# ---- alu_mc ----
**src/rtl/alu_pkg.sv**
```systemverilog
// Shared types and constants for the multi-cycle ALU.
package alu_pkg;

  typedef enum logic [3:0] {
    OP_AND = 4'b0000,
    OP_OR  = 4'b0001,
    OP_ADD = 4'b0010,
    OP_SRL = 4'b0011,
    OP_SLL = 4'b0100,
    OP_SRA = 4'b0101,
    OP_SUB = 4'b0110,
    OP_SLT = 4'b0111,
    OP_MUL = 4'b1000
  } op_t;

  typedef enum logic [2:0] {
    IDLE  = 3'd0,
    EXEC  = 3'd1,
    SHIFT = 3'd2,
    MUL   = 3'd3,
    DONE  = 3'd4
  } state_t;

  localparam int ST_Z   = 0;
  localparam int ST_N   = 1;
  localparam int ST_C   = 2;
  localparam int ST_V   = 3;
  localparam int ST_ILL = 4;

  // Assemble the status word from individual flags.
  function automatic logic [4:0] pack_status(input logic ill, input logic v,
                                             input logic c, input logic n,
                                             input logic z);
    logic [4:0] s;
    s         = '0;
    s[ST_ILL] = ill;
    s[ST_V]   = v;
    s[ST_C]   = c;
    s[ST_N]   = n;
    s[ST_Z]   = z;
    return s;
  endfunction

  function automatic logic is_shift_op(input logic [3:0] code);
    return (code == OP_SRL) || (code == OP_SLL) || (code == OP_SRA);
  endfunction

endpackage

```
**src/rtl/alu_comb.sv**
```systemverilog
// Single-cycle part of the ALU: logic ops, add/sub/slt and their flags.
// Any code it does not handle is reported as illegal (result 0, ILL=1, Z=1).
module alu_comb
  import alu_pkg::*;
#(
  parameter int WIDTH = 32
) (
  input  logic [3:0]       op,
  input  logic [WIDTH-1:0] a,
  input  logic [WIDTH-1:0] b,
  output logic [WIDTH-1:0] result,
  output logic [4:0]       status
);

  logic             is_sub;
  logic [WIDTH-1:0] b_op;
  logic [WIDTH:0]   sum_ext;
  logic [WIDTH-1:0] sum;
  logic             carry;
  logic             ovf;

  // Shared adder: subtraction is a + ~b + 1; overflow when the adder's
  // operands agree in sign but the sum does not.
  always_comb begin
    is_sub  = (op == OP_SUB) || (op == OP_SLT);
    b_op    = is_sub ? ~b : b;
    sum_ext = {1'b0, a} + {1'b0, b_op} + {{WIDTH{1'b0}}, is_sub};
    sum     = sum_ext[WIDTH-1:0];
    carry   = sum_ext[WIDTH];
    ovf     = (a[WIDTH-1] == b_op[WIDTH-1]) && (sum[WIDTH-1] != a[WIDTH-1]);
  end

  // Select result and flags per operation.
  always_comb begin
    logic c_f;
    logic v_f;
    logic ill_f;
    result = '0;
    c_f    = 1'b0;
    v_f    = 1'b0;
    ill_f  = 1'b0;
    case (op)
      OP_AND: result = a & b;
      OP_OR:  result = a | b;
      OP_ADD, OP_SUB: begin
        result = sum;
        c_f    = carry;
        v_f    = ovf;
      end
      OP_SLT: begin
        result = {{(WIDTH-1){1'b0}}, sum[WIDTH-1] ^ ovf};
        c_f    = carry;
        v_f    = ovf;
      end
      default: ill_f = 1'b1;
    endcase
    status = pack_status(ill_f, v_f, c_f, result[WIDTH-1], result == '0);
  end

endmodule

```
**src/rtl/alu_mc.sv**
```systemverilog
// Multi-cycle ALU with valid/ready on both sides. Single-cycle ops go
// through alu_comb; shifts move one bit per cycle and the multiply is an
// iterative shift-add into a double-width accumulator.
// Handshake: a transfer happens on a rising edge where valid and ready are
// both high; in_ready is high only in IDLE, and out_valid holds result and
// status stable in DONE until out_ready is seen.
module alu_mc
  import alu_pkg::*;
#(
  parameter int WIDTH = 32,
  parameter int SHW   = $clog2(WIDTH)
) (
  input  logic             clk,
  input  logic             rst_n,
  input  logic             in_valid,
  output logic             in_ready,
  input  logic [3:0]       op,
  input  logic [WIDTH-1:0] a,
  input  logic [WIDTH-1:0] b,
  input  logic [SHW-1:0]   shamt,
  output logic             out_valid,
  input  logic             out_ready,
  output logic [WIDTH-1:0] result,
  output logic [4:0]       status
);

  // Counter must hold WIDTH for the multiply, one bit wider than shamt.
  localparam int CW = SHW + 1;

  state_t             state;
  logic [3:0]         op_q;
  logic [WIDTH-1:0]   a_q;
  logic [WIDTH-1:0]   b_q;
  logic [CW-1:0]      cnt;
  logic [2*WIDTH-1:0] acc;
  logic [2*WIDTH-1:0] mcand;
  logic               sh_c;
  logic [WIDTH-1:0]   comb_result;
  logic [4:0]         comb_status;

  alu_comb #(.WIDTH(WIDTH)) u_comb (
    .op     (op_q),
    .a      (a_q),
    .b      (b_q),
    .result (comb_result),
    .status (comb_status)
  );

  // Control FSM and datapath registers; b_q doubles as the shift value and
  // the multiplier that is consumed LSB first.
  always_ff @(posedge clk or negedge rst_n) begin
    if (!rst_n) begin
      state     <= IDLE;
      in_ready  <= 1'b0;
      out_valid <= 1'b0;
      result    <= '0;
      status    <= '0;
      op_q      <= '0;
      a_q       <= '0;
      b_q       <= '0;
      cnt       <= '0;
      acc       <= '0;
      mcand     <= '0;
      sh_c      <= 1'b0;
    end else begin
      case (state)
        IDLE: begin
          in_ready <= 1'b1;
          if (in_valid && in_ready) begin
            op_q     <= op;
            a_q      <= a;
            b_q      <= b;
            sh_c     <= 1'b0;
            acc      <= '0;
            mcand    <= {{WIDTH{1'b0}}, a};
            in_ready <= 1'b0;
            if (is_shift_op(op)) begin
              cnt   <= CW'(shamt);
              state <= SHIFT;
            end else if (op == OP_MUL) begin
              cnt   <= CW'(WIDTH);
              state <= MUL;
            end else begin
              state <= EXEC;
            end
          end
        end
        EXEC: begin
          result    <= comb_result;
          status    <= comb_status;
          out_valid <= 1'b1;
          state     <= DONE;
        end
        SHIFT: begin
          if (cnt == '0) begin
            result    <= b_q;
            status    <= pack_status(1'b0, 1'b0, sh_c, b_q[WIDTH-1], b_q == '0);
            out_valid <= 1'b1;
            state     <= DONE;
          end else begin
            cnt <= cnt - CW'(1);
            case (op_q)
              OP_SLL: begin
                sh_c <= b_q[WIDTH-1];
                b_q  <= {b_q[WIDTH-2:0], 1'b0};
              end
              OP_SRA: begin
                sh_c <= b_q[0];
                b_q  <= {b_q[WIDTH-1], b_q[WIDTH-1:1]};
              end
              default: begin
                sh_c <= b_q[0];
                b_q  <= {1'b0, b_q[WIDTH-1:1]};
              end
            endcase
          end
        end
        MUL: begin
          if (cnt == '0) begin
            result    <= acc[WIDTH-1:0];
            status    <= pack_status(1'b0, |acc[2*WIDTH-1:WIDTH], 1'b0,
                                     acc[WIDTH-1], acc[WIDTH-1:0] == '0);
            out_valid <= 1'b1;
            state     <= DONE;
          end else begin
            if (b_q[0]) acc <= acc + mcand;
            mcand <= mcand << 1;
            b_q   <= b_q >> 1;
            cnt   <= cnt - CW'(1);
          end
        end
        DONE: begin
          if (out_ready) begin
            out_valid <= 1'b0;
            in_ready  <= 1'b1;
            state     <= IDLE;
          end
        end
        default: state <= IDLE;
      endcase
    end
  end

endmodule

```
**config.mk**
```make
export PLATFORM = sky130hd
export DESIGN_NAME = alu_mc
export DESIGN_NICKNAME = d
export VERILOG_FILES = /design/src/rtl/alu_pkg.sv /design/src/rtl/alu_comb.sv /design/src/rtl/alu_mc.sv
export SDC_FILE = /design/constraint.sdc
export NUM_CORES = 1
export LEC_CHECK = 0
export ABC_AREA = 1
export CORE_MARGIN = 2
export CORE_UTILIZATION = 65
export DETAILED_ROUTE_END_ITERATION = 10
export PLACE_DENSITY = 0.86
export SLEW_MARGIN = 0
export SYNTH_ARGS = -nofsm -noshare
export SYNTH_HDL_FRONTEND = slang
export SYNTH_SLANG_ARGS = --single-unit
```
**constraint.sdc**
```tcl
create_clock -name clk -period 7.8 [get_ports clk]
set_clock_uncertainty 0.2 [all_clocks]
set_input_delay 0.78 -clock clk [delete_from_list [all_inputs] [get_ports clk]]
set_output_delay 0.78 -clock clk [all_outputs]
set_load 0.05 [all_outputs]
```
# ---- instr_encoder_loader ----
===== config.mk =====
export PLATFORM = sky130hd
export DESIGN_NAME = instr_encoder_loader
export DESIGN_NICKNAME = d
export VERILOG_FILES = /design/src/rtl/instr_encoder_loader.sv
export SDC_FILE = /design/constraint.sdc
export NUM_CORES = 1
export LEC_CHECK = 0
export CORE_MARGIN = 4
export CORE_UTILIZATION = 40
export CTS_CLUSTER_DIAMETER = 200
export DETAILED_ROUTE_END_ITERATION = 10
export PLACE_DENSITY = 0.74
export SLEW_MARGIN = 5
export SYNTH_ARGS = -nofsm -noshare
export SYNTH_HDL_FRONTEND = slang
export SYNTH_SLANG_ARGS = --single-unit

===== constraint.sdc =====
create_clock -name clk -period 2.5 [get_ports clk]
set_input_delay 0.375 -clock clk [delete_from_list [all_inputs] [get_ports clk]]
set_output_delay 0.375 -clock clk [all_outputs]
set_load 0.02 [all_outputs]

===== src/rtl/instr_encoder_loader.sv =====
// Program loader: encodes symbolic MIPS instruction fields into 32-bit words
// and writes them sequentially into the instruction memory write port.
module instr_encoder_loader #(
  parameter int ADDR_WIDTH = 6,
  parameter int DEPTH      = 64,
  parameter int BASE_ADDR  = 0
) (
  input  logic                  clk,
  input  logic                  reset,
  input  logic                  clear,
  input  logic                  in_valid,
  output logic                  in_ready,
  input  logic [3:0]            op_sel,
  input  logic [4:0]            rs,
  input  logic [4:0]            rt,
  input  logic [4:0]            rd,
  input  logic [4:0]            shamt,
  input  logic [5:0]            funct,
  input  logic [15:0]           imm16,
  input  logic [25:0]           target26,
  output logic                  mem_we,
  output logic [ADDR_WIDTH-1:0] mem_addr,
  output logic [31:0]           mem_wdata,
  output logic [ADDR_WIDTH:0]   word_count,
  output logic                  full,
  output logic                  err,
  output logic                  err_sticky
);

  typedef enum logic [1:0] {StIdle, StWrite, StFull} state_t;

  localparam logic [ADDR_WIDTH-1:0] BaseAddr = ADDR_WIDTH'(BASE_ADDR);
  localparam logic [ADDR_WIDTH-1:0] AddrOne  = ADDR_WIDTH'(1);
  localparam logic [ADDR_WIDTH:0]   CntOne   = (ADDR_WIDTH + 1)'(1);
  localparam logic [ADDR_WIDTH:0]   DepthCnt = (ADDR_WIDTH + 1)'(DEPTH);

  function automatic logic isLegal(input logic [3:0] opSel);
    return opSel <= 4'd10;
  endfunction

  function automatic logic [31:0] encodeWord(
    input logic [3:0]  opSel,
    input logic [4:0]  fRs,
    input logic [4:0]  fRt,
    input logic [4:0]  fRd,
    input logic [4:0]  fShamt,
    input logic [5:0]  fFunct,
    input logic [15:0] fImm,
    input logic [25:0] fTarget
  );
    logic [31:0] word;
    word = 32'd0;
    case (opSel)
      4'd0:    word = {6'h00, fRs, fRt, fRd, fShamt, fFunct};
      4'd1:    word = {6'h08, fRs, fRt, fImm};
      4'd2:    word = {6'h0d, fRs, fRt, fImm};
      4'd3:    word = {6'h0f, 5'd0, fRt, fImm};
      4'd4:    word = {6'h0c, fRs, fRt, fImm};
      4'd5:    word = {6'h23, fRs, fRt, fImm};
      4'd6:    word = {6'h2b, fRs, fRt, fImm};
      4'd7:    word = {6'h04, fRs, fRt, fImm};
      4'd8:    word = {6'h05, fRs, fRt, fImm};
      4'd9:    word = {6'h02, fTarget};
      4'd10:   word = {6'h03, fTarget};
      default: word = 32'd0;
    endcase
    return word;
  endfunction

  state_t              state;
  state_t              nextState;
  logic                accept;
  logic                legal;
  logic [ADDR_WIDTH:0] cntNext;

  assign in_ready = (state == StIdle);
  assign accept   = in_valid && in_ready;
  assign legal    = isLegal(op_sel);
  assign cntNext  = word_count + CntOne;

  always_ff @(posedge clk or negedge reset) begin
    if (!reset) state <= StIdle;
    else        state <= nextState;
  end

  always_comb begin
    nextState = state;
    mem_we    = 1'b0;
    full      = 1'b0;
    case (state)
      StIdle:  if (accept && legal) nextState = StWrite;
      StWrite: begin
        mem_we    = 1'b1;
        nextState = (cntNext == DepthCnt) ? StFull : StIdle;
      end
      StFull:  full = 1'b1;
      default: nextState = StIdle;
    endcase
    // clear wins over any transfer; an in-flight write still completes this cycle
    if (clear) nextState = StIdle;
  end

  always_ff @(posedge clk or negedge reset) begin
    if (!reset) begin
      mem_addr   <= BaseAddr;
      word_count <= '0;
      mem_wdata  <= 32'd0;
      err        <= 1'b0;
      err_sticky <= 1'b0;
    end else if (clear) begin
      mem_addr   <= BaseAddr;
      word_count <= '0;
      err        <= 1'b0;
      err_sticky <= 1'b0;
    end else begin
      err <= accept && !legal;
      if (accept && !legal) err_sticky <= 1'b1;
      if (accept && legal)
        mem_wdata <= encodeWord(op_sel, rs, rt, rd, shamt, funct, imm16, target26);
      if (state == StWrite) begin
        mem_addr   <= mem_addr + AddrOne;
        word_count <= cntNext;
      end
    end
  end

endmodule


# ---- head_shift_ctrl_flat ----
File: src/rtl/head_shift_ctrl_pkg.sv
// Shared parser-stage definitions: datapath widths, tag bit positions,
// the classification rule record and the controller state encoding.
package head_shift_ctrl_pkg;

  localparam int HEAD_WIDTH       = 512;
  localparam int TAG_WIDTH        = 8;
  localparam int META_WIDTH       = 256;
  localparam int SHIFT_WIDTH      = 16;
  localparam int HEAD_SHIFT_WIDTH = 5;
  localparam int META_SHIFT_WIDTH = 4;
  localparam int KEY_FIELD_NUM    = 4;
  localparam int RULE_NUM         = 8;

  localparam int HEAD_WORDS     = HEAD_WIDTH / SHIFT_WIDTH;
  localparam int WORD_SEL_WIDTH = $clog2(HEAD_WORDS);
  localparam int RULE_IDX_WIDTH = $clog2(RULE_NUM);
  localparam int HEAD_BUS_W     = HEAD_WIDTH + TAG_WIDTH;
  localparam int META_BUS_W     = META_WIDTH + TAG_WIDTH;
  localparam int EXT_W          = KEY_FIELD_NUM * SHIFT_WIDTH;

  // Tag bit positions, counted from the LSB of the tag that sits above the data.
  localparam int TAG_START_BIT = 0;
  localparam int TAG_VALID_BIT = 1;
  localparam int TAG_TAIL_BIT  = 2;
  localparam int TAG_SHIFT_BIT = 3;

  typedef enum logic [1:0] {
    IDLE  = 2'd0,
    PKT   = 2'd1,
    DRAIN = 2'd2
  } state_e;

  // One classification rule; ext_sel[i] picks the word driven on field i.
  typedef struct packed {
    logic                                           valid;
    logic [WORD_SEL_WIDTH-1:0]                      key_sel;
    logic [SHIFT_WIDTH-1:0]                         value;
    logic [SHIFT_WIDTH-1:0]                         mask;
    logic [HEAD_SHIFT_WIDTH-1:0]                    head_shift;
    logic [META_SHIFT_WIDTH-1:0]                    meta_shift;
    logic [KEY_FIELD_NUM-1:0][WORD_SEL_WIDTH-1:0]   ext_sel;
  } rule_t;

  localparam int RULE_W = $bits(rule_t);

endpackage

File: src/rtl/head_shift_ctrl_if.sv
// Bus bundle between a parser stage's head/meta stream, its config port
// and the downstream shift stage.
interface head_shift_ctrl_if;
  import head_shift_ctrl_pkg::*;

  logic [HEAD_BUS_W-1:0]       i_head;
  logic [META_BUS_W-1:0]       i_meta;
  logic [HEAD_BUS_W-1:0]       o_head;
  logic [META_BUS_W-1:0]       o_meta;
  logic [HEAD_SHIFT_WIDTH-1:0] o_headShift;
  logic [META_SHIFT_WIDTH-1:0] o_metaShift;
  logic [EXT_W-1:0]            o_extField;
  logic                        o_hit;
  logic                        o_miss;
  logic                        i_cfg_valid;
  logic [RULE_IDX_WIDTH-1:0]   i_cfg_addr;
  logic [RULE_W-1:0]           i_cfg_data;
  logic                        o_cfg_ready;
  logic [31:0]                 o_hitCnt;
  logic [31:0]                 o_missCnt;

  modport master (
    output i_head, i_meta, i_cfg_valid, i_cfg_addr, i_cfg_data,
    input  o_head, o_meta, o_headShift, o_metaShift, o_extField,
           o_hit, o_miss, o_cfg_ready, o_hitCnt, o_missCnt
  );

  modport slave (
    input  i_head, i_meta, i_cfg_valid, i_cfg_addr, i_cfg_data,
    output o_head, o_meta, o_headShift, o_metaShift, o_extField,
           o_hit, o_miss, o_cfg_ready, o_hitCnt, o_missCnt
  );

endinterface

File: src/rtl/head_shift_ctrl_word_sel.sv
// Combinational word picker: returns the SHIFT_WIDTH-bit word at index sel_i,
// where word 0 is the most significant word of the head slice.
module head_word_sel
  import head_shift_ctrl_pkg::*;
(
  input  logic [HEAD_WIDTH-1:0]     data_i,
  input  logic [WORD_SEL_WIDTH-1:0] sel_i,
  output logic [SHIFT_WIDTH-1:0]    word_o
);

  logic [HEAD_WORDS-1:0][SHIFT_WIDTH-1:0] words;
  logic [WORD_SEL_WIDTH-1:0]              idx;

  // Packed index HEAD_WORDS-1 holds the MSB-most word, so flip the index.
  assign words  = data_i;
  assign idx    = WORD_SEL_WIDTH'(HEAD_WORDS - 1) - sel_i;
  assign word_o = words[idx];

endmodule

File: src/rtl/head_shift_ctrl.sv
// Per-stage head/meta shift controller: classifies each packet on its first
// head slice against the rule table and presents the chosen shifts and key
// fields alongside the start slice two cycles later.
module head_shift_ctrl
  import head_shift_ctrl_pkg::*;
(
  input  logic             i_clk,
  input  logic             i_rst,
  head_shift_ctrl_if.slave bus
);

  rule_t                                    rule_q [RULE_NUM];
  logic                                     in_start, in_tail;
  logic                                     cfg_ready, cfg_accept;
  state_e                                   state_q;
  logic                                     drain_q;
  logic                                     ready_q;

  logic [RULE_NUM-1:0]                      match_d, match_q;
  logic [HEAD_BUS_W-1:0]                    head_s1_q, head_s2_q;
  logic [META_BUS_W-1:0]                    meta_s1_q, meta_s2_q;
  logic                                     s1_start;

  logic                                     any_match;
  logic [RULE_IDX_WIDTH-1:0]                win_idx;
  rule_t                                    win_rule;
  logic [KEY_FIELD_NUM-1:0][SHIFT_WIDTH-1:0] ext_word;

  logic                                     hit_d, miss_d;
  logic                                     hit_q, miss_q;
  logic [HEAD_SHIFT_WIDTH-1:0]              head_shift_q;
  logic [META_SHIFT_WIDTH-1:0]              meta_shift_q;
  logic [KEY_FIELD_NUM-1:0][SHIFT_WIDTH-1:0] ext_q;
  logic [31:0]                              hit_cnt_q, miss_cnt_q;

  assign in_start = bus.i_head[HEAD_WIDTH + TAG_START_BIT];
  assign in_tail  = bus.i_head[HEAD_WIDTH + TAG_TAIL_BIT];

  // A start slice always wins over a config write offered in the same cycle.
  assign cfg_ready  = ready_q & ~in_start & ~i_rst;
  assign cfg_accept = bus.i_cfg_valid & cfg_ready;

  // Rule table: written only through the accepted config handshake.
  always_ff @(posedge i_clk) begin
    if (i_rst) begin
      // NOTE: only the valid bits need a reset value; the payload fields are
      // never looked at while valid is low, so they are left unreset.
      for (int r = 0; r < RULE_NUM; r++) rule_q[r].valid <= 1'b0;
    end else if (cfg_accept) begin
      rule_q[bus.i_cfg_addr] <= bus.i_cfg_data;
    end
  end

  // Stage 1 compare: one key-word picker and masked compare per rule.
  for (genvar r = 0; r < RULE_NUM; r++) begin : g_rule
    logic [SHIFT_WIDTH-1:0] key_word;

    head_word_sel u_key_sel (
      .data_i (bus.i_head[HEAD_WIDTH-1:0]),
      .sel_i  (rule_q[r].key_sel),
      .word_o (key_word)
    );

    assign match_d[r] = rule_q[r].valid &
                        ((key_word & rule_q[r].mask) == (rule_q[r].value & rule_q[r].mask));
  end

  // Stage 1 registers: slice data plus the match vector of a start slice.
  always_ff @(posedge i_clk) begin
    if (i_rst) begin
      // NOTE: sequential state uses non-blocking assignments so every register
      // samples the pre-edge values regardless of statement order.
      head_s1_q <= '0;
      meta_s1_q <= '0;
      match_q   <= '0;
    end else begin
      head_s1_q <= bus.i_head;
      meta_s1_q <= bus.i_meta;
      match_q   <= in_start ? match_d : '0;
    end
  end

  assign s1_start = head_s1_q[HEAD_WIDTH + TAG_START_BIT];

  // Stage 2 priority pick: the lowest-index matching rule wins.
  always_comb begin
    // NOTE: defaults first so every path assigns both outputs and no latch
    // is inferred.
    any_match = 1'b0;
    win_idx   = '0;
    for (int r = RULE_NUM - 1; r >= 0; r--) begin
      if (match_q[r]) begin
        any_match = 1'b1;
        win_idx   = RULE_IDX_WIDTH'(r);
      end
    end
  end

  assign win_rule = rule_q[win_idx];
  assign hit_d    = s1_start & any_match;
  assign miss_d   = s1_start & ~any_match;

  for (genvar f = 0; f < KEY_FIELD_NUM; f++) begin : g_ext
    head_word_sel u_ext_sel (
      .data_i (head_s1_q[HEAD_WIDTH-1:0]),
      .sel_i  (win_rule.ext_sel[f]),
      .word_o (ext_word[f])
    );
  end

  // Stage 2 registers: delayed slices and the decision, which holds until
  // the next start slice.
  always_ff @(posedge i_clk) begin
    if (i_rst) begin
      head_s2_q    <= '0;
      meta_s2_q    <= '0;
      head_shift_q <= '0;
      meta_shift_q <= '0;
      ext_q        <= '0;
      hit_q        <= 1'b0;
      miss_q       <= 1'b0;
    end else begin
      head_s2_q <= head_s1_q;
      meta_s2_q <= meta_s1_q;
      hit_q     <= hit_d;
      miss_q    <= miss_d;
      if (s1_start) begin
        head_shift_q <= any_match ? win_rule.head_shift : '0;
        meta_shift_q <= any_match ? win_rule.meta_shift : '0;
        ext_q        <= any_match ? ext_word : '0;
      end
    end
  end

  // Hit/miss statistics, saturating, counted together with the pulses.
  always_ff @(posedge i_clk) begin
    if (i_rst) begin
      hit_cnt_q  <= '0;
      miss_cnt_q <= '0;
    end else begin
      if (hit_d && (hit_cnt_q != 32'hFFFF_FFFF))   hit_cnt_q  <= hit_cnt_q + 32'd1;
      if (miss_d && (miss_cnt_q != 32'hFFFF_FFFF)) miss_cnt_q <= miss_cnt_q + 32'd1;
    end
  end

  // Packet tracking FSM: blocks config writes from a start slice until the
  // tail has left the two-stage pipeline.
  always_ff @(posedge i_clk) begin
    if (i_rst) begin
      state_q <= IDLE;
      drain_q <= 1'b0;
      ready_q <= 1'b1;
    end else if (in_start) begin
      state_q <= in_tail ? DRAIN : PKT;
      drain_q <= 1'b0;
      ready_q <= 1'b0;
    end else begin
      case (state_q)
        IDLE: ready_q <= 1'b1;
        PKT: begin
          if (in_tail) begin
            state_q <= DRAIN;
            drain_q <= 1'b0;
          end
        end
        DRAIN: begin
          if (drain_q) begin
            state_q <= IDLE;
            drain_q <= 1'b0;
            ready_q <= 1'b1;
          end else begin
            drain_q <= 1'b1;
          end
        end
        default: begin
          state_q <= IDLE;
          drain_q <= 1'b0;
          ready_q <= 1'b1;
        end
      endcase
    end
  end

  assign bus.o_head      = head_s2_q;
  assign bus.o_meta      = meta_s2_q;
  assign bus.o_headShift = head_shift_q;
  assign bus.o_metaShift = meta_shift_q;
  assign bus.o_extField  = ext_q;
  assign bus.o_hit       = hit_q;
  assign bus.o_miss      = miss_q;
  assign bus.o_cfg_ready = cfg_ready;
  assign bus.o_hitCnt    = hit_cnt_q;
  assign bus.o_missCnt   = miss_cnt_q;

endmodule

File: src/flat_wrapper.sv
// flat-port wrapper written by rule: the top's interface ports become plain ports
module head_shift_ctrl_flat import head_shift_ctrl_pkg::*;
  (i_clk, i_rst, bus_i_head, bus_i_meta, bus_i_cfg_valid, bus_i_cfg_addr, bus_i_cfg_data, bus_o_head, bus_o_meta, bus_o_headShift, bus_o_metaShift, bus_o_extField, bus_o_hit, bus_o_miss, bus_o_cfg_ready, bus_o_hitCnt, bus_o_missCnt);
  head_shift_ctrl_if bus_i ();
  input  logic i_clk;
  input  logic i_rst;
  input wire logic [$bits(bus_i.i_head)-1:0] bus_i_head;
  input wire logic [$bits(bus_i.i_meta)-1:0] bus_i_meta;
  input wire logic [$bits(bus_i.i_cfg_valid)-1:0] bus_i_cfg_valid;
  input wire logic [$bits(bus_i.i_cfg_addr)-1:0] bus_i_cfg_addr;
  input wire logic [$bits(bus_i.i_cfg_data)-1:0] bus_i_cfg_data;
  output wire logic [$bits(bus_i.o_head)-1:0] bus_o_head;
  output wire logic [$bits(bus_i.o_meta)-1:0] bus_o_meta;
  output wire logic [$bits(bus_i.o_headShift)-1:0] bus_o_headShift;
  output wire logic [$bits(bus_i.o_metaShift)-1:0] bus_o_metaShift;
  output wire logic [$bits(bus_i.o_extField)-1:0] bus_o_extField;
  output wire logic [$bits(bus_i.o_hit)-1:0] bus_o_hit;
  output wire logic [$bits(bus_i.o_miss)-1:0] bus_o_miss;
  output wire logic [$bits(bus_i.o_cfg_ready)-1:0] bus_o_cfg_ready;
  output wire logic [$bits(bus_i.o_hitCnt)-1:0] bus_o_hitCnt;
  output wire logic [$bits(bus_i.o_missCnt)-1:0] bus_o_missCnt;
  assign bus_i.i_head = bus_i_head;
  assign bus_i.i_meta = bus_i_meta;
  assign bus_i.i_cfg_valid = bus_i_cfg_valid;
  assign bus_i.i_cfg_addr = bus_i_cfg_addr;
  assign bus_i.i_cfg_data = bus_i_cfg_data;
  assign bus_o_head = bus_i.o_head;
  assign bus_o_meta = bus_i.o_meta;
  assign bus_o_headShift = bus_i.o_headShift;
  assign bus_o_metaShift = bus_i.o_metaShift;
  assign bus_o_extField = bus_i.o_extField;
  assign bus_o_hit = bus_i.o_hit;
  assign bus_o_miss = bus_i.o_miss;
  assign bus_o_cfg_ready = bus_i.o_cfg_ready;
  assign bus_o_hitCnt = bus_i.o_hitCnt;
  assign bus_o_missCnt = bus_i.o_missCnt;
  head_shift_ctrl u_core (.i_clk(i_clk), .i_rst(i_rst), .bus(bus_i));
endmodule
File: config.mk
export PLATFORM = sky130hd
export DESIGN_NAME = head_shift_ctrl_flat
export DESIGN_NICKNAME = d
export VERILOG_FILES = /design/src/rtl/head_shift_ctrl_pkg.sv /design/src/rtl/head_shift_ctrl_if.sv /design/src/rtl/head_shift_ctrl_word_sel.sv /design/src/rtl/head_shift_ctrl.sv /design/src/flat_wrapper.sv
export SDC_FILE = /design/constraint.sdc
export NUM_CORES = 2
export LEC_CHECK = 0
export CAP_MARGIN = 20
export CELL_PAD_IN_SITES_DETAIL_PLACEMENT = 2
export CELL_PAD_IN_SITES_GLOBAL_PLACEMENT = 2
export CORE_AREA = 2 2 686 688
export CTS_BUF_LIST = sky130_fd_sc_hd__clkbuf_2 sky130_fd_sc_hd__clkbuf_4 sky130_fd_sc_hd__clkbuf_8
export DETAILED_ROUTE_END_ITERATION = 7
export DIE_AREA = 0 0 688 690
export GPL_ROUTABILITY_DRIVEN = 0
export PLACE_DENSITY_LB_ADDON = 0.1
export RECOVER_POWER = 50
export SYNTH_ARGS = -nofsm -noshare
export SYNTH_HDL_FRONTEND = slang
export SYNTH_SLANG_ARGS = --single-unit
File: constraint.sdc
create_clock -name i_clk -period 8.7 [get_ports i_clk]
set_clock_uncertainty 0.1 [all_clocks]
set_input_delay 0.87 -clock i_clk [delete_from_list [all_inputs] [get_ports i_clk]]
set_output_delay 0.87 -clock i_clk [all_outputs]
set_load 0.02 [all_outputs]
# ---- lumi_cfg_seq ----
### src/rtl/lumi_cfg_seq.sv
// rtl/lumi_cfg_seq.sv - host-side LUMI remote configuration sequencer
// Writes remote credit/RX/TX registers over UMI, then reads STATUS to confirm link.
module lumi_cfg_seq #(
  parameter int            CW             = 32,
  parameter int            AW             = 64,
  parameter int            RW             = 32,
  parameter logic [AW-1:0] REGBASE        = '0,
  parameter logic [AW-1:0] SRCADDR        = '0,
  parameter logic [7:0]    OFF_STATUS     = 8'h04,
  parameter logic [7:0]    OFF_TXMODE     = 8'h10,
  parameter logic [7:0]    OFF_RXMODE     = 8'h14,
  parameter logic [7:0]    OFF_CRDTINIT   = 8'h20,
  parameter logic [7:0]    OFF_CRDTINTRVL = 8'h24,
  parameter int            TIMEOUT        = 1023
) (
  input  logic          clk,
  input  logic          reset,
  input  logic          start,
  input  logic [7:0]    cfg_txiowidth,
  input  logic [7:0]    cfg_rxiowidth,
  input  logic          cfg_txcrdt_en,
  input  logic [15:0]   cfg_crdt_req,
  input  logic [15:0]   cfg_crdt_resp,
  input  logic [15:0]   cfg_crdt_intrvl,
  output logic          uhost_req_valid,
  output logic [CW-1:0] uhost_req_cmd,
  output logic [AW-1:0] uhost_req_dstaddr,
  output logic [AW-1:0] uhost_req_srcaddr,
  output logic [RW-1:0] uhost_req_data,
  input  logic          uhost_req_ready,
  input  logic          uhost_resp_valid,
  input  logic [CW-1:0] uhost_resp_cmd,
  input  logic [RW-1:0] uhost_resp_data,
  output logic          uhost_resp_ready,
  output logic          cfg_busy,
  output logic          cfg_done,
  output logic          cfg_error,
  output logic [2:0]    cfg_step
);

  typedef enum logic [2:0] {S_IDLE, S_ISSUE, S_WAIT, S_DONE, S_ERROR} state_t;

  localparam logic [4:0] OP_RD     = 5'h01;
  localparam logic [4:0] OP_WR     = 5'h03;
  localparam logic [4:0] OP_RDRESP = 5'h02;
  localparam logic [4:0] OP_WRACK  = 5'h04;
  localparam logic [9:0] TMO_MAX   = 10'(TIMEOUT);
  localparam logic [9:0] TMO_LAST  = 10'(TIMEOUT - 1);

  state_t        state, state_next;
  logic [2:0]    step, step_next;
  logic [9:0]    tmo_cnt;
  logic          resp_ok;
  logic [7:0]    ld_off;
  logic [4:0]    ld_op;
  logic [RW-1:0] ld_data;
  logic          unused_resp_bits;

  assign unused_resp_bits = ^{uhost_resp_cmd[CW-1:5], uhost_resp_data};

  // The status read must also see the remote linkactive bit.
  always_comb begin
    resp_ok = 1'b0;
    if (step == 3'd4)
      resp_ok = (uhost_resp_cmd[4:0] == OP_RDRESP) && uhost_resp_data[4];
    else
      resp_ok = (uhost_resp_cmd[4:0] == OP_WRACK);
  end

  always_ff @(posedge clk or posedge reset) begin
    if (reset) state <= S_IDLE;
    else       state <= state_next;
  end

  // Abort on start low takes priority over any response or timeout.
  always_comb begin
    state_next = state;
    step_next  = step;
    case (state)
      S_IDLE:  if (start) begin
                 state_next = S_ISSUE;
                 step_next  = 3'd0;
               end
      S_ISSUE: if (!start)              state_next = S_IDLE;
               else if (uhost_req_ready) state_next = S_WAIT;
      S_WAIT:  if (!start) state_next = S_IDLE;
               else if (uhost_resp_valid) begin
                 if (!resp_ok)            state_next = S_ERROR;
                 else if (step == 3'd4)   state_next = S_DONE;
                 else begin
                   state_next = S_ISSUE;
                   step_next  = step + 3'd1;
                 end
               end
               else if (tmo_cnt == TMO_LAST) state_next = S_ERROR;
      S_DONE,
      S_ERROR: if (!start) state_next = S_IDLE;
      default: state_next = S_IDLE;
    endcase
    if (state_next == S_IDLE) step_next = 3'd0;
  end

  always_comb begin
    ld_off  = OFF_STATUS;
    ld_op   = OP_RD;
    ld_data = '0;
    case (step_next)
      3'd0: begin ld_off = OFF_CRDTINIT;   ld_op = OP_WR; ld_data = RW'({cfg_crdt_resp, cfg_crdt_req}); end
      3'd1: begin ld_off = OFF_CRDTINTRVL; ld_op = OP_WR; ld_data = RW'({16'h0, cfg_crdt_intrvl}); end
      3'd2: begin ld_off = OFF_RXMODE;     ld_op = OP_WR; ld_data = RW'({8'h0, cfg_rxiowidth, 15'h0, 1'b1}); end
      3'd3: begin ld_off = OFF_TXMODE;     ld_op = OP_WR;
                  ld_data = RW'({8'h0, cfg_txiowidth, 11'h0, cfg_txcrdt_en, 3'h0, 1'b1}); end
      default: ;
    endcase
  end

  // Request fields are captured on entry to ISSUE and held until the handshake.
  always_ff @(posedge clk or posedge reset) begin
    if (reset) begin
      step              <= 3'd0;
      tmo_cnt           <= 10'd0;
      uhost_req_valid   <= 1'b0;
      uhost_req_cmd     <= '0;
      uhost_req_dstaddr <= '0;
      uhost_req_srcaddr <= '0;
      uhost_req_data    <= '0;
    end else begin
      step <= step_next;
      if (state == S_ISSUE)
        tmo_cnt <= 10'd0;
      else if (state == S_WAIT && tmo_cnt != TMO_MAX)
        tmo_cnt <= tmo_cnt + 10'd1;
      uhost_req_valid <= (state_next == S_ISSUE);
      if (state_next == S_ISSUE && state != S_ISSUE) begin
        uhost_req_cmd     <= CW'({16'h0, 8'h00, 3'd2, ld_op});
        uhost_req_dstaddr <= REGBASE + AW'(ld_off);
        uhost_req_srcaddr <= SRCADDR;
        uhost_req_data    <= ld_data;
      end else if (state_next != S_ISSUE) begin
        uhost_req_cmd     <= '0;
        uhost_req_dstaddr <= '0;
        uhost_req_srcaddr <= '0;
        uhost_req_data    <= '0;
      end
    end
  end

  always_comb begin
    cfg_busy         = (state == S_ISSUE) || (state == S_WAIT);
    cfg_done         = (state == S_DONE);
    cfg_error        = (state == S_ERROR);
    uhost_resp_ready = 1'b1;
    cfg_step         = step;
  end

endmodule

### config.mk
export PLATFORM = sky130hd
export DESIGN_NAME = lumi_cfg_seq
export DESIGN_NICKNAME = d
export VERILOG_FILES = /design/src/rtl/lumi_cfg_seq.sv
export SDC_FILE = /design/constraint.sdc
export NUM_CORES = 1
export LEC_CHECK = 0
export ABC_AREA = 1
export CAP_MARGIN = 25
export CORE_ASPECT_RATIO = 0.7
export CORE_MARGIN = 4
export CORE_UTILIZATION = 31
export CTS_BUF_LIST = sky130_fd_sc_hd__clkbuf_4 sky130_fd_sc_hd__clkbuf_8 sky130_fd_sc_hd__clkbuf_16
export DETAILED_ROUTE_END_ITERATION = 8
export PLACE_DENSITY = 0.78
export SYNTH_ARGS = -nofsm -noshare
export SYNTH_HDL_FRONTEND = slang
export SYNTH_SLANG_ARGS = --single-unit
### constraint.sdc
create_clock -name clk -period 2 [get_ports clk]
set_input_delay 0.5 -clock clk [delete_from_list [all_inputs] [get_ports clk]]
set_output_delay 0.5 -clock clk [all_outputs]
set_load 0.05 [all_outputs]
lumi_cfg_seq/congestion_map.png
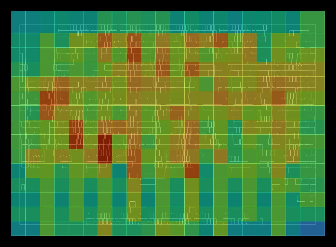
Total GRT Usage: 15.02%
GRT met2 Usage: 23.32%

==> out/results.ini, lumi_cfg_seq <==
[run_status]
status = complete, but fails checks
failing_checks = negative setup slack

[clock_tree]
cts_hold_bufs = 0
cts_tree = yes
cts-root-to-sink-buffers = 2
clock_pin_transition_on_the_worst_setup_and_hold_timing_paths_ps = 80
clock_insertion_delay_worst_skew_ps = 290

[finish]
inv_count = 44
regArea_mm2 = 0.001354
multi_input_comb_area_mm2 = 0.002377
finished_cell_area_mm2 = 0.006246
largest-register = uhost_req_data
clkbuf_count = 6
seq-cell-share_pct = 21.67
layout.core_utilization_pct = 46.46
drive_gt1_share_pct = 24.74
area_dominant_class = logic gates
signal_buffers = 187
num-multi-input-gates = 471

[synthesis]
synth-edff-count = 0
synth-compound-area-share_pct = 4.941
synth-async-reset-ratio_pct = 100.0
yosys_warnings = 0
synth.yosys.seq_area_share_pct = 31.03
post_synth_inst_count = 588
yosysTopAreaCell = sky130_fd_sc_hd__dfrtp_1

[pwr]
power.total_w = 0.004605
p_leak_nw = 3.366
power_combinational_w = 0.00241
sequentialPowerShare_pct = 27.3

[global_route]
overflow = 0
grt_busiest_layer = met2
global_route_wire_length_before_repair_um = 18960
use_met1_pct = 21.43

[setup_path]
cp_common_cell = sky130_fd_sc_hd__nand2_1
worst-r2r-setup-slack_ps = -250
regToRegEndpoint = uhost_req_data[1]$_DFFE_PP0P_
worst_setup_sp_type = flip-flop
timing.critical_path.cells = inv_2, ha_4, nand2_2, nor2_1, nand2_1, nand2_2, buf_6, nand3_4, nand3_4, buf_4, inv_2, a21oi_4, buf_12, nand3_1, nand2_1, nand2_1, nand2_1
required_ps = 2230
r2r_start = cfg_step[0]$_DFF_PP0_
worst-endpoint-arrival_ps = 2480

[floorplan]
die-area_mm2 = 0.01604
placeableCoreArea_mm2 = 0.01344
fp-utilization_pct = 32.40
taps = 185
dieHeight_um = 107.2

[final_timing]
clock_skews_ps = 3.869
timing_worst_slew_pin_value_ps = 514.1
timing.final.crit_period_ps = 2252
setup_ws_final_ps = -252.1
setup_repair_after_global_routing_missed_its_margin = true
final-setup-viol-count = 36
final.hold.worst_slack_ps = 482.2

[placement]
gp_congestion = 0.8605

[route]
route.detailed.vias_per_inst = 4.110
drt-initial-drc-count = 189
firstDrtPassIters = 4
met2WireLength_um = 6208
top_layer = met4
final_antenna_net_count = 0

[min_path]
timing.hold.worst.start = uhost_req_data[17]$_DFFE_PP0P_

[run]
drv.max_cap_violation_count = 0

==> lumi_cfg_seq: stage by stage <==
stage,TNS [ps],worst slack (ps)
after floorplan,-3775,-151.7
after global placement,-15070,-460.4
after detailed placement,-17070,-522.1
after CTS,-4357,-150.7
after global routing,-13250,-401.8
final,-7262,-252.1
==> lumi_cfg_seq: timing repair <==
item                       4_1_cts  5_1_grt
hold endpoints to repair         0        0
setup buffers                   15        4
resized                         40       41
cloned                           6        2
setup endpoints to repair       36       47
pin swaps                       13       22
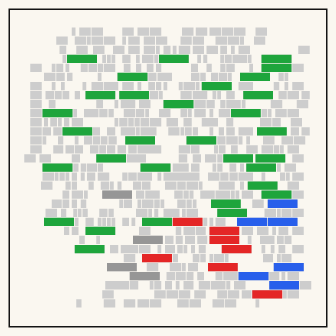
instr_encoder_loader/ff_map.png
Other sequential cells in the stronger gray, the rest of the logic in the fainter gray.
name in the netlist	color	sequential cells
`word_count`	red	7
`mem_addr`	blue	6
`mem_wdata`	green	31
not colored	4

==> out/results.ini, instr_encoder_loader <==
[run_status]
status = finished clean

[setup_path]
crit_cells = 5
nature_of_the_critical_path_endpoint = flip-flop

[synthesis]
ys_types = 45
yosys_warnings = 0
yosys.area.top_type_share_pct = 39.75
postSynthRegisterBits = 48
yosysTopAreaCell = sky130_fd_sc_hd__dfrtp_1
synthesis.nets = 435

[pwr]
clock_power_share_pct = 23.5
pwr_density_cell_mw_per_mm2 = 545.9
top_power_group = sequential cells

[final_timing]
clock_skews_ps = 10.76
setup_ws_final_ps = 384.6

[route]
drc = 0
top_layer = met4

[global_route]
grt_antenna_before_repair = 0
global_route_wire_length_before_repair_um = 14860
use_met1_pct = 26.52

[clock_tree]
cts_made_buffers = 5

[run]
openroad.warnings = 27

-- instr_encoder_loader: kinds of logic after synthesis --
group / synth area share, %
and+or+nand+nor: 22.40
AOI/OAI and AO/OA: 24.89
DFF: 39.75
buffers and inverters: 6.253
xor gates and xnor gates: 4.348
adders and majority gates: 1.574
muxes: 0.6626
other: 0.1241
-- instr_encoder_loader: flip-flops by register name (all words and copies together) (netlist names) --
signal	cells
err_sticky	1
mem_wdata	31
state	2
err	1
mem_addr	6
word_count	7
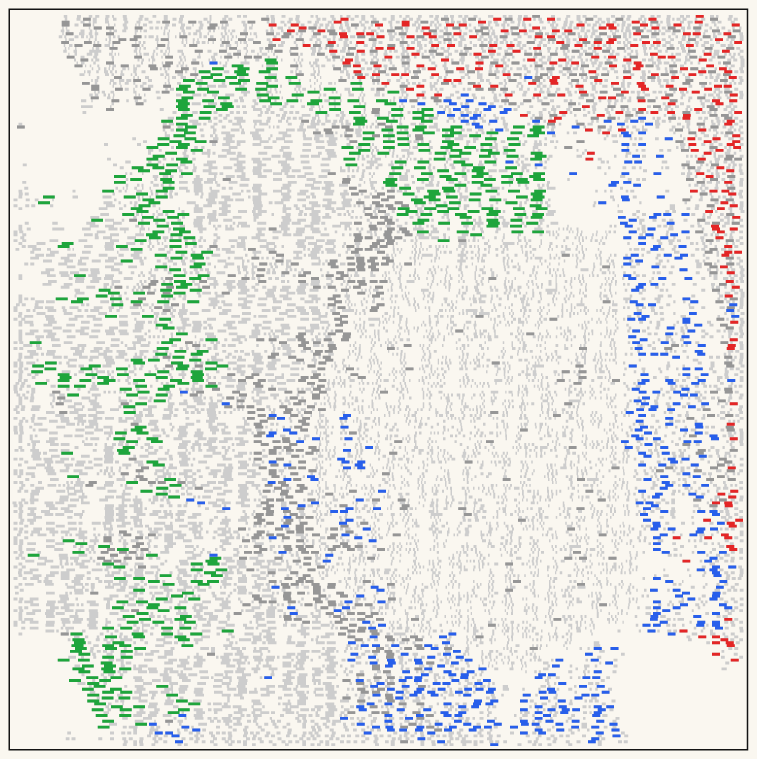
head_shift_ctrl_flat/ff_map.png
Other sequential cells in the stronger gray, the rest of the logic in the fainter gray.
name in the netlist	color	sequential cells
`u_core.rule_q`	green	536
`u_core.bus.o_head`	blue	520
`u_core.bus.o_meta`	red	264

==> out/results.ini, head_shift_ctrl_flat <==
[run_status]
status = complete, but fails checks
failing_checks = max-capacitance violations, max-slew violations

[route]
route.detailed.wl_per_inst_um = 47.52
dr_wl_met3_um = 110400
drc = 0

[clock_tree]
maximum_level_of_the_cts_h_tree = 5
post_cts.repair.setup_buffers = 0
clock_insertion_delay_worst_skew_ps = 1300
cts-root-to-sink-buffers = 4
ctsResizeCount = 0

[final_timing]
final.hold.worst_slack_ps = 105.8
max_slew_violations = 981
max_clock_freq_mhz = 142.3
setup_ws_final_ps = 1674
setup_repair_after_global_routing_missed_its_margin = false

[finish]
largest-register = u_core.rule_q
regArea_mm2 = 0.05051
clkbuf_count = 630
finished_cell_area_mm2 = 0.1542
drive_gt1_share_pct = 19.44
layout.core_utilization_pct = 33.05

[global_route]
grtUsageTotal_pct = 36.82
grt_busiest_layer = met2
gr-usage-met3_pct = 13.63
grtUsageMet2_pct = 53.89

[setup_path]
crit_path_max_fanout = 190
critPathKind = in2reg
crit_end = u_core.bus.o_meta[238]$_SDFF_PP0_
worst_setup_sp_type = primary input
regToRegEndpoint = u_core.bus.o_extField[12]$_SDFFE_PP0P_
timing.critical_path.cells = dlygate4sd3_1, buf_16, clkbuf_1, clkbuf_1, buf_12, nor2b_1

[floorplan]
fp-utilization_pct = 25.11
ios = 1781

[run]
drv.max_cap_violation_count = 20

[synthesis]
yosysChipArea_mm2 = 0.1172
yosys.area.top_type_share_pct = 29.37
syn-cell-area_mm2 = 0.1172
synth-async-reset-ratio_pct = 0

[pwr]
pwr_density_cell_mw_per_mm2 = 177.7
total_switching_power_w = 0.008255
power.total_w = 0.02740
p_int_w = 0.01915

[placement]
placedCellCount = 17846
place_area_mm2 = 0.1421
dp_hpwl_um = 698200
pre_cts_ws_ps = 2757

[min_path]
min_to = u_core.meta_s1_q[207]$_SDFF_PP0_

==> head_shift_ctrl_flat: cells by family after synthesis <==
logic type / count (synthesis) / share of synthesized area, %
AOI/OAI and AO/OA: 798 / 4.867
xor gates and xnor gates: 180 / 1.345
adders and majority gates: 2 / 0.02135
buffers and inverters: 894 / 3.174
DFF: 2255 / 43.11
muxes: 1537 / 27.02
and+or+nand+nor: 4786 / 20.46
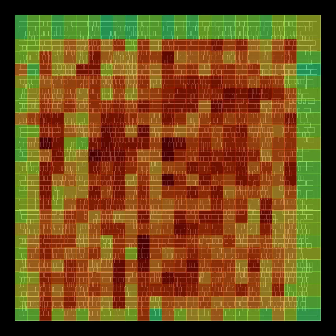
alu_mc/congestion_map.png
GRT met2 Usage: 71.42%
wire length per cell after detailed routing: 21.80 µm

==> out/results.ini, alu_mc <==
[global_route]
grt_pass1_vias = 19177
gr-usage-met3_pct = 10.39
pin_count_of_the_biggest_net_entering_global_routing = 135
grt_antenna_before_repair = 1
grt_busiest_layer = met2

[pwr]
p_leak_nw = 9.847
total_switching_power_w = 0.004733
switching_share_pct = 53.91
sequentialPowerShare_pct = 23.8
seq_cell_power_w = 0.00209

[placement]
port_buffers = 115
place_area_mm2 = 0.01982
placedCellCount = 3083
pre_cts_ws_ps = 3663

[clock_tree]
cts_tree = yes
maximum_level_of_the_cts_h_tree = 1
cts-root-to-sink-buffers = 3
clkSinkCount = 244

[synthesis]
synthesis.nets = 2842
yosysTopAreaCell = sky130_fd_sc_hd__dfrtp_1
post-synth-top-count-cell = sky130_fd_sc_hd__nand2_1
yosys_cells = 2664
post_synth_inst_count = 2664

[route]
drt-initial-drc-count = 2776
dr_wl_met3_um = 8150
firstDrtPassIters = 7
route.detailed.vias_per_inst = 6.533
routed_wirelength_um = 68250

[final_timing]
final-setup-viol-count = 0
final.hold.worst_slack_ps = 100.3
setup_ws_final_ps = 3527
timing.final.crit_period_ps = 4273

[run_status]
status = finished clean

[setup_path]
crit_cells = 22
crit_end = status[0]$_DFFE_PN0P_
timing.critical_path.cells = inv_2, nand3_4, a21boi_0, inv_1, fa_1, inv_1, nand3_1, nand2_1, nand2_1, nand2_1, nand2_1, nand3_1, nand2_1, nor2_1, nand3_1, nor2_1, nand3_1, nor2_1, nand2_1, nor2_1, nand3_1, a21oi_1
worst-r2r-setup-slack_ps = 3530
regToRegEndpoint = status[0]$_DFFE_PN0P_
nature_of_the_critical_path_endpoint = flip-flop
required_ps = 8080
worst-r2r-cell-count = 22
cp_common_cell = sky130_fd_sc_hd__nand2_1
crit_path_max_fanout = 36

[finish]
drive_gt1_share_pct = 3.161

[alu_mc: state kept, by name, summed over array words and instances (netlist names), 3 cells and up]
register / count
acc: 64
mcand: 64
a_q: 32
b_q: 32
result: 31
cnt: 6
status: 5
op_q: 4
state: 3
[alu_mc: layout make-up]
class,count,area (µm²)
Antenna cell,1,2.502
Clock buffer,36,749.5
Clock inverter,11,113.9
Fill cell,2160,7177
Inverter,400,1501
Multi-Input combinational cell,1930,10460
Sequential cell,244,6106
Tap cell,378,473.0
Timing Repair Buffer,131,1276

# ---- i2c_reg_bank ----
i2c_reg_bank/ff_map.png
Other sequential cells in the stronger gray, the rest of the logic in the fainter gray.
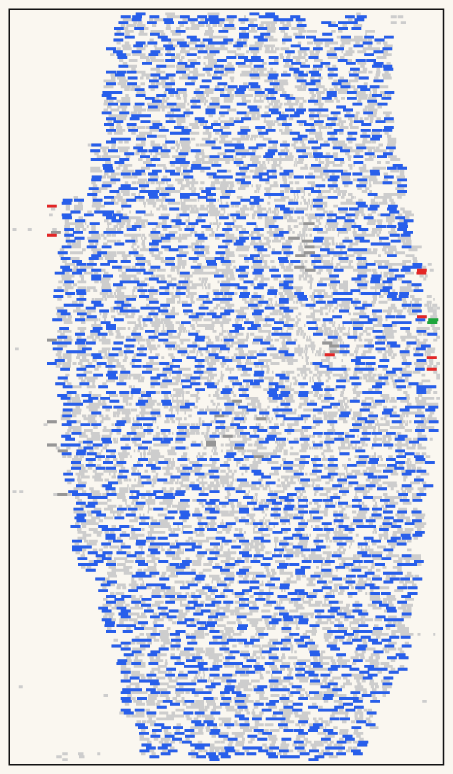

`src/rtl/i2c_reg_pkg.sv`:
```
// ============================================================================
// Module   : i2c_reg_pkg
// Purpose  : Shared types and defaults for the I2C EEPROM-style register bank.
// Revision : 1.0 - initial release
// ============================================================================
`default_nettype none

package i2c_reg_pkg;

    localparam int         C_ADDR_W  = 8;
    localparam logic [7:0] C_RST_VAL = 8'h00;

    typedef enum logic [1:0] {
        ST_IDLE      = 2'd0,
        ST_ADDRESSED = 2'd1,
        ST_DATA      = 2'd2
    } state_t;

endpackage

`default_nettype wire

```
`src/rtl/i2c_reg_mem.sv`:
```
// ============================================================================
// Module   : i2c_reg_mem
// Purpose  : Flop array, one write port, two registered read ports (I2C, host).
// Revision : 1.0 - initial release
// ============================================================================
`default_nettype none

module i2c_reg_mem
    import i2c_reg_pkg::*;
#(
    parameter int         ADDR_W  = C_ADDR_W,
    parameter logic [7:0] RST_VAL = C_RST_VAL
) (
    input  logic              clk,
    input  logic              rst,
    input  logic              i_we,
    input  logic [ADDR_W-1:0] i_waddr,
    input  logic [7:0]        i_wdata,
    input  logic [ADDR_W-1:0] i_raddr_a,
    output logic [7:0]        o_rdata_a,
    input  logic [ADDR_W-1:0] i_raddr_b,
    output logic [7:0]        o_rdata_b
);

    localparam int C_DEPTH = 2**ADDR_W;

    logic [7:0] r_mem [C_DEPTH];

    always_ff @(posedge clk or posedge rst) begin
        if (rst) begin
            for (int i = 0; i < C_DEPTH; i++) begin
                r_mem[i] <= RST_VAL;
            end
        end else if (i_we) begin
            r_mem[i_waddr] <= i_wdata;
        end
    end

    // Read ports sample the pre-write array, so a new byte shows up one cycle after the write edge.
    always_ff @(posedge clk or posedge rst) begin
        if (rst) begin
            o_rdata_a <= 8'h00;
            o_rdata_b <= 8'h00;
        end else begin
            o_rdata_a <= r_mem[i_raddr_a];
            o_rdata_b <= r_mem[i_raddr_b];
        end
    end

endmodule

`default_nettype wire

```
`src/rtl/i2c_reg_bank.sv`:
```
// ============================================================================
// Module   : i2c_reg_bank
// Purpose  : 24Cxx-style register bank behind i2c_slave: pointer FSM + array.
// Revision : 1.0 - initial release
// ============================================================================
`default_nettype none

module i2c_reg_bank
    import i2c_reg_pkg::*;
#(
    parameter int         ADDR_W  = C_ADDR_W,
    parameter logic [7:0] RST_VAL = C_RST_VAL
) (
    input  logic              clk,
    input  logic              rst,
    input  logic              hitar,
    input  logic              flag_start,
    input  logic              flag_restart,
    input  logic              flag_stop,
    input  logic [7:0]        write_data,
    input  logic              write_en,
    output logic [7:0]        read_data,
    input  logic              read_en,
    input  logic [ADDR_W-1:0] host_addr,
    output logic [7:0]        host_rdata,
    output logic              reg_wr,
    output logic [ADDR_W-1:0] reg_wr_addr,
    output logic              busy
);

    state_t            r_state;
    state_t            w_state_nxt;
    logic [ADDR_W-1:0] r_ptr;
    logic [ADDR_W-1:0] w_ptr_nxt;
    logic              w_mem_we;
    logic              r_reg_wr;
    logic [ADDR_W-1:0] r_reg_wr_addr;

    always_ff @(posedge clk or posedge rst) begin
        if (rst) begin
            r_state <= ST_IDLE;
            r_ptr   <= '0;
        end else begin
            r_state <= w_state_nxt;
            r_ptr   <= w_ptr_nxt;
        end
    end

    // The byte is handled under the current state first; flags then override the next state.
    always_comb begin
        w_state_nxt = r_state;
        w_ptr_nxt   = r_ptr;
        w_mem_we    = 1'b0;
        case (r_state)
            ST_IDLE: begin
                if (hitar) begin
                    w_state_nxt = ST_ADDRESSED;
                end
            end
            ST_ADDRESSED: begin
                if (write_en) begin
                    w_ptr_nxt   = ADDR_W'(write_data);
                    w_state_nxt = ST_DATA;
                end else if (read_en) begin
                    w_ptr_nxt   = r_ptr + 1'b1;
                    w_state_nxt = ST_DATA;
                end
            end
            ST_DATA: begin
                if (write_en) begin
                    w_mem_we  = 1'b1;
                    w_ptr_nxt = r_ptr + 1'b1;
                end else if (read_en) begin
                    w_ptr_nxt = r_ptr + 1'b1;
                end
            end
            default: begin
                w_state_nxt = ST_IDLE;
            end
        endcase
        if (flag_start || flag_stop) begin
            w_state_nxt = ST_IDLE;
        end
        if (flag_restart) begin
            w_state_nxt = ST_ADDRESSED;
        end
    end

    always_ff @(posedge clk or posedge rst) begin
        if (rst) begin
            r_reg_wr      <= 1'b0;
            r_reg_wr_addr <= '0;
        end else begin
            r_reg_wr <= w_mem_we;
            if (w_mem_we) begin
                r_reg_wr_addr <= r_ptr;
            end
        end
    end

    i2c_reg_mem #(
        .ADDR_W  (ADDR_W),
        .RST_VAL (RST_VAL)
    ) u_mem (
        .clk       (clk),
        .rst       (rst),
        .i_we      (w_mem_we),
        .i_waddr   (r_ptr),
        .i_wdata   (write_data),
        .i_raddr_a (r_ptr),
        .o_rdata_a (read_data),
        .i_raddr_b (host_addr),
        .o_rdata_b (host_rdata)
    );

    assign reg_wr      = r_reg_wr;
    assign reg_wr_addr = r_reg_wr_addr;
    assign busy        = (r_state != ST_IDLE);

endmodule

`default_nettype wire

```
`config.mk`:
```
export PLATFORM = sky130hd
export DESIGN_NAME = i2c_reg_bank
export DESIGN_NICKNAME = d
export VERILOG_FILES = /design/src/rtl/i2c_reg_pkg.sv /design/src/rtl/i2c_reg_mem.sv /design/src/rtl/i2c_reg_bank.sv
export SDC_FILE = /design/constraint.sdc
export NUM_CORES = 2
export LEC_CHECK = 0
export ABC_CLOCK_PERIOD_IN_PS = 208700
export CAP_MARGIN = 20
export CORE_AREA = 2 2 402 702
export DETAILED_ROUTE_END_ITERATION = 8
export DIE_AREA = 0 0 404 704
export PLACE_DENSITY = 0.56
export REMOVE_ABC_BUFFERS = 1
export SYNTH_ARGS = -nofsm -noshare
export SYNTH_HDL_FRONTEND = slang
export SYNTH_SLANG_ARGS = --single-unit
```
`constraint.sdc`:
```
create_clock -name clk -period 208.7 [get_ports clk]
set_input_delay 41.74 -clock clk [delete_from_list [all_inputs] [get_ports clk]]
set_output_delay 41.74 -clock clk [all_outputs]
set_load 0.02 [all_outputs]
```
# ---- sensors_scan_avg ----
**src/rtl/sensors_scan_avg.sv**
```systemverilog
// Sequential sensor scanner: sums, counts and tracks min/max over enabled
// channels LANES at a time, then derives the floor average with a
// one-bit-per-cycle restoring divider. Results update together on valid_o.
module sensors_scan_avg #(
    parameter int NR_SENSORS = 200,
    parameter int DATA_W     = 8,
    parameter int LANES      = 4,
    parameter int SUM_W      = 16,
    parameter int CNT_W      = 8
) (
    input  logic                         clk_i,
    input  logic                         rst_i,
    input  logic                         start_i,
    input  logic [DATA_W*NR_SENSORS-1:0] sensors_data_i,
    input  logic [NR_SENSORS-1:0]        sensors_en_i,
    output logic                         busy_o,
    output logic                         valid_o,
    output logic [SUM_W-1:0]             temp_sum_o,
    output logic [CNT_W-1:0]             nr_active_sensors_o,
    output logic [DATA_W-1:0]            temp_avg_o,
    output logic [DATA_W-1:0]            temp_min_o,
    output logic [DATA_W-1:0]            temp_max_o
);

    localparam int NB    = (NR_SENSORS + LANES - 1) / LANES;
    localparam int PAD_N = NB * LANES;
    localparam int BLK_W = (NB > 1) ? $clog2(NB) : 1;
    localparam int DIV_W = $clog2(SUM_W + 1);

    typedef enum logic [1:0] {S_IDLE, S_ACCUM, S_DIVIDE, S_DONE} state_t;

    state_t              r_state;
    logic [BLK_W-1:0]    r_blk;
    logic [SUM_W-1:0]    r_sum;
    logic [CNT_W-1:0]    r_cnt;
    logic [DATA_W-1:0]   r_min;
    logic [DATA_W-1:0]   r_max;
    logic [SUM_W-1:0]    r_quo;
    logic [SUM_W-1:0]    r_rem;
    logic [DIV_W-1:0]    r_div_cnt;
    logic                r_busy;
    logic                r_valid;
    logic [SUM_W-1:0]    r_o_sum;
    logic [CNT_W-1:0]    r_o_cnt;
    logic [DATA_W-1:0]   r_o_avg;
    logic [DATA_W-1:0]   r_o_min;
    logic [DATA_W-1:0]   r_o_max;

    logic [DATA_W*PAD_N-1:0] w_data_pad;
    logic [PAD_N-1:0]        w_en_pad;
    logic [DATA_W-1:0]       w_lane;
    logic [SUM_W-1:0]        w_sum_nx;
    logic [CNT_W-1:0]        w_cnt_nx;
    logic [DATA_W-1:0]       w_min_nx;
    logic [DATA_W-1:0]       w_max_nx;
    logic [SUM_W:0]          w_rem_sh;
    logic [SUM_W:0]          w_div;
    logic                    w_ge;
    logic [SUM_W-1:0]        w_quo_nx;

    // Zero-pad the channel bus to whole blocks so phantom lanes read as disabled
    always_comb begin
        w_data_pad = '0;
        w_en_pad   = '0;
        w_data_pad[DATA_W*NR_SENSORS-1:0] = sensors_data_i;
        w_en_pad[NR_SENSORS-1:0]          = sensors_en_i;
    end

    // Fold every enabled lane of the current block into the running totals
    always_comb begin
        w_sum_nx = r_sum;
        w_cnt_nx = r_cnt;
        w_min_nx = r_min;
        w_max_nx = r_max;
        w_lane   = '0;
        for (int l = 0; l < LANES; l++) begin
            w_lane = w_data_pad[(int'(r_blk) * LANES + l) * DATA_W +: DATA_W];
            if (w_en_pad[int'(r_blk) * LANES + l]) begin
                w_sum_nx = w_sum_nx + SUM_W'(w_lane);
                w_cnt_nx = w_cnt_nx + CNT_W'(1);
                if (w_lane < w_min_nx) w_min_nx = w_lane;
                if (w_lane > w_max_nx) w_max_nx = w_lane;
            end
        end
    end

    // One restoring-division step: r_quo shifts dividend bits out the top and
    // quotient bits in at the bottom
    always_comb begin
        w_rem_sh = {r_rem, r_quo[SUM_W-1]};
        w_div    = (SUM_W+1)'(r_cnt);
        w_ge     = (w_rem_sh >= w_div);
        w_quo_nx = {r_quo[SUM_W-2:0], w_ge};
    end

    // Scan/divide FSM with registered status and result outputs
    always_ff @(posedge clk_i or posedge rst_i) begin
        if (rst_i) begin
            r_state   <= S_IDLE;
            r_blk     <= '0;
            r_sum     <= '0;
            r_cnt     <= '0;
            r_min     <= '0;
            r_max     <= '0;
            r_quo     <= '0;
            r_rem     <= '0;
            r_div_cnt <= '0;
            r_busy    <= 1'b0;
            r_valid   <= 1'b0;
            r_o_sum   <= '0;
            r_o_cnt   <= '0;
            r_o_avg   <= '0;
            r_o_min   <= '0;
            r_o_max   <= '0;
        end else begin
            r_valid <= 1'b0;
            case (r_state)
                S_IDLE: begin
                    if (start_i) begin
                        r_state <= S_ACCUM;
                        r_blk   <= '0;
                        r_sum   <= '0;
                        r_cnt   <= '0;
                        r_min   <= '1;
                        r_max   <= '0;
                        r_busy  <= 1'b1;
                    end
                end
                S_ACCUM: begin
                    r_sum <= w_sum_nx;
                    r_cnt <= w_cnt_nx;
                    r_min <= w_min_nx;
                    r_max <= w_max_nx;
                    r_blk <= r_blk + BLK_W'(1);
                    if (r_blk == BLK_W'(NB - 1)) begin
                        if (w_cnt_nx != '0) begin
                            r_state   <= S_DIVIDE;
                            r_quo     <= w_sum_nx;
                            r_rem     <= '0;
                            r_div_cnt <= '0;
                        end else begin
                            // nothing enabled: skip the divider, report all zeros
                            r_state <= S_DONE;
                            r_busy  <= 1'b0;
                            r_valid <= 1'b1;
                            r_o_sum <= '0;
                            r_o_cnt <= '0;
                            r_o_avg <= '0;
                            r_o_min <= '0;
                            r_o_max <= '0;
                        end
                    end
                end
                S_DIVIDE: begin
                    r_quo     <= w_quo_nx;
                    r_rem     <= w_ge ? SUM_W'(w_rem_sh - w_div) : w_rem_sh[SUM_W-1:0];
                    r_div_cnt <= r_div_cnt + DIV_W'(1);
                    if (r_div_cnt == DIV_W'(SUM_W - 1)) begin
                        // average fits DATA_W, so truncating the quotient is exact
                        r_state <= S_DONE;
                        r_busy  <= 1'b0;
                        r_valid <= 1'b1;
                        r_o_sum <= r_sum;
                        r_o_cnt <= r_cnt;
                        r_o_avg <= w_quo_nx[DATA_W-1:0];
                        r_o_min <= r_min;
                        r_o_max <= r_max;
                    end
                end
                default: begin
                    r_state <= S_IDLE;
                end
            endcase
        end
    end

    assign busy_o              = r_busy;
    assign valid_o             = r_valid;
    assign temp_sum_o          = r_o_sum;
    assign nr_active_sensors_o = r_o_cnt;
    assign temp_avg_o          = r_o_avg;
    assign temp_min_o          = r_o_min;
    assign temp_max_o          = r_o_max;

endmodule

```
**config.mk**
```make
export PLATFORM = sky130hd
export DESIGN_NAME = sensors_scan_avg
export DESIGN_NICKNAME = d
export VERILOG_FILES = /design/src/rtl/sensors_scan_avg.sv
export SDC_FILE = /design/constraint.sdc
export NUM_CORES = 1
export LEC_CHECK = 0
export ABC_CLOCK_PERIOD_IN_PS = 12900
export CORE_AREA = 2 2 730 732
export DETAILED_ROUTE_END_ITERATION = 8
export DIE_AREA = 0 0 732 734
export PLACE_DENSITY_LB_ADDON = 0.25
export SETUP_SLACK_MARGIN = 0.1
export SLEW_MARGIN = 20
export SYNTH_ARGS = -nofsm -noshare
export SYNTH_HDL_FRONTEND = slang
export SYNTH_SLANG_ARGS = --single-unit
```
**constraint.sdc**
```tcl
create_clock -name clk_i -period 12.9 [get_ports clk_i]
set_input_delay 1.29 -clock clk_i [delete_from_list [all_inputs] [get_ports clk_i]]
set_output_delay 1.29 -clock clk_i [all_outputs]
set_load 0.01 [all_outputs]
```
# ---- junction_arbiter_flat ----
## src/rtl/junction_arbiter_pkg.sv

```systemverilog
// Shared types for the junction arbiter: state encodings (equal to the display codes) and track sides.
package train_pkg;

  localparam logic [3:0] FAULT_CODE = 4'hF;

  typedef enum logic [3:0] {
    ST_IDLE    = 4'h0,
    ST_SETUP_A = 4'h1,
    ST_GRANT_A = 4'h2,
    ST_OCC_A   = 4'h3,
    ST_SETUP_B = 4'h5,
    ST_GRANT_B = 4'h6,
    ST_OCC_B   = 4'h7,
    ST_FAULT   = FAULT_CODE
  } state_e;

  typedef enum logic {
    SIDE_A = 1'b0,
    SIDE_B = 1'b1
  } side_e;

  // The side that gets priority when both trains are waiting.
  function automatic side_e other_side(input side_e s);
    return (s == SIDE_A) ? SIDE_B : SIDE_A;
  endfunction

endpackage

```

## src/rtl/junction_arbiter_if.sv

```systemverilog
// Sensor inputs and driver outputs of the junction arbiter; master = sensor/driver side, slave = arbiter.
interface junction_arbiter_if;
  logic       s_req_a;
  logic       s_req_b;
  logic       s_entry_a;
  logic       s_entry_b;
  logic       s_exit;
  logic       s_estop;
  logic       fault_clr;
  logic       go_a;
  logic       go_b;
  logic       switch_pos;
  logic       busy;
  logic       fault;
  logic [3:0] state_code;

  modport master (
    output s_req_a, s_req_b, s_entry_a, s_entry_b, s_exit, s_estop, fault_clr,
    input  go_a, go_b, switch_pos, busy, fault, state_code
  );

  modport slave (
    input  s_req_a, s_req_b, s_entry_a, s_entry_b, s_exit, s_estop, fault_clr,
    output go_a, go_b, switch_pos, busy, fault, state_code
  );
endinterface

```

## src/rtl/junction_arbiter_sensor_debounce.sv

```systemverilog
// Two-flop synchronizer plus debouncer for one track sensor; outputs the qualified level and a rise pulse.
module sensor_debounce #(
  parameter int DEBOUNCE_CYCLES = 4
) (
  input  logic clk,
  input  logic rst_n,
  input  logic raw,
  output logic level,
  output logic rise
);

  localparam int CW = $clog2(DEBOUNCE_CYCLES) + 1;
  localparam logic [CW-1:0] CNT_ZERO = {CW{1'b0}};
  localparam logic [CW-1:0] CNT_ONE  = CW'(1);
  localparam logic [CW-1:0] CNT_LAST = CW'(DEBOUNCE_CYCLES - 1);

  logic [1:0]    sync_r;
  logic [CW-1:0] cnt_r;
  logic          level_r;
  logic          rise_r;

  // Synchronize, then accept a new level only after DEBOUNCE_CYCLES consecutive differing samples.
  always_ff @(posedge clk or negedge rst_n) begin
    if (!rst_n) begin
      sync_r  <= 2'b00;
      cnt_r   <= CNT_ZERO;
      level_r <= 1'b0;
      rise_r  <= 1'b0;
    end else begin
      sync_r <= {sync_r[0], raw};
      rise_r <= 1'b0;
      if (sync_r[1] == level_r) begin
        cnt_r <= CNT_ZERO;
      end else if (cnt_r >= CNT_LAST) begin
        level_r <= sync_r[1];
        rise_r  <= sync_r[1];
        cnt_r   <= CNT_ZERO;
      end else begin
        cnt_r <= cnt_r + CNT_ONE;
      end
    end
  end

  assign level = level_r;
  assign rise  = rise_r;

endmodule

```

## src/rtl/junction_arbiter.sv

```systemverilog
// Grants the shared junction to train A or B and sequences switch and go signals.
// Define JUNCTION_TIMEOUT_EN to release a grant that sees no entry within TIMEOUT_CYCLES.
module junction_arbiter
  import train_pkg::*;
#(
  parameter int DEBOUNCE_CYCLES = 4,
  parameter int SWITCH_SETTLE   = 8,
  parameter int TIMEOUT_CYCLES  = 1000
) (
  input logic               clk,
  input logic               rst_n,
  junction_arbiter_if.slave bus
);

  localparam int REQ_A = 0, REQ_B = 1, ENT_A = 2, ENT_B = 3, EXIT = 4, ESTOP = 5;

`ifdef JUNCTION_TIMEOUT_EN
  localparam int CNT_MAX = (TIMEOUT_CYCLES > SWITCH_SETTLE) ? TIMEOUT_CYCLES : SWITCH_SETTLE;
`else
  localparam int CNT_MAX = SWITCH_SETTLE;
  localparam int unused_timeout_cycles = TIMEOUT_CYCLES;
`endif
  localparam int CW = $clog2(CNT_MAX) + 1;
  localparam logic [CW-1:0] CNT_ZERO    = {CW{1'b0}};
  localparam logic [CW-1:0] CNT_ONE     = CW'(1);
  localparam logic [CW-1:0] CNT_SAT     = {CW{1'b1}};
  localparam logic [CW-1:0] SETTLE_LAST = CW'(SWITCH_SETTLE - 1);
`ifdef JUNCTION_TIMEOUT_EN
  localparam logic [CW-1:0] TIMEOUT_LAST = CW'(TIMEOUT_CYCLES - 1);
`endif

  logic [5:0] raw_s;
  logic [5:0] level_s;
  logic [5:0] rise_s;
  logic       unused_bits_s;

  assign raw_s = {bus.s_estop, bus.s_exit, bus.s_entry_b, bus.s_entry_a, bus.s_req_b, bus.s_req_a};
  assign unused_bits_s = ^{rise_s[REQ_A], rise_s[REQ_B], rise_s[ESTOP],
                           level_s[ENT_A], level_s[ENT_B], level_s[EXIT]};

  for (genvar i = 0; i < 6; i++) begin : g_sense
    sensor_debounce #(.DEBOUNCE_CYCLES(DEBOUNCE_CYCLES)) u_debounce (
      .clk   (clk),
      .rst_n (rst_n),
      .raw   (raw_s[i]),
      .level (level_s[i]),
      .rise  (rise_s[i])
    );
  end

  state_e        state_r, state_next_s;
  side_e         last_served_r, served_next_s;
  logic [CW-1:0] cnt_r, cnt_next_s;
  logic          switch_next_s;
  logic          go_a_r, go_b_r, switch_pos_r, busy_r, fault_r;
  logic [3:0]    state_code_r;

  // Next-state logic; a qualified estop overrides every other transition.
  always_comb begin
    state_next_s  = state_r;
    served_next_s = last_served_r;
    if (level_s[ESTOP]) begin
      state_next_s = ST_FAULT;
    end else begin
      case (state_r)
        ST_IDLE: begin
          if (level_s[REQ_A] && level_s[REQ_B]) begin
            state_next_s = (other_side(last_served_r) == SIDE_A) ? ST_SETUP_A : ST_SETUP_B;
          end else if (level_s[REQ_A]) begin
            state_next_s = ST_SETUP_A;
          end else if (level_s[REQ_B]) begin
            state_next_s = ST_SETUP_B;
          end else begin
            state_next_s = ST_IDLE;
          end
        end
        ST_SETUP_A: begin
          if (cnt_r >= SETTLE_LAST) state_next_s = ST_GRANT_A;
          else                      state_next_s = ST_SETUP_A;
        end
        ST_SETUP_B: begin
          if (cnt_r >= SETTLE_LAST) state_next_s = ST_GRANT_B;
          else                      state_next_s = ST_SETUP_B;
        end
        ST_GRANT_A: begin
          if (rise_s[ENT_B]) begin
            state_next_s = ST_FAULT;
          end else if (rise_s[ENT_A]) begin
            state_next_s = ST_OCC_A;
`ifdef JUNCTION_TIMEOUT_EN
          end else if (cnt_r >= TIMEOUT_LAST) begin
            state_next_s  = ST_IDLE;
            served_next_s = SIDE_A;
`endif
          end else begin
            state_next_s = ST_GRANT_A;
          end
        end
        ST_GRANT_B: begin
          if (rise_s[ENT_A]) begin
            state_next_s = ST_FAULT;
          end else if (rise_s[ENT_B]) begin
            state_next_s = ST_OCC_B;
`ifdef JUNCTION_TIMEOUT_EN
          end else if (cnt_r >= TIMEOUT_LAST) begin
            state_next_s  = ST_IDLE;
            served_next_s = SIDE_B;
`endif
          end else begin
            state_next_s = ST_GRANT_B;
          end
        end
        ST_OCC_A: begin
          if (rise_s[EXIT]) begin
            state_next_s  = ST_IDLE;
            served_next_s = SIDE_A;
          end else begin
            state_next_s = ST_OCC_A;
          end
        end
        ST_OCC_B: begin
          if (rise_s[EXIT]) begin
            state_next_s  = ST_IDLE;
            served_next_s = SIDE_B;
          end else begin
            state_next_s = ST_OCC_B;
          end
        end
        ST_FAULT: begin
          if (bus.fault_clr) state_next_s = ST_IDLE;
          else               state_next_s = ST_FAULT;
        end
        default: state_next_s = ST_FAULT;
      endcase
    end
  end

  // Per-state counter restarts on every state change and saturates instead of wrapping.
  always_comb begin
    cnt_next_s = cnt_r;
    if (state_next_s != state_r) begin
      cnt_next_s = CNT_ZERO;
    end else if (cnt_r == CNT_SAT) begin
      cnt_next_s = cnt_r;
    end else begin
      cnt_next_s = cnt_r + CNT_ONE;
    end
  end

  // The switch only moves while a route is being set up; otherwise it keeps its position.
  always_comb begin
    switch_next_s = switch_pos_r;
    if (state_next_s == ST_SETUP_A) begin
      switch_next_s = 1'b0;
    end else if (state_next_s == ST_SETUP_B) begin
      switch_next_s = 1'b1;
    end else begin
      switch_next_s = switch_pos_r;
    end
  end

  // State, counter and outputs all register from the next state.
  always_ff @(posedge clk or negedge rst_n) begin
    if (!rst_n) begin
      state_r       <= ST_IDLE;
      last_served_r <= SIDE_B;
      cnt_r         <= CNT_ZERO;
      go_a_r        <= 1'b0;
      go_b_r        <= 1'b0;
      switch_pos_r  <= 1'b0;
      busy_r        <= 1'b0;
      fault_r       <= 1'b0;
      state_code_r  <= 4'h0;
    end else begin
      state_r       <= state_next_s;
      last_served_r <= served_next_s;
      cnt_r         <= cnt_next_s;
      go_a_r        <= (state_next_s == ST_GRANT_A);
      go_b_r        <= (state_next_s == ST_GRANT_B);
      switch_pos_r  <= switch_next_s;
      busy_r        <= (state_next_s == ST_GRANT_A) || (state_next_s == ST_OCC_A) ||
                       (state_next_s == ST_GRANT_B) || (state_next_s == ST_OCC_B);
      fault_r       <= (state_next_s == ST_FAULT);
      state_code_r  <= state_next_s;
    end
  end

  assign bus.go_a       = go_a_r;
  assign bus.go_b       = go_b_r;
  assign bus.switch_pos = switch_pos_r;
  assign bus.busy       = busy_r;
  assign bus.fault      = fault_r;
  assign bus.state_code = state_code_r;

endmodule

```

## src/flat_wrapper.sv

```systemverilog
// flat-port wrapper written by rule: the top's interface ports become plain ports
module junction_arbiter_flat import train_pkg::*;
#(
  parameter int DEBOUNCE_CYCLES = 4,
  parameter int SWITCH_SETTLE   = 8,
  parameter int TIMEOUT_CYCLES  = 1000
)
  (clk, rst_n, bus_s_req_a, bus_s_req_b, bus_s_entry_a, bus_s_entry_b, bus_s_exit, bus_s_estop, bus_fault_clr, bus_go_a, bus_go_b, bus_switch_pos, bus_busy, bus_fault, bus_state_code);
  junction_arbiter_if bus_i ();
  input logic clk;
  input logic rst_n;
  input wire logic [$bits(bus_i.s_req_a)-1:0] bus_s_req_a;
  input wire logic [$bits(bus_i.s_req_b)-1:0] bus_s_req_b;
  input wire logic [$bits(bus_i.s_entry_a)-1:0] bus_s_entry_a;
  input wire logic [$bits(bus_i.s_entry_b)-1:0] bus_s_entry_b;
  input wire logic [$bits(bus_i.s_exit)-1:0] bus_s_exit;
  input wire logic [$bits(bus_i.s_estop)-1:0] bus_s_estop;
  input wire logic [$bits(bus_i.fault_clr)-1:0] bus_fault_clr;
  output wire logic [$bits(bus_i.go_a)-1:0] bus_go_a;
  output wire logic [$bits(bus_i.go_b)-1:0] bus_go_b;
  output wire logic [$bits(bus_i.switch_pos)-1:0] bus_switch_pos;
  output wire logic [$bits(bus_i.busy)-1:0] bus_busy;
  output wire logic [$bits(bus_i.fault)-1:0] bus_fault;
  output wire logic [$bits(bus_i.state_code)-1:0] bus_state_code;
  assign bus_i.s_req_a = bus_s_req_a;
  assign bus_i.s_req_b = bus_s_req_b;
  assign bus_i.s_entry_a = bus_s_entry_a;
  assign bus_i.s_entry_b = bus_s_entry_b;
  assign bus_i.s_exit = bus_s_exit;
  assign bus_i.s_estop = bus_s_estop;
  assign bus_i.fault_clr = bus_fault_clr;
  assign bus_go_a = bus_i.go_a;
  assign bus_go_b = bus_i.go_b;
  assign bus_switch_pos = bus_i.switch_pos;
  assign bus_busy = bus_i.busy;
  assign bus_fault = bus_i.fault;
  assign bus_state_code = bus_i.state_code;
  junction_arbiter #(.DEBOUNCE_CYCLES(DEBOUNCE_CYCLES), .SWITCH_SETTLE(SWITCH_SETTLE), .TIMEOUT_CYCLES(TIMEOUT_CYCLES)) u_core (.clk(clk), .rst_n(rst_n), .bus(bus_i));
endmodule
```

## config.mk

```make
export PLATFORM = sky130hd
export DESIGN_NAME = junction_arbiter_flat
export DESIGN_NICKNAME = d
export VERILOG_FILES = /design/src/rtl/junction_arbiter_pkg.sv /design/src/rtl/junction_arbiter_if.sv /design/src/rtl/junction_arbiter_sensor_debounce.sv /design/src/rtl/junction_arbiter.sv /design/src/flat_wrapper.sv
export SDC_FILE = /design/constraint.sdc
export NUM_CORES = 1
export LEC_CHECK = 0
export CAP_MARGIN = 20
export CORE_ASPECT_RATIO = 1.75
export CORE_MARGIN = 1.5
export CORE_UTILIZATION = 25
export CTS_CLUSTER_SIZE = 24
export DETAILED_ROUTE_END_ITERATION = 12
export GPL_TIMING_DRIVEN = 0
export PLACE_DENSITY_LB_ADDON = 0.1
export SETUP_SLACK_MARGIN = 0.4
export SLEW_MARGIN = 20
export SYNTH_ARGS = -nofsm -noshare
export SYNTH_HDL_FRONTEND = slang
export SYNTH_SLANG_ARGS = --single-unit
```

## constraint.sdc

```tcl
create_clock -name clk -period 3.1 [get_ports clk]
set_clock_uncertainty 0.1 [all_clocks]
set_input_delay 0.465 -clock clk [delete_from_list [all_inputs] [get_ports clk]]
set_output_delay 0.465 -clock clk [all_outputs]
set_load 0.02 [all_outputs]
```

sensors_scan_avg/clock_wires.png
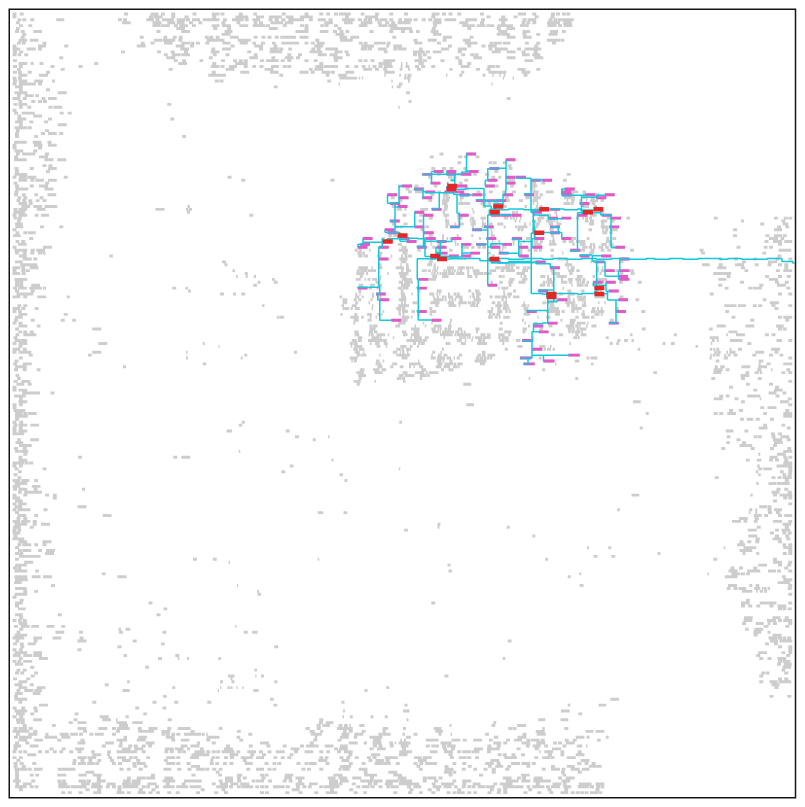
[flip-flops] magenta | count: 135
[clock-net drivers] red | count: 17
[clock wires] cyan | length: 2,780 µm
routed clock nets	18

==> out/results.ini, sensors_scan_avg <==
[clock_tree]
cts_made_buffers = 17
cts-root-to-sink-buffers = 2

[synthesis]
yosys_warnings = 0
simple_gate_share_pct = 8.701
yosysChipArea_mm2 = 0.02620
adder_share_pct = 5.674
synth-async-reset-ratio_pct = 100.0

[pwr]
power_frac_comb_pct = 89.1
top_power_group = combinational logic
clk-power_w = 0.000517
power_combinational_w = 0.0103

[route]
routed_wirelength_um = 310200
drt-initial-drc-count = 2007
firstDrtPassIters = 5

[finish]
layout.core_utilization_pct = 10.25
sh_comb_area_pct = 39.58
finished_cell_area_mm2 = 0.05435
flops = 135
finalNetCount = 5982
layout.buffer.nonclock.area_share_pct = 35.82
final-instance-count-excl-fill = 11189

[global_route]
overflow = 0
global_route_wire_length_before_repair_um = 381400
grtUsageMet2_pct = 20.27
grtUsageTotal_pct = 11.02

[placement]
dp_hpwl_um = 279900
pre_cts_ws_ps = 930.6

[final_timing]
accumulated_negative_setup_slack_ps = 0
max_clock_freq_mhz = 86.89
setup_ws_final_ps = 1391

[min_path]
hp-class = reg2reg

[floorplan]
placeableCoreArea_mm2 = 0.5301

[setup_path]
crit_path_max_fanout = 38
worst_setup_path_startpoint = r_blk[0]$_DFFE_PP0P_

[run_status]
status = finished clean

-- sensors_scan_avg: worst max-delay path, delay by kind of cell, from the launching register on --
family | cells | cell delay (ps)
simple gates | 8 | 1260
buf+inv | 4 | 980
flops | 1 | 760
fa+ha+maj | 4 | 1210
mux | 5 | 2380
compound gates | 18 | 4660
-- sensors_scan_avg: layer usage --
metal | up-vias | wire [µm]
met5 | - | 465
met4 | 70 | 4503
met3 | 243 | 24190
met2 | 1593 | 159400
met1 | 15852 | 121700
li1 | 13144 | -
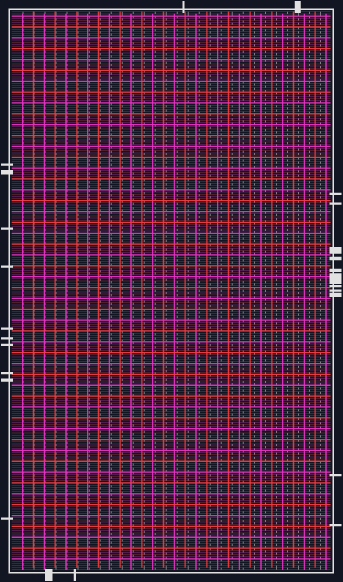
i2c_reg_bank/floorplan.png
Pins as bars on the die edge. Tap cells in gray.
net	color
VSS	magenta
VDD	red
met4 straps	29
met1 rails	258
rows	257
signal pins	50

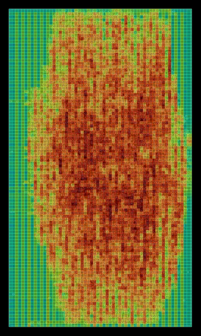
i2c_reg_bank/congestion_map.png
GRT met2 Usage: 50.32%
met1 Track Usage GR: 34.28%
global-route track usage on met3: 5.874%
busiest layer in global routing: met2
Total GRT Usage: 30.61%

## Picture notes: i2c_reg_bank/ff_map.png
name in the netlist	color	sequential cells
`u_mem.r_mem`	blue	2,048
`r_state`	green	2
`reg_wr_addr`	red	8
not colored	25

==> out/results.ini, i2c_reg_bank <==
[finish]
syn_to_final_growth_pct = 10.66
inv_count = 20

[setup_path]
critPathKind = in2async
path_buffers = 10
required_ps = 209730
crit_end = u_mem.r_mem[1041]$_DFFE_PP0P_

[min_path]
min_path_cells = 2

[pwr]
total_switching_power_w = 0.0002770
clk-power_w = 0.000401
switching_share_pct = 29.10

[clock_tree]
cts_root_buffer = sky130_fd_sc_hd__clkbuf_16
cts_tree = yes
cts_hold_bufs = 0

[floorplan]
dieHeight_um = 704
row_count = 257
fp-utilization_pct = 39.73

[global_route]
pin_count_of_the_biggest_net_entering_global_routing = 187
grt_antenna_before_repair = 28

[synthesis]
synth.area.top_cells = sky130_fd_sc_hd__dfrtp_1 47%, sky130_fd_sc_hd__mux2_2 21%, sky130_fd_sc_hd__mux4_2 20%
synth-compound-area-share_pct = 3.805
post_synth_inst_count = 7368
synth-async-reset-ratio_pct = 100.0
yosysTopAreaCell = sky130_fd_sc_hd__dfrtp_1

[final_timing]
clock_skews_ps = 64.33

[run_status]
status = finished clean

-- i2c_reg_bank: worst reg2reg max path: cells and delay by family, from the launching register on --
family                 cells  cell delay, ps
buffers and inverters      4            2530
multiplexers               2            1300
AND-OR/OR-AND              2             960
AND/OR/NAND/NOR            2             800
flip-flops                 1             660
-- i2c_reg_bank: metal layers --
layer / wire length [µm] / up-vias / part of all wire, % / track usage [%]
li1: - / 28539 / - / -
met1: 149200 / 39798 / 34 / 34.28
met2: 213500 / 3349 / 49 / 50.32
met3: 29180 / 1204 / 6.7 / 5.874
met4: 45410 / 22 / 10 / 25.73
met5: 143 / - / 0.033 / 0
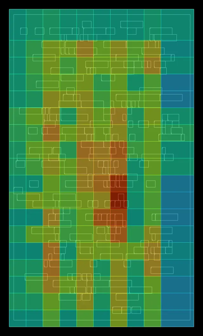
junction_arbiter_flat/congestion_map.png
GRT met2 Usage: 16.98%
post-layout utilization of the core: 30.92%
wire length per cell after detailed routing: 13.15 µm
Total GRT Usage: 10.43%
global-route track usage on met3: 2.471%

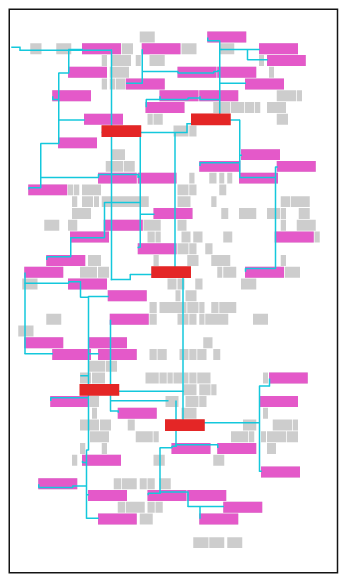
junction_arbiter_flat/clock_wires.png
[flip-flops] magenta | count: 53
[clock wires] cyan | length: 785 µm
[clock-net drivers] red | count: 5
flops lie	spread over the die
routed clock nets	6

==> out/results.ini, junction_arbiter_flat <==
[setup_path]
regToRegEndpoint = u_core.bus.switch_pos$_DFFE_PN0P_
worst_path_largest_cell_delay_ps = 490
worst_setup_sp_type = primary input
worst_setup_path_startpoint = bus_fault_clr
worst-r2r-setup-slack_ps = 940
timing.critical_path.cells = clkdlybuf4s50_1, and3b_1, a311oi_2, o211a_4, nand2_1, a21oi_1, mux2_2
critPathKind = in2reg
r2r_start = u_core.cnt_r[0]$_DFFE_PN0P_

[synthesis]
muxShareOfSynthArea_pct = 4.343
yosys_cells = 197
avgSynthCellArea_um2 = 11.70
post-synth-top-count-cell = sky130_fd_sc_hd__dfrtp_1
synth-edff-count = 0
dominantRegCellSynth = sky130_fd_sc_hd__dfrtp_1
yosys_warnings = 0
adder_share_pct = 7.058
synth.cells.most_frequent = 52 x sky130_fd_sc_hd__dfrtp_1, 16 x sky130_fd_sc_hd__nand2_1, 15 x sky130_fd_sc_hd__nor2_1, 13 x sky130_fd_sc_hd__ha_1, 10 x sky130_fd_sc_hd__a21oi_1
ys_types = 41

[floorplan]
fp-utilization_pct = 25.51
ios = 18

[clock_tree]
clock_insertion_delay_worst_skew_ps = 300
maximum_level_of_the_cts_h_tree = 2
ctsResizeCount = 0
cts_hold_bufs = 0

[global_route]
grt_pass1_vias = 1510

[finish]
clkbuf_count = 5
area_dominant_class = registers
flops = 53
regArea_mm2 = 0.001328
drive_gt1_share_pct = 11.71
final-instance-count-excl-fill = 342
lay_top_cells = 52 x sky130_fd_sc_hd__dfrtp_1, 16 x sky130_fd_sc_hd__nand2_1, 16 x sky130_fd_sc_hd__clkdlybuf4s50_1
filler_cell_count = 956
layout.buffer.nonclock.area_share_pct = 7.076
inv_count = 9

[final_timing]
max_clock_freq_mhz = 445.5
share_of_the_clock_period_used_by_the_worst_path_pct = 72.41

[run]
drv.max_cap_violation_count = 0
openroad.warnings = 26

[route]
drc = 0
final_antenna_net_count = 0
met2WireLength_um = 2372
route.vias.total = 1511
top_layer = met4
met1_length_um = 1826

[pwr]
power_frac_comb_pct = 36.6
sequentialPowerShare_pct = 38.8
clock_power_share_pct = 24.5
p_int_w = 0.001694
power_combinational_w = 0.000962

[run_status]
status = finished clean

[placement]
port_buffers = 17
dp_hpwl_um = 3218
gp_congestion = 0.7656

[junction_arbiter_flat: through the flow]
step           setup slack [ps]  instance area, µm²  setup TNS (ps)  total power, W
2_1_floorplan              1044                2305               0        0.001707
3_3_place_gp             -302.7                2625          -15480        0.002020
3_5_place_dp              570.8                2623               0        0.002020
4_1_cts                   867.8                2794               0        0.002686
5_1_grt                   782.1                2794               0        0.002836
6_report                  855.3                2794               0        0.002627
[junction_arbiter_flat: critical path: cells and delay by family]
kind	cells	cell delay (ps)
AND-OR/OR-AND	3	740
buffers and inverters	1	490
multiplexers	1	340
AND/OR/NAND/NOR	2	300

==> gallery <==
Placed cells, one color a class.
Plate I
The bar under the picture is 20 µm long.
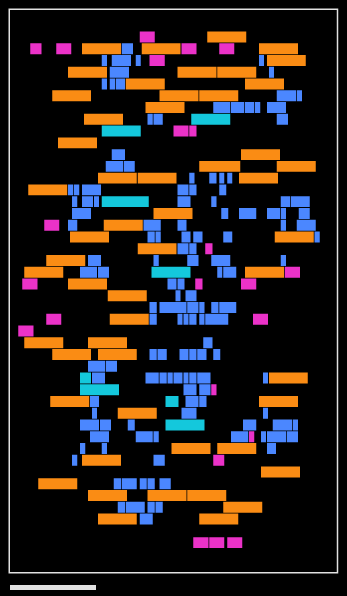
Plate II
The bar under the picture is 100 µm long.
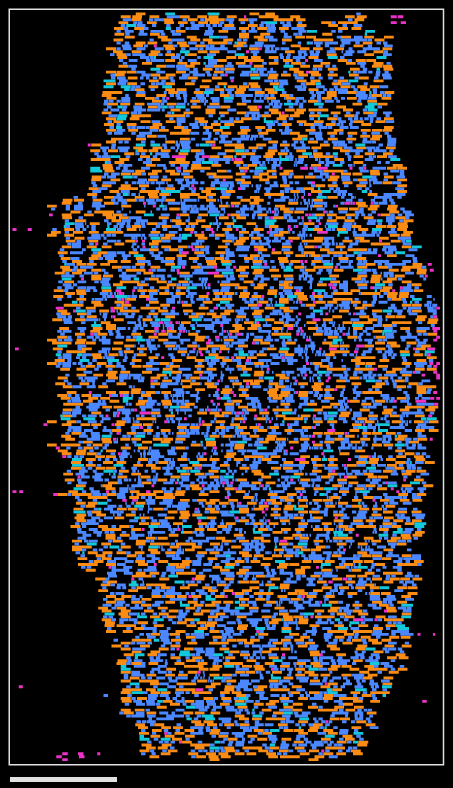
Plate III
The bar under the picture is 200 µm long.
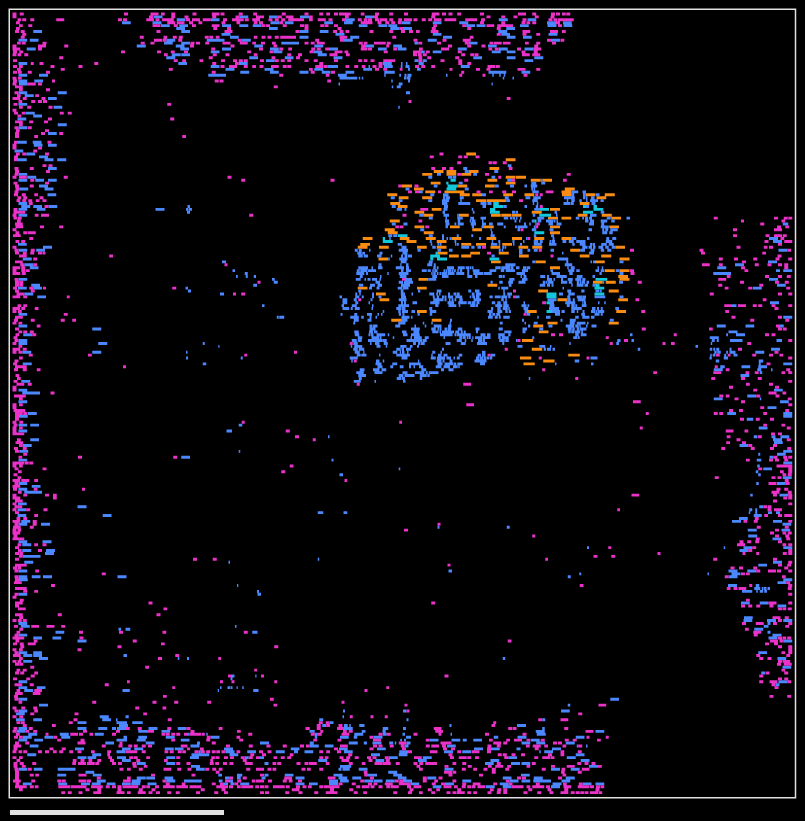
- Plate III = sensors_scan_avg
- Plate II = i2c_reg_bank
- Plate I = junction_arbiter_flat


# ---- ttl74x190_updown_decade ----
[config.mk]
export PLATFORM = sky130hd
export DESIGN_NAME = ttl74x190_updown_decade
export DESIGN_NICKNAME = d
export VERILOG_FILES = /design/src/rtl/ttl74x190_updown_decade.sv
export SDC_FILE = /design/constraint.sdc
export NUM_CORES = 1
export LEC_CHECK = 0
export CORE_AREA = 4 4 41 43
export DETAILED_ROUTE_END_ITERATION = 7
export DIE_AREA = 0 0 45 47
export PLACE_DENSITY = 0.68
export SYNTH_ARGS = -nofsm -noshare
export SYNTH_HDL_FRONTEND = slang
export SYNTH_SLANG_ARGS = --single-unit
[constraint.sdc]
create_clock -name clk -period 2.15 [get_ports clk]
set_input_delay 0.5375 -clock clk [delete_from_list [all_inputs] [get_ports clk]]
set_output_delay 0.5375 -clock clk [all_outputs]
set_load 0.03 [all_outputs]
[src/rtl/ttl74x190_updown_decade.sv]
// ttl74x190_updown_decade
//   Synchronous up/down BCD decade counter modelled on the SN74LS190.
//   The parallel load is synchronous (single-clock FPGA style).
//   To cascade digits, drive the next digit's CTEN_n from this digit's RCO_n.
//   Both digits share clk.
//
// Ports
//   clk      rising-edge clock
//   MR_n     asynchronous active-low master clear (Q=0)
//   PL_n     active-low synchronous parallel load of P
//   CTEN_n   active-low count enable
//   D_U      direction: 0 = up, 1 = down
//   P[3:0]   parallel load data; any code 0..15 is accepted
//   Q[3:0]   current count
//   MAX_MIN  terminal state for the current direction (9 going up, 0 going down)
//   RCO_n    active-low ripple carry/borrow = ~(MAX_MIN & ~CTEN_n)
//   ERR      sticky invalid-code flag, present only when TTL74X190_ERR_FLAG_EN
//            is defined
//
// Optional feature macro: TTL74X190_ERR_FLAG_EN
module ttl74x190_updown_decade #(
  localparam int         WIDTH     = 4,
  localparam logic [3:0] MAX_COUNT = 4'd9
) (
  input  logic             clk,
  input  logic             MR_n,
  input  logic             PL_n,
  input  logic             CTEN_n,
  input  logic             D_U,
  input  logic [WIDTH-1:0] P,
  output logic [WIDTH-1:0] Q,
  output logic             MAX_MIN,
  output logic             RCO_n
`ifdef TTL74X190_ERR_FLAG_EN
  ,
  output logic             ERR
`endif
);

  logic [WIDTH-1:0] q_q, q_d;
  logic             q_invalid;

  assign q_invalid = (q_q > MAX_COUNT);

  // Codes 10..15 can only come from a load.
  // A count always lands back in 0..9: up goes to 0, down goes to 9.
  always_comb begin
    q_d = q_q;
    if (!PL_n) begin
      q_d = P;
    end else if (!CTEN_n) begin
      if (!D_U) begin
        q_d = (q_q >= MAX_COUNT) ? '0 : q_q + 4'd1;
      end else begin
        q_d = ((q_q == '0) || q_invalid) ? MAX_COUNT : q_q - 4'd1;
      end
    end
  end

  always_ff @(posedge clk or negedge MR_n) begin
    if (!MR_n) q_q <= '0;
    else       q_q <= q_d;
  end

  assign Q = q_q;

  // The direction is not latched, so MAX_MIN tracks D_U combinationally.
  // During reset Q=0, so this reduces to MAX_MIN = D_U.
  assign MAX_MIN = (!D_U && (q_q == MAX_COUNT)) || (D_U && (q_q == '0));

  // RCO_n is not gated by the clock: it stays low for the whole terminal cycle.
  // This lets the next digit advance on the same edge that wraps this digit.
  assign RCO_n = ~(MAX_MIN & ~CTEN_n);

`ifdef TTL74X190_ERR_FLAG_EN
  logic err_q, err_d;

  // Loading a valid code clears the flag, and the clear takes priority.
  // Recovering through a count does not clear it.
  // Holding an invalid code across any other edge sets it.
  always_comb begin
    err_d = err_q;
    if (!PL_n && (P <= MAX_COUNT)) err_d = 1'b0;
    else if (q_invalid)            err_d = 1'b1;
  end

  always_ff @(posedge clk or negedge MR_n) begin
    if (!MR_n) err_q <= 1'b0;
    else       err_q <= err_d;
  end

  assign ERR = err_q;
`endif

endmodule
# ---- pmc_receiver ----
[config.mk]
export PLATFORM = sky130hd
export DESIGN_NAME = pmc_receiver
export DESIGN_NICKNAME = d
export VERILOG_FILES = /design/src/rtl/pmc_receiver.sv
export SDC_FILE = /design/constraint.sdc
export NUM_CORES = 2
export LEC_CHECK = 0
export ABC_AREA = 1
export CORE_ASPECT_RATIO = 1.25
export CORE_MARGIN = 2
export CORE_UTILIZATION = 25
export CTS_CLUSTER_DIAMETER = 30
export DETAILED_ROUTE_END_ITERATION = 7
export GPL_TIMING_DRIVEN = 0
export PLACE_DENSITY_LB_ADDON = 0.05
export SETUP_SLACK_MARGIN = 0.1
export SLEW_MARGIN = 5
export SYNTH_ARGS = -nofsm -noshare
export SYNTH_HDL_FRONTEND = slang
export SYNTH_SLANG_ARGS = --single-unit
export TNS_END_PERCENT = 10
[constraint.sdc]
create_clock -name clk -period 1.75 [get_ports clk]
set_input_delay 0.2625 -clock clk [delete_from_list [all_inputs] [get_ports clk]]
set_output_delay 0.2625 -clock clk [all_outputs]
set_load 0.02 [all_outputs]
[src/rtl/pmc_receiver.sv]
// pmc_receiver: 32-lane serial-to-parallel receiver for the PMC return path.
// Each lane assembles a 16-bit word MSB first on pclk strobes while sh is high;
// a completed set of 32 words is published on din with a one-cycle valid pulse.
module pmc_receiver (
  input  logic             clk,
  input  logic             rst_n,
  input  logic             sh,
  input  logic             pclk,
  input  logic [31:0]      pm_dout,
  input  logic             clr,
  output logic [31:0][15:0] din,
  output logic             din_valid,
  output logic [7:0]       words_cnt,
  output logic             abort_err
);

  typedef enum logic {
    IDLE   = 1'b0,
    ACTIVE = 1'b1
  } state_t;

  state_t      state_reg, state_next;
  logic [3:0]  bits_reg, bits_next;
  logic        shift_en;
  logic        word_done;
  logic        abort_evt;

  logic [15:0] shreg_reg [32];
  logic [15:0] din_reg   [32];
  logic        din_valid_reg;
  logic [7:0]  words_cnt_reg;
  logic        abort_err_reg;

  // State and bit-counter registers.
  always_ff @(posedge clk or negedge rst_n) begin
    if (!rst_n) begin
      state_reg <= IDLE;
      bits_reg  <= 4'd0;
    end else begin
      state_reg <= state_next;
      bits_reg  <= bits_next;
    end
  end

  // Next-state logic; strobes are only honoured in ACTIVE with sh still high,
  // so a strobe coinciding with the sh rise or fall is dropped.
  always_comb begin
    state_next = state_reg;
    bits_next  = bits_reg;
    shift_en   = 1'b0;
    word_done  = 1'b0;
    abort_evt  = 1'b0;
    case (state_reg)
      IDLE: begin
        bits_next = 4'd0;
        if (sh) state_next = ACTIVE;
      end
      ACTIVE: begin
        if (!sh) begin
          state_next = IDLE;
          bits_next  = 4'd0;
          abort_evt  = (bits_reg != 4'd0);
        end else if (pclk) begin
          shift_en  = 1'b1;
          word_done = (bits_reg == 4'd15);
          bits_next = bits_reg + 4'd1;  // wraps to 0 after the 16th bit
        end
      end
      default: begin
        state_next = IDLE;
        bits_next  = 4'd0;
      end
    endcase
  end

  // Per-lane shift register and output word; the output word takes the
  // incoming bit directly so it is complete on the 16th strobe itself.
  generate
    for (genvar gi = 0; gi < 32; gi++) begin : g_lane
      always_ff @(posedge clk or negedge rst_n) begin
        if (!rst_n) begin
          shreg_reg[gi] <= 16'd0;
          din_reg[gi]   <= 16'd0;
        end else begin
          if (shift_en)  shreg_reg[gi] <= {shreg_reg[gi][14:0], pm_dout[gi]};
          if (word_done) din_reg[gi]   <= {shreg_reg[gi][14:0], pm_dout[gi]};
        end
      end
      assign din[gi] = din_reg[gi];
    end
  endgenerate

  // Valid pulse, saturating word counter and sticky abort flag.
  // clr beats a coinciding completion; a coinciding abort beats clr.
  always_ff @(posedge clk or negedge rst_n) begin
    if (!rst_n) begin
      din_valid_reg <= 1'b0;
      words_cnt_reg <= 8'd0;
      abort_err_reg <= 1'b0;
    end else begin
      din_valid_reg <= word_done;
      if (clr)
        words_cnt_reg <= 8'd0;
      else if (word_done && words_cnt_reg != 8'hFF)
        words_cnt_reg <= words_cnt_reg + 8'd1;
      if (abort_evt)
        abort_err_reg <= 1'b1;
      else if (clr)
        abort_err_reg <= 1'b0;
    end
  end

  assign din_valid = din_valid_reg;
  assign words_cnt = words_cnt_reg;
  assign abort_err = abort_err_reg;

endmodule

# ---- stall_watchdog ----
--- src/rtl/stall_watchdog.sv ---
// Counts enabled cycles since the last clear and flags when the stall reaches the limit.
// Latency: expired is combinational on the edge that completes the limit-th stall cycle.
// Backpressure: none; a zero limit disables expiry.
module stall_watchdog #(
    parameter int TIMEOUT_WIDTH = 24
) (
    input  logic                     clk,
    input  logic                     rst,
    input  logic                     enable,
    input  logic                     clear,
    input  logic [TIMEOUT_WIDTH-1:0] limit,
    output logic                     expired
);

    logic [TIMEOUT_WIDTH-1:0] r_count;

    always_ff @(posedge clk or negedge rst) begin
        if (!rst) begin
            r_count <= '0;
        end else if (clear) begin
            r_count <= '0;
        end else if (enable) begin
            r_count <= r_count + TIMEOUT_WIDTH'(1);
        end
    end

    // Fires on the edge that would make the stall count equal to the limit.
    assign expired = enable & ~clear & (limit != '0) &
                     (r_count == limit - TIMEOUT_WIDTH'(1));

endmodule

--- config.mk ---
export PLATFORM = sky130hd
export DESIGN_NAME = stall_watchdog
export DESIGN_NICKNAME = d
export VERILOG_FILES = /design/src/rtl/stall_watchdog.sv
export SDC_FILE = /design/constraint.sdc
export NUM_CORES = 1
export LEC_CHECK = 0
export ABC_CLOCK_PERIOD_IN_PS = 7100
export CORE_MARGIN = 1.5
export CORE_UTILIZATION = 59
export DETAILED_ROUTE_END_ITERATION = 8
export PLACE_DENSITY = 0.86
export SETUP_SLACK_MARGIN = 0.1
export SYNTH_ARGS = -nofsm -noshare
export SYNTH_HDL_FRONTEND = slang
export SYNTH_SLANG_ARGS = --single-unit
--- constraint.sdc ---
create_clock -name clk -period 7.1 [get_ports clk]
set_input_delay 1.775 -clock clk [delete_from_list [all_inputs] [get_ports clk]]
set_output_delay 1.775 -clock clk [all_outputs]
set_load 0.05 [all_outputs]

## Gallery

Routing congestion.
(a)
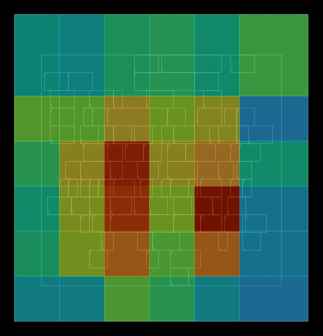
(b)
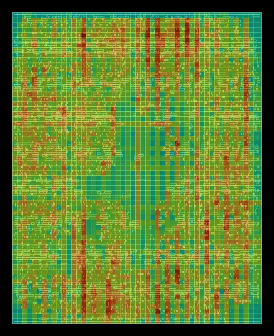
(c)
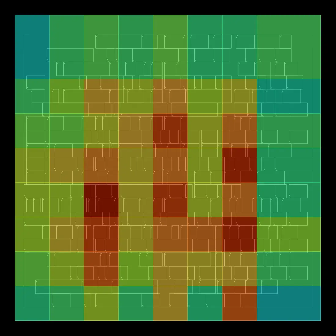
(a) is ttl74x190_updown_decade.
(c) is stall_watchdog.
(b) is pmc_receiver.
- most wire per cell: (b)
- lowest utilization: (b)

stall_watchdog/clock_wires.png
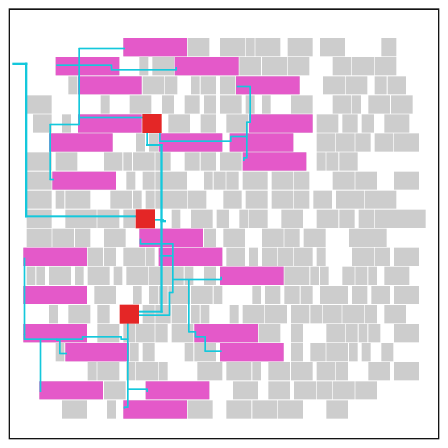
[clock wires] cyan | length: 264 µm
[clock-net drivers] red | count: 3
[flip-flops] magenta | count: 24
routed clock nets	4

==> out/results.ini, stall_watchdog <==
[final_timing]
setup_ws_final_ps = 382.6
max_slew_violations = 0
timing_worst_slew_pin_value_ps = 1042
final-setup-viol-count = 0

[synthesis]
syn-cell-area_mm2 = 0.001989
synth.yosys.seq_area_share_pct = 30.19
avgSynthCellArea_um2 = 8.394
synth.cells.most_frequent = 38 x sky130_fd_sc_hd__nor2_1, 33 x sky130_fd_sc_hd__xnor2_1, 24 x sky130_fd_sc_hd__dfrtp_1, 22 x sky130_fd_sc_hd__xor2_1, 12 x sky130_fd_sc_hd__nand3_1
synth-compound-area-share_pct = 7.610
yosys.area.top_type_share_pct = 30.19
muxShareOfSynthArea_pct = 1.006
yosys_warnings = 0
ys_types = 42

[placement]
dp_hpwl_um = 3435
placedCellCount = 301
place_area_mm2 = 0.002306

[global_route]
use_met1_pct = 37.55
global_route_wire_length_before_repair_um = 7341
grt_antenna_before_repair = 0
grtUsageTotal_pct = 26.62
pin_count_of_the_biggest_net_entering_global_routing = 26

[floorplan]
floorplan.die.width_um = 61.07
placeableCoreArea_mm2 = 0.003128
die-area_mm2 = 0.003729
dieHeight_um = 61.07
ios = 29

[route]
route.vias.total = 1794
route.detailed.wl_per_inst_um = 14.61
met1_length_um = 2090
dr_wl_met3_um = 193
firstDrtPassIters = 4
met2WireLength_um = 2098
route.detailed.vias_per_inst = 5.901

[clock_tree]
cts_hold_bufs = 0
clock_insertion_delay_worst_skew_ps = 310
post_cts.repair.setup_buffers = 0
cts_root_buffer = sky130_fd_sc_hd__clkbuf_4
cts_made_buffers = 3
clkSinkCount = 24

[setup_path]
regToRegEndpoint = r_count[19]$_DFFE_PN0P_
worst_path_largest_cell_delay_ps = 590
worst_setup_sp_type = primary input
critical-path-top-delay-family = simple AND/OR/NAND/NOR gates
path_buffers = 2
r2r_start = r_count[8]$_DFFE_PN0P_
timing.critical_path.cells = clkdlybuf4s50_1, or4_1, or4_4, or4_4, a221oi_2, nand4_1, nor4_2, buf_12

[finish]
layout_top_cell = sky130_fd_sc_hd__nor2_1
drive_gt1_share_pct = 5.000
largest-register = r_count
largest_register_ff_count = 24
layout.buffer.nonclock.area_share_pct = 13.43
area_dominant_class = logic gates
layout.clock.cell_area_share_pct = 0.9672
clkbuf_count = 3
seq-cell-share_pct = 25.79

[pwr]
clk-power_w = 0.0000577
sequentialPowerShare_pct = 55.7
top_power_group = sequential cells
switching_share_pct = 26.48

[min_path]
timing.hold.worst.start = r_count[23]$_DFFE_PN0P_
min_path_cells = 2

[run_status]
status = finished clean

stall_watchdog: kinds of logic after synthesis:
logic type               after synthesis
XOR/XNOR                              55
buffers and inverters                 15
AND-OR/OR-AND                         22
AND/OR/NAND/NOR                      116
multiplexers                           2
flip-flops                            24
adder cells (fa/ha/maj)                3
stall_watchdog: worst min-delay path: cells and delay by family (launching register included):
kind,cells,cell delay [ps]
xor+xnor,1,80
simple gates,1,80
flops,1,390
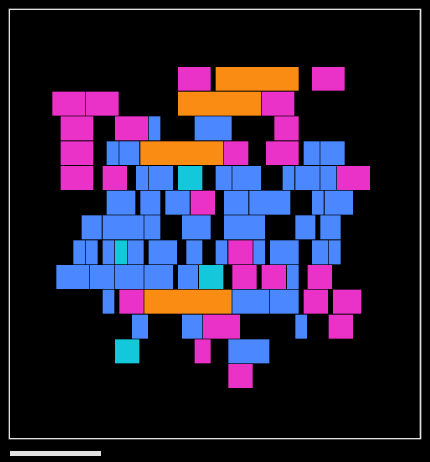
ttl74x190_updown_decade/class_map.png
The bar under the picture is 10 µm long.
class	color	cells	share of their area
remaining buffers and delay cells	magenta	26	32%
sequential cells	orange	4	15%
remaining logic cells	blue	51	49%
clock drivers and dummy loads	cyan	4	3.8%

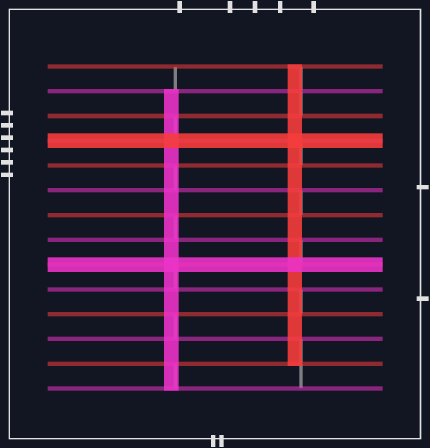
ttl74x190_updown_decade/floorplan.png
Pins as bars on the die edge. Tap cells in gray.
net	color
VDD	red
VSS	magenta
met4 straps	2
rows	13
met1 rails	14
signal pins	15

==> out/results.ini, ttl74x190_updown_decade <==
[run_status]
status = finished clean

[global_route]
overflow = 0
grt_busiest_layer = met2
global_route_wire_length_before_repair_um = 2352
grtUsageMet2_pct = 23.73

[placement]
dp_hpwl_um = 1035
gp_congestion = 0.8229

[clock_tree]
clock_insertion_delay_worst_skew_ps = 250
ctsResizeCount = 7
cts_tree = yes
maximum_level_of_the_cts_h_tree = 1
clock_pin_transition_on_the_worst_setup_and_hold_timing_paths_ps = 50
cts_root_buffer = sky130_fd_sc_hd__clkbuf_4
cts-root-to-sink-buffers = 2

[synthesis]
muxShareOfSynthArea_pct = 0
ys_types = 31
avgSynthCellArea_um2 = 7.757
yosysChipArea_um2 = 465.4
synth-compound-area-share_pct = 25.54
synth-async-reset-ratio_pct = 100.0

[pwr]
top_power_group = combinational logic
pwr_density_cell_mw_per_mm2 = 599.5
total_switching_power_w = 0.0001652
max-vdd-ir-drop_mv = 0.2870
power_combinational_w = 0.000221

[finish]
finalNetCount = 98
antenna_diodes = 0
regArea_um2 = 101.3
area_dominant_class = logic gates
drive_gt1_share_pct = 24.71
signal_buffers = 26
syn_to_final_growth_pct = 53.49

[final_timing]
timing.final.crit_period_ps = 2050
share_of_the_clock_period_used_by_the_worst_path_pct = 95.33
final.hold.worst_slack_ps = 497.2
max_clock_freq_mhz = 487.9
final-setup-viol-count = 0

[floorplan]
taps = 15
floorplan.die.width_um = 45
die-area_mm2 = 0.002115

[route]
met1_length_um = 605
firstDrtPassIters = 4
met2WireLength_um = 680
route.detailed.wl_per_inst_um = 13.60
final_antenna_net_count = 0

[setup_path]
critPathKind = reg2out
worst-r2r-cell-count = 7
worst-r2r-setup-slack_ps = 470

-- ttl74x190_updown_decade: through the flow --
step	TNS [ps]	instance area (µm²)	cells	utilization (%)	setup slack [ps]
6_report	0	714.4	100	54.90	100.5
2_1_floorplan	0	476.7	60	-	62.30
5_1_grt	0	714.4	100	54.90	9.817
3_5_place_dp	-514.3	690.7	96	53.08	-450.8
3_3_place_gp	-498.8	690.7	96	53.08	-442.6
4_1_cts	0	714.4	100	54.90	84.17
-- ttl74x190_updown_decade: worst max-delay path: cells and delay by family (launching register included) --
family / cells / cell delay [ps]
buffers and inverters: 2 / 900
flip-flops: 1 / 370
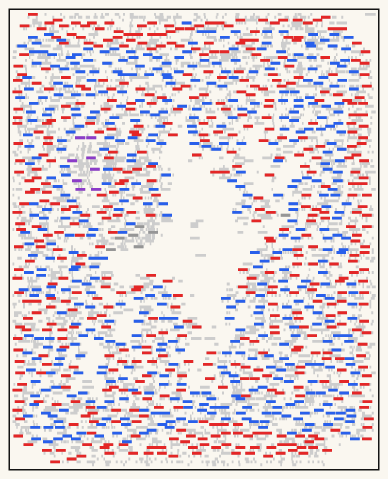
pmc_receiver/ff_map.png
Other sequential cells in the stronger gray, the rest of the logic in the fainter gray.
name in the netlist	color	sequential cells
`shreg_reg`	blue	480
`din`	red	512
`words_cnt`	purple	8
not colored	7

==> out/results.ini, pmc_receiver <==
[pwr]
sequentialPowerShare_pct = 32.0
switching_share_pct = 21.78
p_int_w = 0.06264
clk-power_w = 0.0511
seq_cell_power_w = 0.0256
power_combinational_w = 0.00334

[final_timing]
final.hold.worst_slack_ps = -667.5
share_of_the_clock_period_used_by_the_worst_path_pct = 97.76
clock_skews_ps = 53.24
final-hold-violation-count = 433
timing_worst_slew_pin_value_ps = 734.3

[clock_tree]
cts_root_buffer = sky130_fd_sc_hd__clkbuf_16
cts_tree = yes
clock_pin_transition_on_the_worst_setup_and_hold_timing_paths_ps = 50
ctsResizeCount = 2717
post_cts.repair.setup_buffers = 24

[finish]
syn_to_final_growth_pct = 49.98
seq-cell-share_pct = 45.16
layout.core_utilization_pct = 37.69
signal_buffers = 870
final-instance-count-excl-fill = 6860

[floorplan]
dieHeight_um = 435.3
die-area_mm2 = 0.1520
ios = 559

[synthesis]
yosysChipArea_mm2 = 0.03721
avgSynthCellArea_um2 = 9.764
synth.cells.most_frequent = 1,081 x sky130_fd_sc_hd__nand2_1, 1,007 x sky130_fd_sc_hd__dfrtp_1, 535 x sky130_fd_sc_hd__o21ai_0, 494 x sky130_fd_sc_hd__inv_1, 432 x sky130_fd_sc_hd__o21ai_1
synth-xor-area-share_pct = 0.02354
synth-async-reset-ratio_pct = 100.0
yosys-dominant-comb-family = AND-OR/OR-AND gates
dominantRegCellSynth = sky130_fd_sc_hd__dfrtp_1
synth-compound-area-share_pct = 13.14
simple_gate_share_pct = 11.30

[setup_path]
path_buffers = 1
crit_path_max_fanout = 2
worst_setup_sp_type = flip-flop
r2r_start = bits_reg[0]$_DFFE_PN0P_
timing.critical_path.cells = buf_6
critPathKind = reg2out

[route]
final_antenna_net_count = 0
routed_wirelength_um = 127700
route.detailed.vias_per_inst = 4.227

[placement]
port_buffers = 558

[run_status]
status = complete, but fails checks
failing_checks = negative hold slack

[global_route]
grt_antenna_before_repair = 4
global_route_wire_length_before_repair_um = 195600

[pmc_receiver: stage by stage]
stage	power (W)	worst slack, ps	instance area, µm²	hold slack [ps]
after floorplan	0.02767	179.3	37210	-33.09
after global placement	0.02894	-50650	45200	455.7
after detailed placement	0.02926	-1171	45430	215.0
after CTS	0.08148	-51.84	54490	-753.2
after global routing	0.08363	-58.40	55800	-708.1
final	0.08009	39.22	55810	-667.5
[pmc_receiver: routing by layer]
layer,vias to the layer above,GRT usage [%],share of wire (%)
met5,-,0,0.016
met4,4,6.048,2.6
met3,215,6.907,8.4
met2,737,26.62,47
met1,14042,20.60,42
li1,13999,-,-

# ---- mem_arbiter ----
===== src/rtl/mem_arbiter.sv =====
// mem_arbiter: sequences 1/2/4-byte IF and MEM requests over a single
// byte-wide RAM port. It assembles and splits little-endian words, pulses a
// one-cycle done on completion, and raises stall_req_o while a requester waits.
// Optional feature macro: ARB_FAIR_EN. When it is defined and both requesters
// are waiting, the grant alternates away from MEM after each MEM grant.
`timescale 1ns/1ps
module mem_arbiter #(
   parameter int ADDR_W = 17
) (
   input  logic              clk,
   input  logic              rst,
   input  logic              if_req_i,
   input  logic [31:0]       if_addr_i,
   input  logic              if_flush_i,
   output logic [31:0]       if_data_o,
   output logic              if_done_o,
   input  logic              mem_req_i,
   input  logic              mem_we_i,
   input  logic [1:0]        mem_len_i,
   input  logic [31:0]       mem_addr_i,
   input  logic [31:0]       mem_wdata_i,
   output logic [31:0]       mem_rdata_o,
   output logic              mem_done_o,
   output logic [ADDR_W-1:0] ram_addr_o,
   output logic [7:0]        ram_dout_o,
   output logic              ram_wr_o,
   input  logic [7:0]        ram_din_i,
   output logic              stall_req_o
);

   typedef enum logic [1:0] {IDLE, IF_RD, MEM_RD, MEM_WR} state_t;

   state_t            state, state_nxt;
   logic [2:0]        cnt, len, mem_n;
   logic [ADDR_W-1:0] base, byte_addr;
   logic [31:0]       wdata, asm_q, asm_nxt;
   logic [7:0]        wr_byte;
   logic              can_grant, if_ok, grant_mem, grant_if;
   logic              unused_hi;

   // Address bits above ADDR_W are dropped; addresses wrap modulo 2^ADDR_W.
   assign unused_hi = ^{if_addr_i[31:ADDR_W], mem_addr_i[31:ADDR_W]};

   assign stall_req_o = (mem_req_i & ~mem_done_o) | (if_req_i & ~if_done_o);
   // A pending done forces a bubble cycle before the next grant.
   assign can_grant   = ~if_done_o & ~mem_done_o;
   assign if_ok       = if_req_i & ~if_flush_i;
   assign byte_addr   = base + ADDR_W'(cnt);

`ifdef ARB_FAIR_EN
   logic last_mem;
   assign grant_mem = mem_req_i & ~(if_ok & last_mem);

   // Remember who was granted last so IF waits at most one MEM transaction.
   always_ff @(posedge clk) begin
      if (rst)
         last_mem <= 1'b0;
      else if (state == IDLE && can_grant && (grant_mem || grant_if))
         last_mem <= grant_mem;
   end
`else
   assign grant_mem = mem_req_i;
`endif
   assign grant_if = if_ok & ~grant_mem;

   // Decode the MEM length code; 11 is treated as a word.
   always_comb begin
      case (mem_len_i)
         2'b00:   mem_n = 3'd1;
         2'b01:   mem_n = 3'd2;
         default: mem_n = 3'd4;
      endcase
   end

   // Merge the returning RAM byte into the lane for access cnt-1.
   always_comb begin
      asm_nxt = asm_q;
      case (cnt)
         3'd1:    asm_nxt[7:0]   = ram_din_i;
         3'd2:    asm_nxt[15:8]  = ram_din_i;
         3'd3:    asm_nxt[23:16] = ram_din_i;
         3'd4:    asm_nxt[31:24] = ram_din_i;
         default: asm_nxt = asm_q;
      endcase
   end

   // Select the store byte for the current access.
   always_comb begin
      case (cnt[1:0])
         2'd0:    wr_byte = wdata[7:0];
         2'd1:    wr_byte = wdata[15:8];
         2'd2:    wr_byte = wdata[23:16];
         default: wr_byte = wdata[31:24];
      endcase
   end

   // Next-state and RAM port drive.
   always_comb begin
      state_nxt  = state;
      ram_addr_o = '0;
      ram_dout_o = '0;
      ram_wr_o   = 1'b0;
      case (state)
         IDLE: begin
            if (can_grant) begin
               if (grant_mem)     state_nxt = mem_we_i ? MEM_WR : MEM_RD;
               else if (grant_if) state_nxt = IF_RD;
            end
         end
         IF_RD: begin
            if (cnt < len) ram_addr_o = byte_addr;
            if (if_flush_i || cnt == len) state_nxt = IDLE;
         end
         MEM_RD: begin
            if (cnt < len) ram_addr_o = byte_addr;
            if (cnt == len) state_nxt = IDLE;
         end
         MEM_WR: begin
            ram_wr_o   = 1'b1;
            ram_addr_o = byte_addr;
            ram_dout_o = wr_byte;
            if (cnt == len - 3'd1) state_nxt = IDLE;
         end
         default: state_nxt = IDLE;
      endcase
   end

   // State register, transaction latches and completion pulses.
   always_ff @(posedge clk) begin
      if (rst) begin
         state       <= IDLE;
         cnt         <= '0;
         len         <= '0;
         base        <= '0;
         wdata       <= '0;
         asm_q       <= '0;
         if_done_o   <= 1'b0;
         mem_done_o  <= 1'b0;
         if_data_o   <= '0;
         mem_rdata_o <= '0;
      end else begin
         state      <= state_nxt;
         if_done_o  <= 1'b0;
         mem_done_o <= 1'b0;
         case (state)
            IDLE: begin
               if (can_grant && (grant_mem || grant_if)) begin
                  cnt   <= '0;
                  asm_q <= '0;
                  wdata <= mem_wdata_i;
                  base  <= grant_mem ? mem_addr_i[ADDR_W-1:0] : if_addr_i[ADDR_W-1:0];
                  len   <= grant_mem ? mem_n : 3'd4;
               end
            end
            IF_RD: begin
               if (!if_flush_i) begin
                  asm_q <= asm_nxt;
                  if (cnt == len) begin
                     if_done_o <= 1'b1;
                     if_data_o <= asm_nxt;
                  end else begin
                     cnt <= cnt + 3'd1;
                  end
               end
            end
            MEM_RD: begin
               asm_q <= asm_nxt;
               if (cnt == len) begin
                  mem_done_o  <= 1'b1;
                  mem_rdata_o <= asm_nxt;
               end else begin
                  cnt <= cnt + 3'd1;
               end
            end
            MEM_WR: begin
               cnt <= cnt + 3'd1;
               if (cnt == len - 3'd1) mem_done_o <= 1'b1;
            end
            default: ;
         endcase
      end
   end

endmodule

===== config.mk =====
export PLATFORM = sky130hd
export DESIGN_NAME = mem_arbiter
export DESIGN_NICKNAME = d
export VERILOG_FILES = /design/src/rtl/mem_arbiter.sv
export SDC_FILE = /design/constraint.sdc
export NUM_CORES = 1
export LEC_CHECK = 0
export ABC_AREA = 1
export CAP_MARGIN = 10
export CELL_PAD_IN_SITES_DETAIL_PLACEMENT = 1
export CELL_PAD_IN_SITES_GLOBAL_PLACEMENT = 1
export CORE_ASPECT_RATIO = 0.7
export CORE_UTILIZATION = 34
export CTS_BUF_LIST = sky130_fd_sc_hd__clkbuf_4
export DETAILED_ROUTE_END_ITERATION = 10
export GPL_TIMING_DRIVEN = 0
export PLACE_DENSITY_LB_ADDON = 0.15
export SYNTH_ARGS = -nofsm -noshare
export SYNTH_HDL_FRONTEND = slang
export SYNTH_SLANG_ARGS = --single-unit

===== constraint.sdc =====
create_clock -name clk -period 2.8 [get_ports clk]
set_clock_uncertainty 0.2 [all_clocks]
set_input_delay 0.56 -clock clk [delete_from_list [all_inputs] [get_ports clk]]
set_output_delay 0.56 -clock clk [all_outputs]
set_load 0.005 [all_outputs]

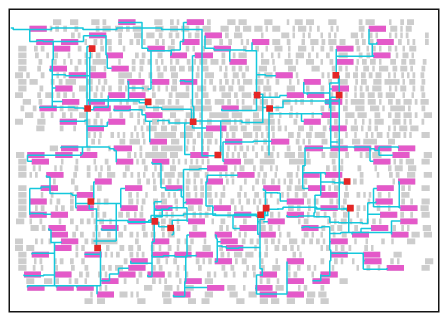
mem_arbiter/clock_wires.png
[clock wires] cyan | length: 2,270 µm
[flip-flops] magenta | count: 155
[clock-net drivers] red | count: 17
flops lie	spread over the die

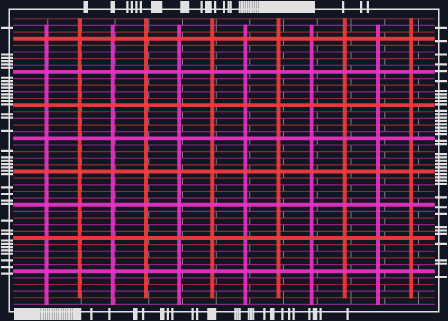
mem_arbiter/floorplan.png
Pins as bars on the die edge. Tap cells in gray.
net	color
VSS	magenta
VDD	red
met4 straps	12
rows	43
signal pins	205
met1 rails	44
tap cells	270

==> out/results.ini <==
[run_status]
status = complete, but fails checks
failing_checks = negative setup slack

[floorplan]
row_count = 43
taps = 270
dieHeight_um = 123.3
floorplan.die.width_um = 175.2

[global_route]
overflow = 0
grtUsageMet2_pct = 38.32
use_met1_pct = 37.38
gr-usage-met3_pct = 5.074
global_route_wire_length_before_repair_um = 42320

[clock_tree]
cts-root-to-sink-buffers = 2
clock_insertion_delay_worst_skew_ps = 600
clock_pin_transition_on_the_worst_setup_and_hold_timing_paths_ps = 150
cts_hold_bufs = 0
ctsResizeCount = 163

[finish]
lay_top_cells = 205 x sky130_fd_sc_hd__nand2_1, 148 x sky130_fd_sc_hd__dfxtp_1, 147 x sky130_fd_sc_hd__clkdlybuf4s50_1
seq-cell-share_pct = 30.48
area_dominant_class = logic gates
num-multi-input-gates = 711
layout.buffer.nonclock.area_share_pct = 23.64
layout.core_utilization_pct = 50.68
layout.clock.cell_area_share_pct = 2.594
flops = 155
syn_to_final_growth_pct = 43.14
clkbuf_count = 17
sh_comb_area_pct = 36.31
inv_count = 94
multi_input_comb_area_mm2 = 0.003712

[setup_path]
worst-r2r-cell-count = 10
r2r_start = cnt[0]$_SDFFE_PP0P_
worst-endpoint-arrival_ps = 2480
cp_slowest_cell = sky130_fd_sc_hd__dfxtp_2
worst_setup_path_startpoint = base[0]$_SDFFE_PP0P_
path_buffers = 3
worst_setup_sp_type = flip-flop
regToRegEndpoint = if_data_o[0]$_SDFFE_PP0P_
crit_cells = 13

[synthesis]
synth-async-reset-ratio_pct = 0
postSynthRegisterBits = 155
syn-cell-area_mm2 = 0.007143
synth-edff-count = 0
post-synth-top-count-cell = sky130_fd_sc_hd__nand2_1
yosysTopAreaCell = sky130_fd_sc_hd__dfxtp_1
yosys_warnings = 0
yosys-dominant-comb-family = simple AND/OR/NAND/NOR gates
synth.yosys.seq_area_share_pct = 43.44
muxShareOfSynthArea_pct = 0
avgSynthCellArea_um2 = 6.935

[run]
drv.max_cap_violation_count = 0

[min_path]
min_to = len[0]$_SDFFE_PP0P_

[final_timing]
accumulated_negative_setup_slack_ps = -5897
final-setup-viol-count = 25
setup_ws_final_ps = -440.0
timing.final.crit_period_ps = 3240
timing_worst_slew_pin_value_ps = 671.1
max_slew_violations = 0

[route]
dr_wl_met3_um = 1781
firstDrtPassIters = 6
drt-initial-drc-count = 540
route.detailed.vias_per_inst = 5.159
drc = 0

[pwr]
power.total_w = 0.008927
p_int_w = 0.004876
clk-power_w = 0.00140
total_switching_power_w = 0.004050

[placement]
gp_congestion = 0.8478
port_buffers = 172

[worst reg2reg max path, stage by stage (launching register included)]
cell                       delay (ps)
sky130_fd_sc_hd__dfxtp_2          380
sky130_fd_sc_hd__buf_4            110
sky130_fd_sc_hd__buf_6            100
sky130_fd_sc_hd__inv_6             30
sky130_fd_sc_hd__ha_1             310
sky130_fd_sc_hd__nand3_1          210
sky130_fd_sc_hd__inv_2            120
sky130_fd_sc_hd__nand2_1          240
sky130_fd_sc_hd__clkbuf_1         500
sky130_fd_sc_hd__o21ai_0          240
sky130_fd_sc_hd__nor2_1           140


==> notes/layouts.md <==
Pictures saved along the way, in no particular order.

Placed cells, one color a class.
image #1
The bar under the picture is 50 µm long.
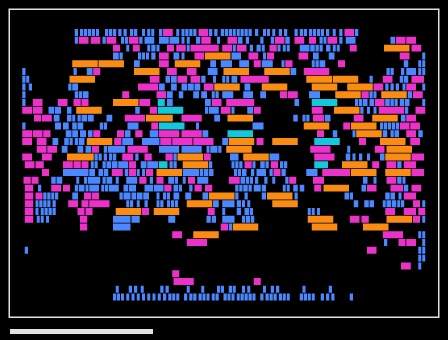
image #2
The bar under the picture is 50 µm long.
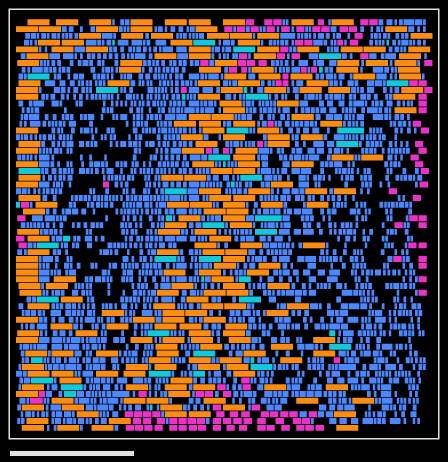
image #3
The bar under the picture is 50 µm long.
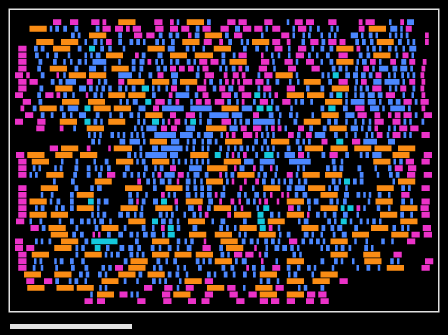
image #4
The bar under the picture is 20 µm long.
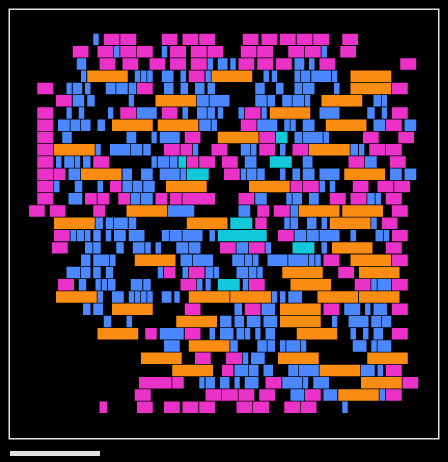
image #5
The bar under the picture is 200 µm long.
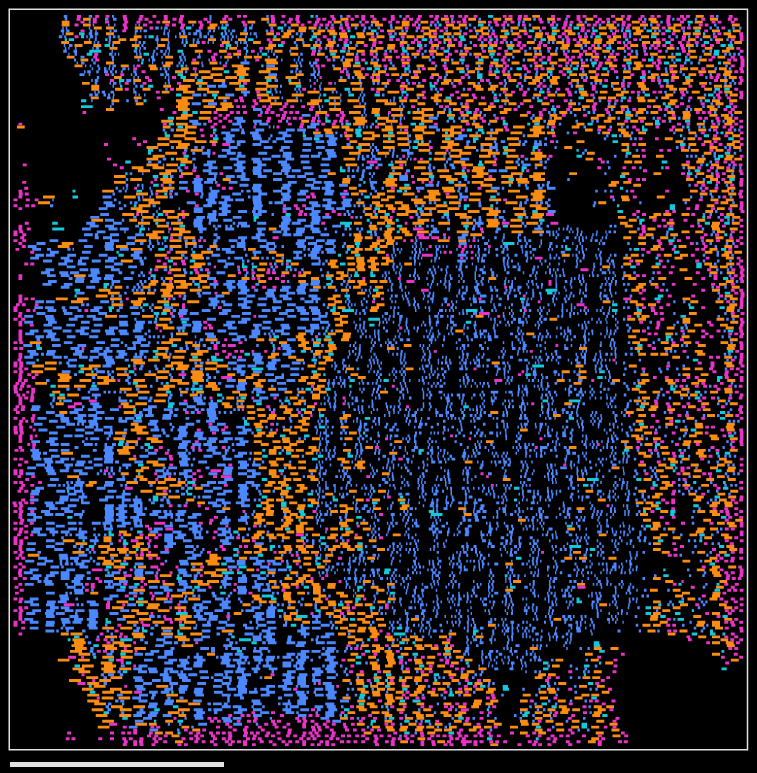
image #6
The bar under the picture is 100 µm long.
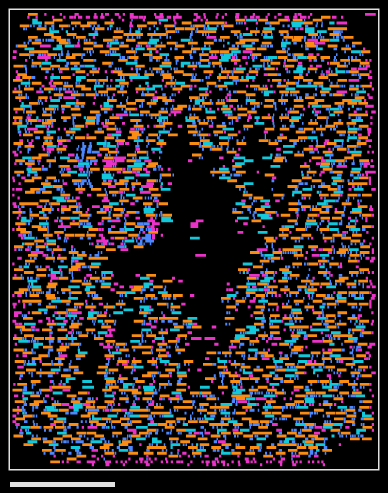
Of these, most cells: image #5
Of these, fewest cells: image #4
- instr_encoder_loader = image #4
- lumi_cfg_seq = image #1
- pmc_receiver = image #6
- mem_arbiter = image #3
- head_shift_ctrl_flat = image #5
- alu_mc = image #2

Key to image #5:
class	color	cells	share of their area
sequential cells	orange	2,255	35%
remaining logic cells	blue	7,309	43%
clock drivers and dummy loads	cyan	784	6.6%
remaining buffers and delay cells	magenta	2,269	15%


==> layout pictures side by side <==
Routing congestion.
picture 1
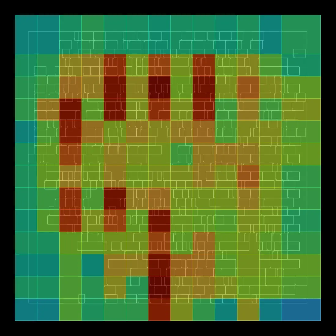
picture 2
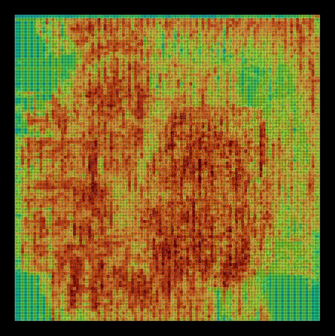
picture 3
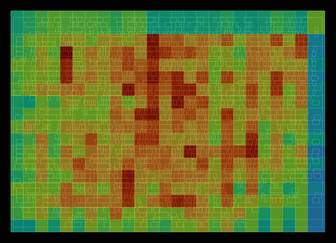
picture 4
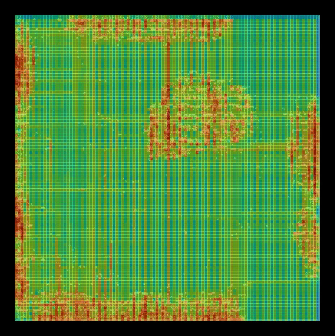
The one with the lowest utilization is picture 4.
Picture 1 comes from instr_encoder_loader.
Picture 3 comes from mem_arbiter.
Picture 4 comes from sensors_scan_avg.
Picture 2 comes from head_shift_ctrl_flat.

Power is estimated from default activity; no workload was simulated.
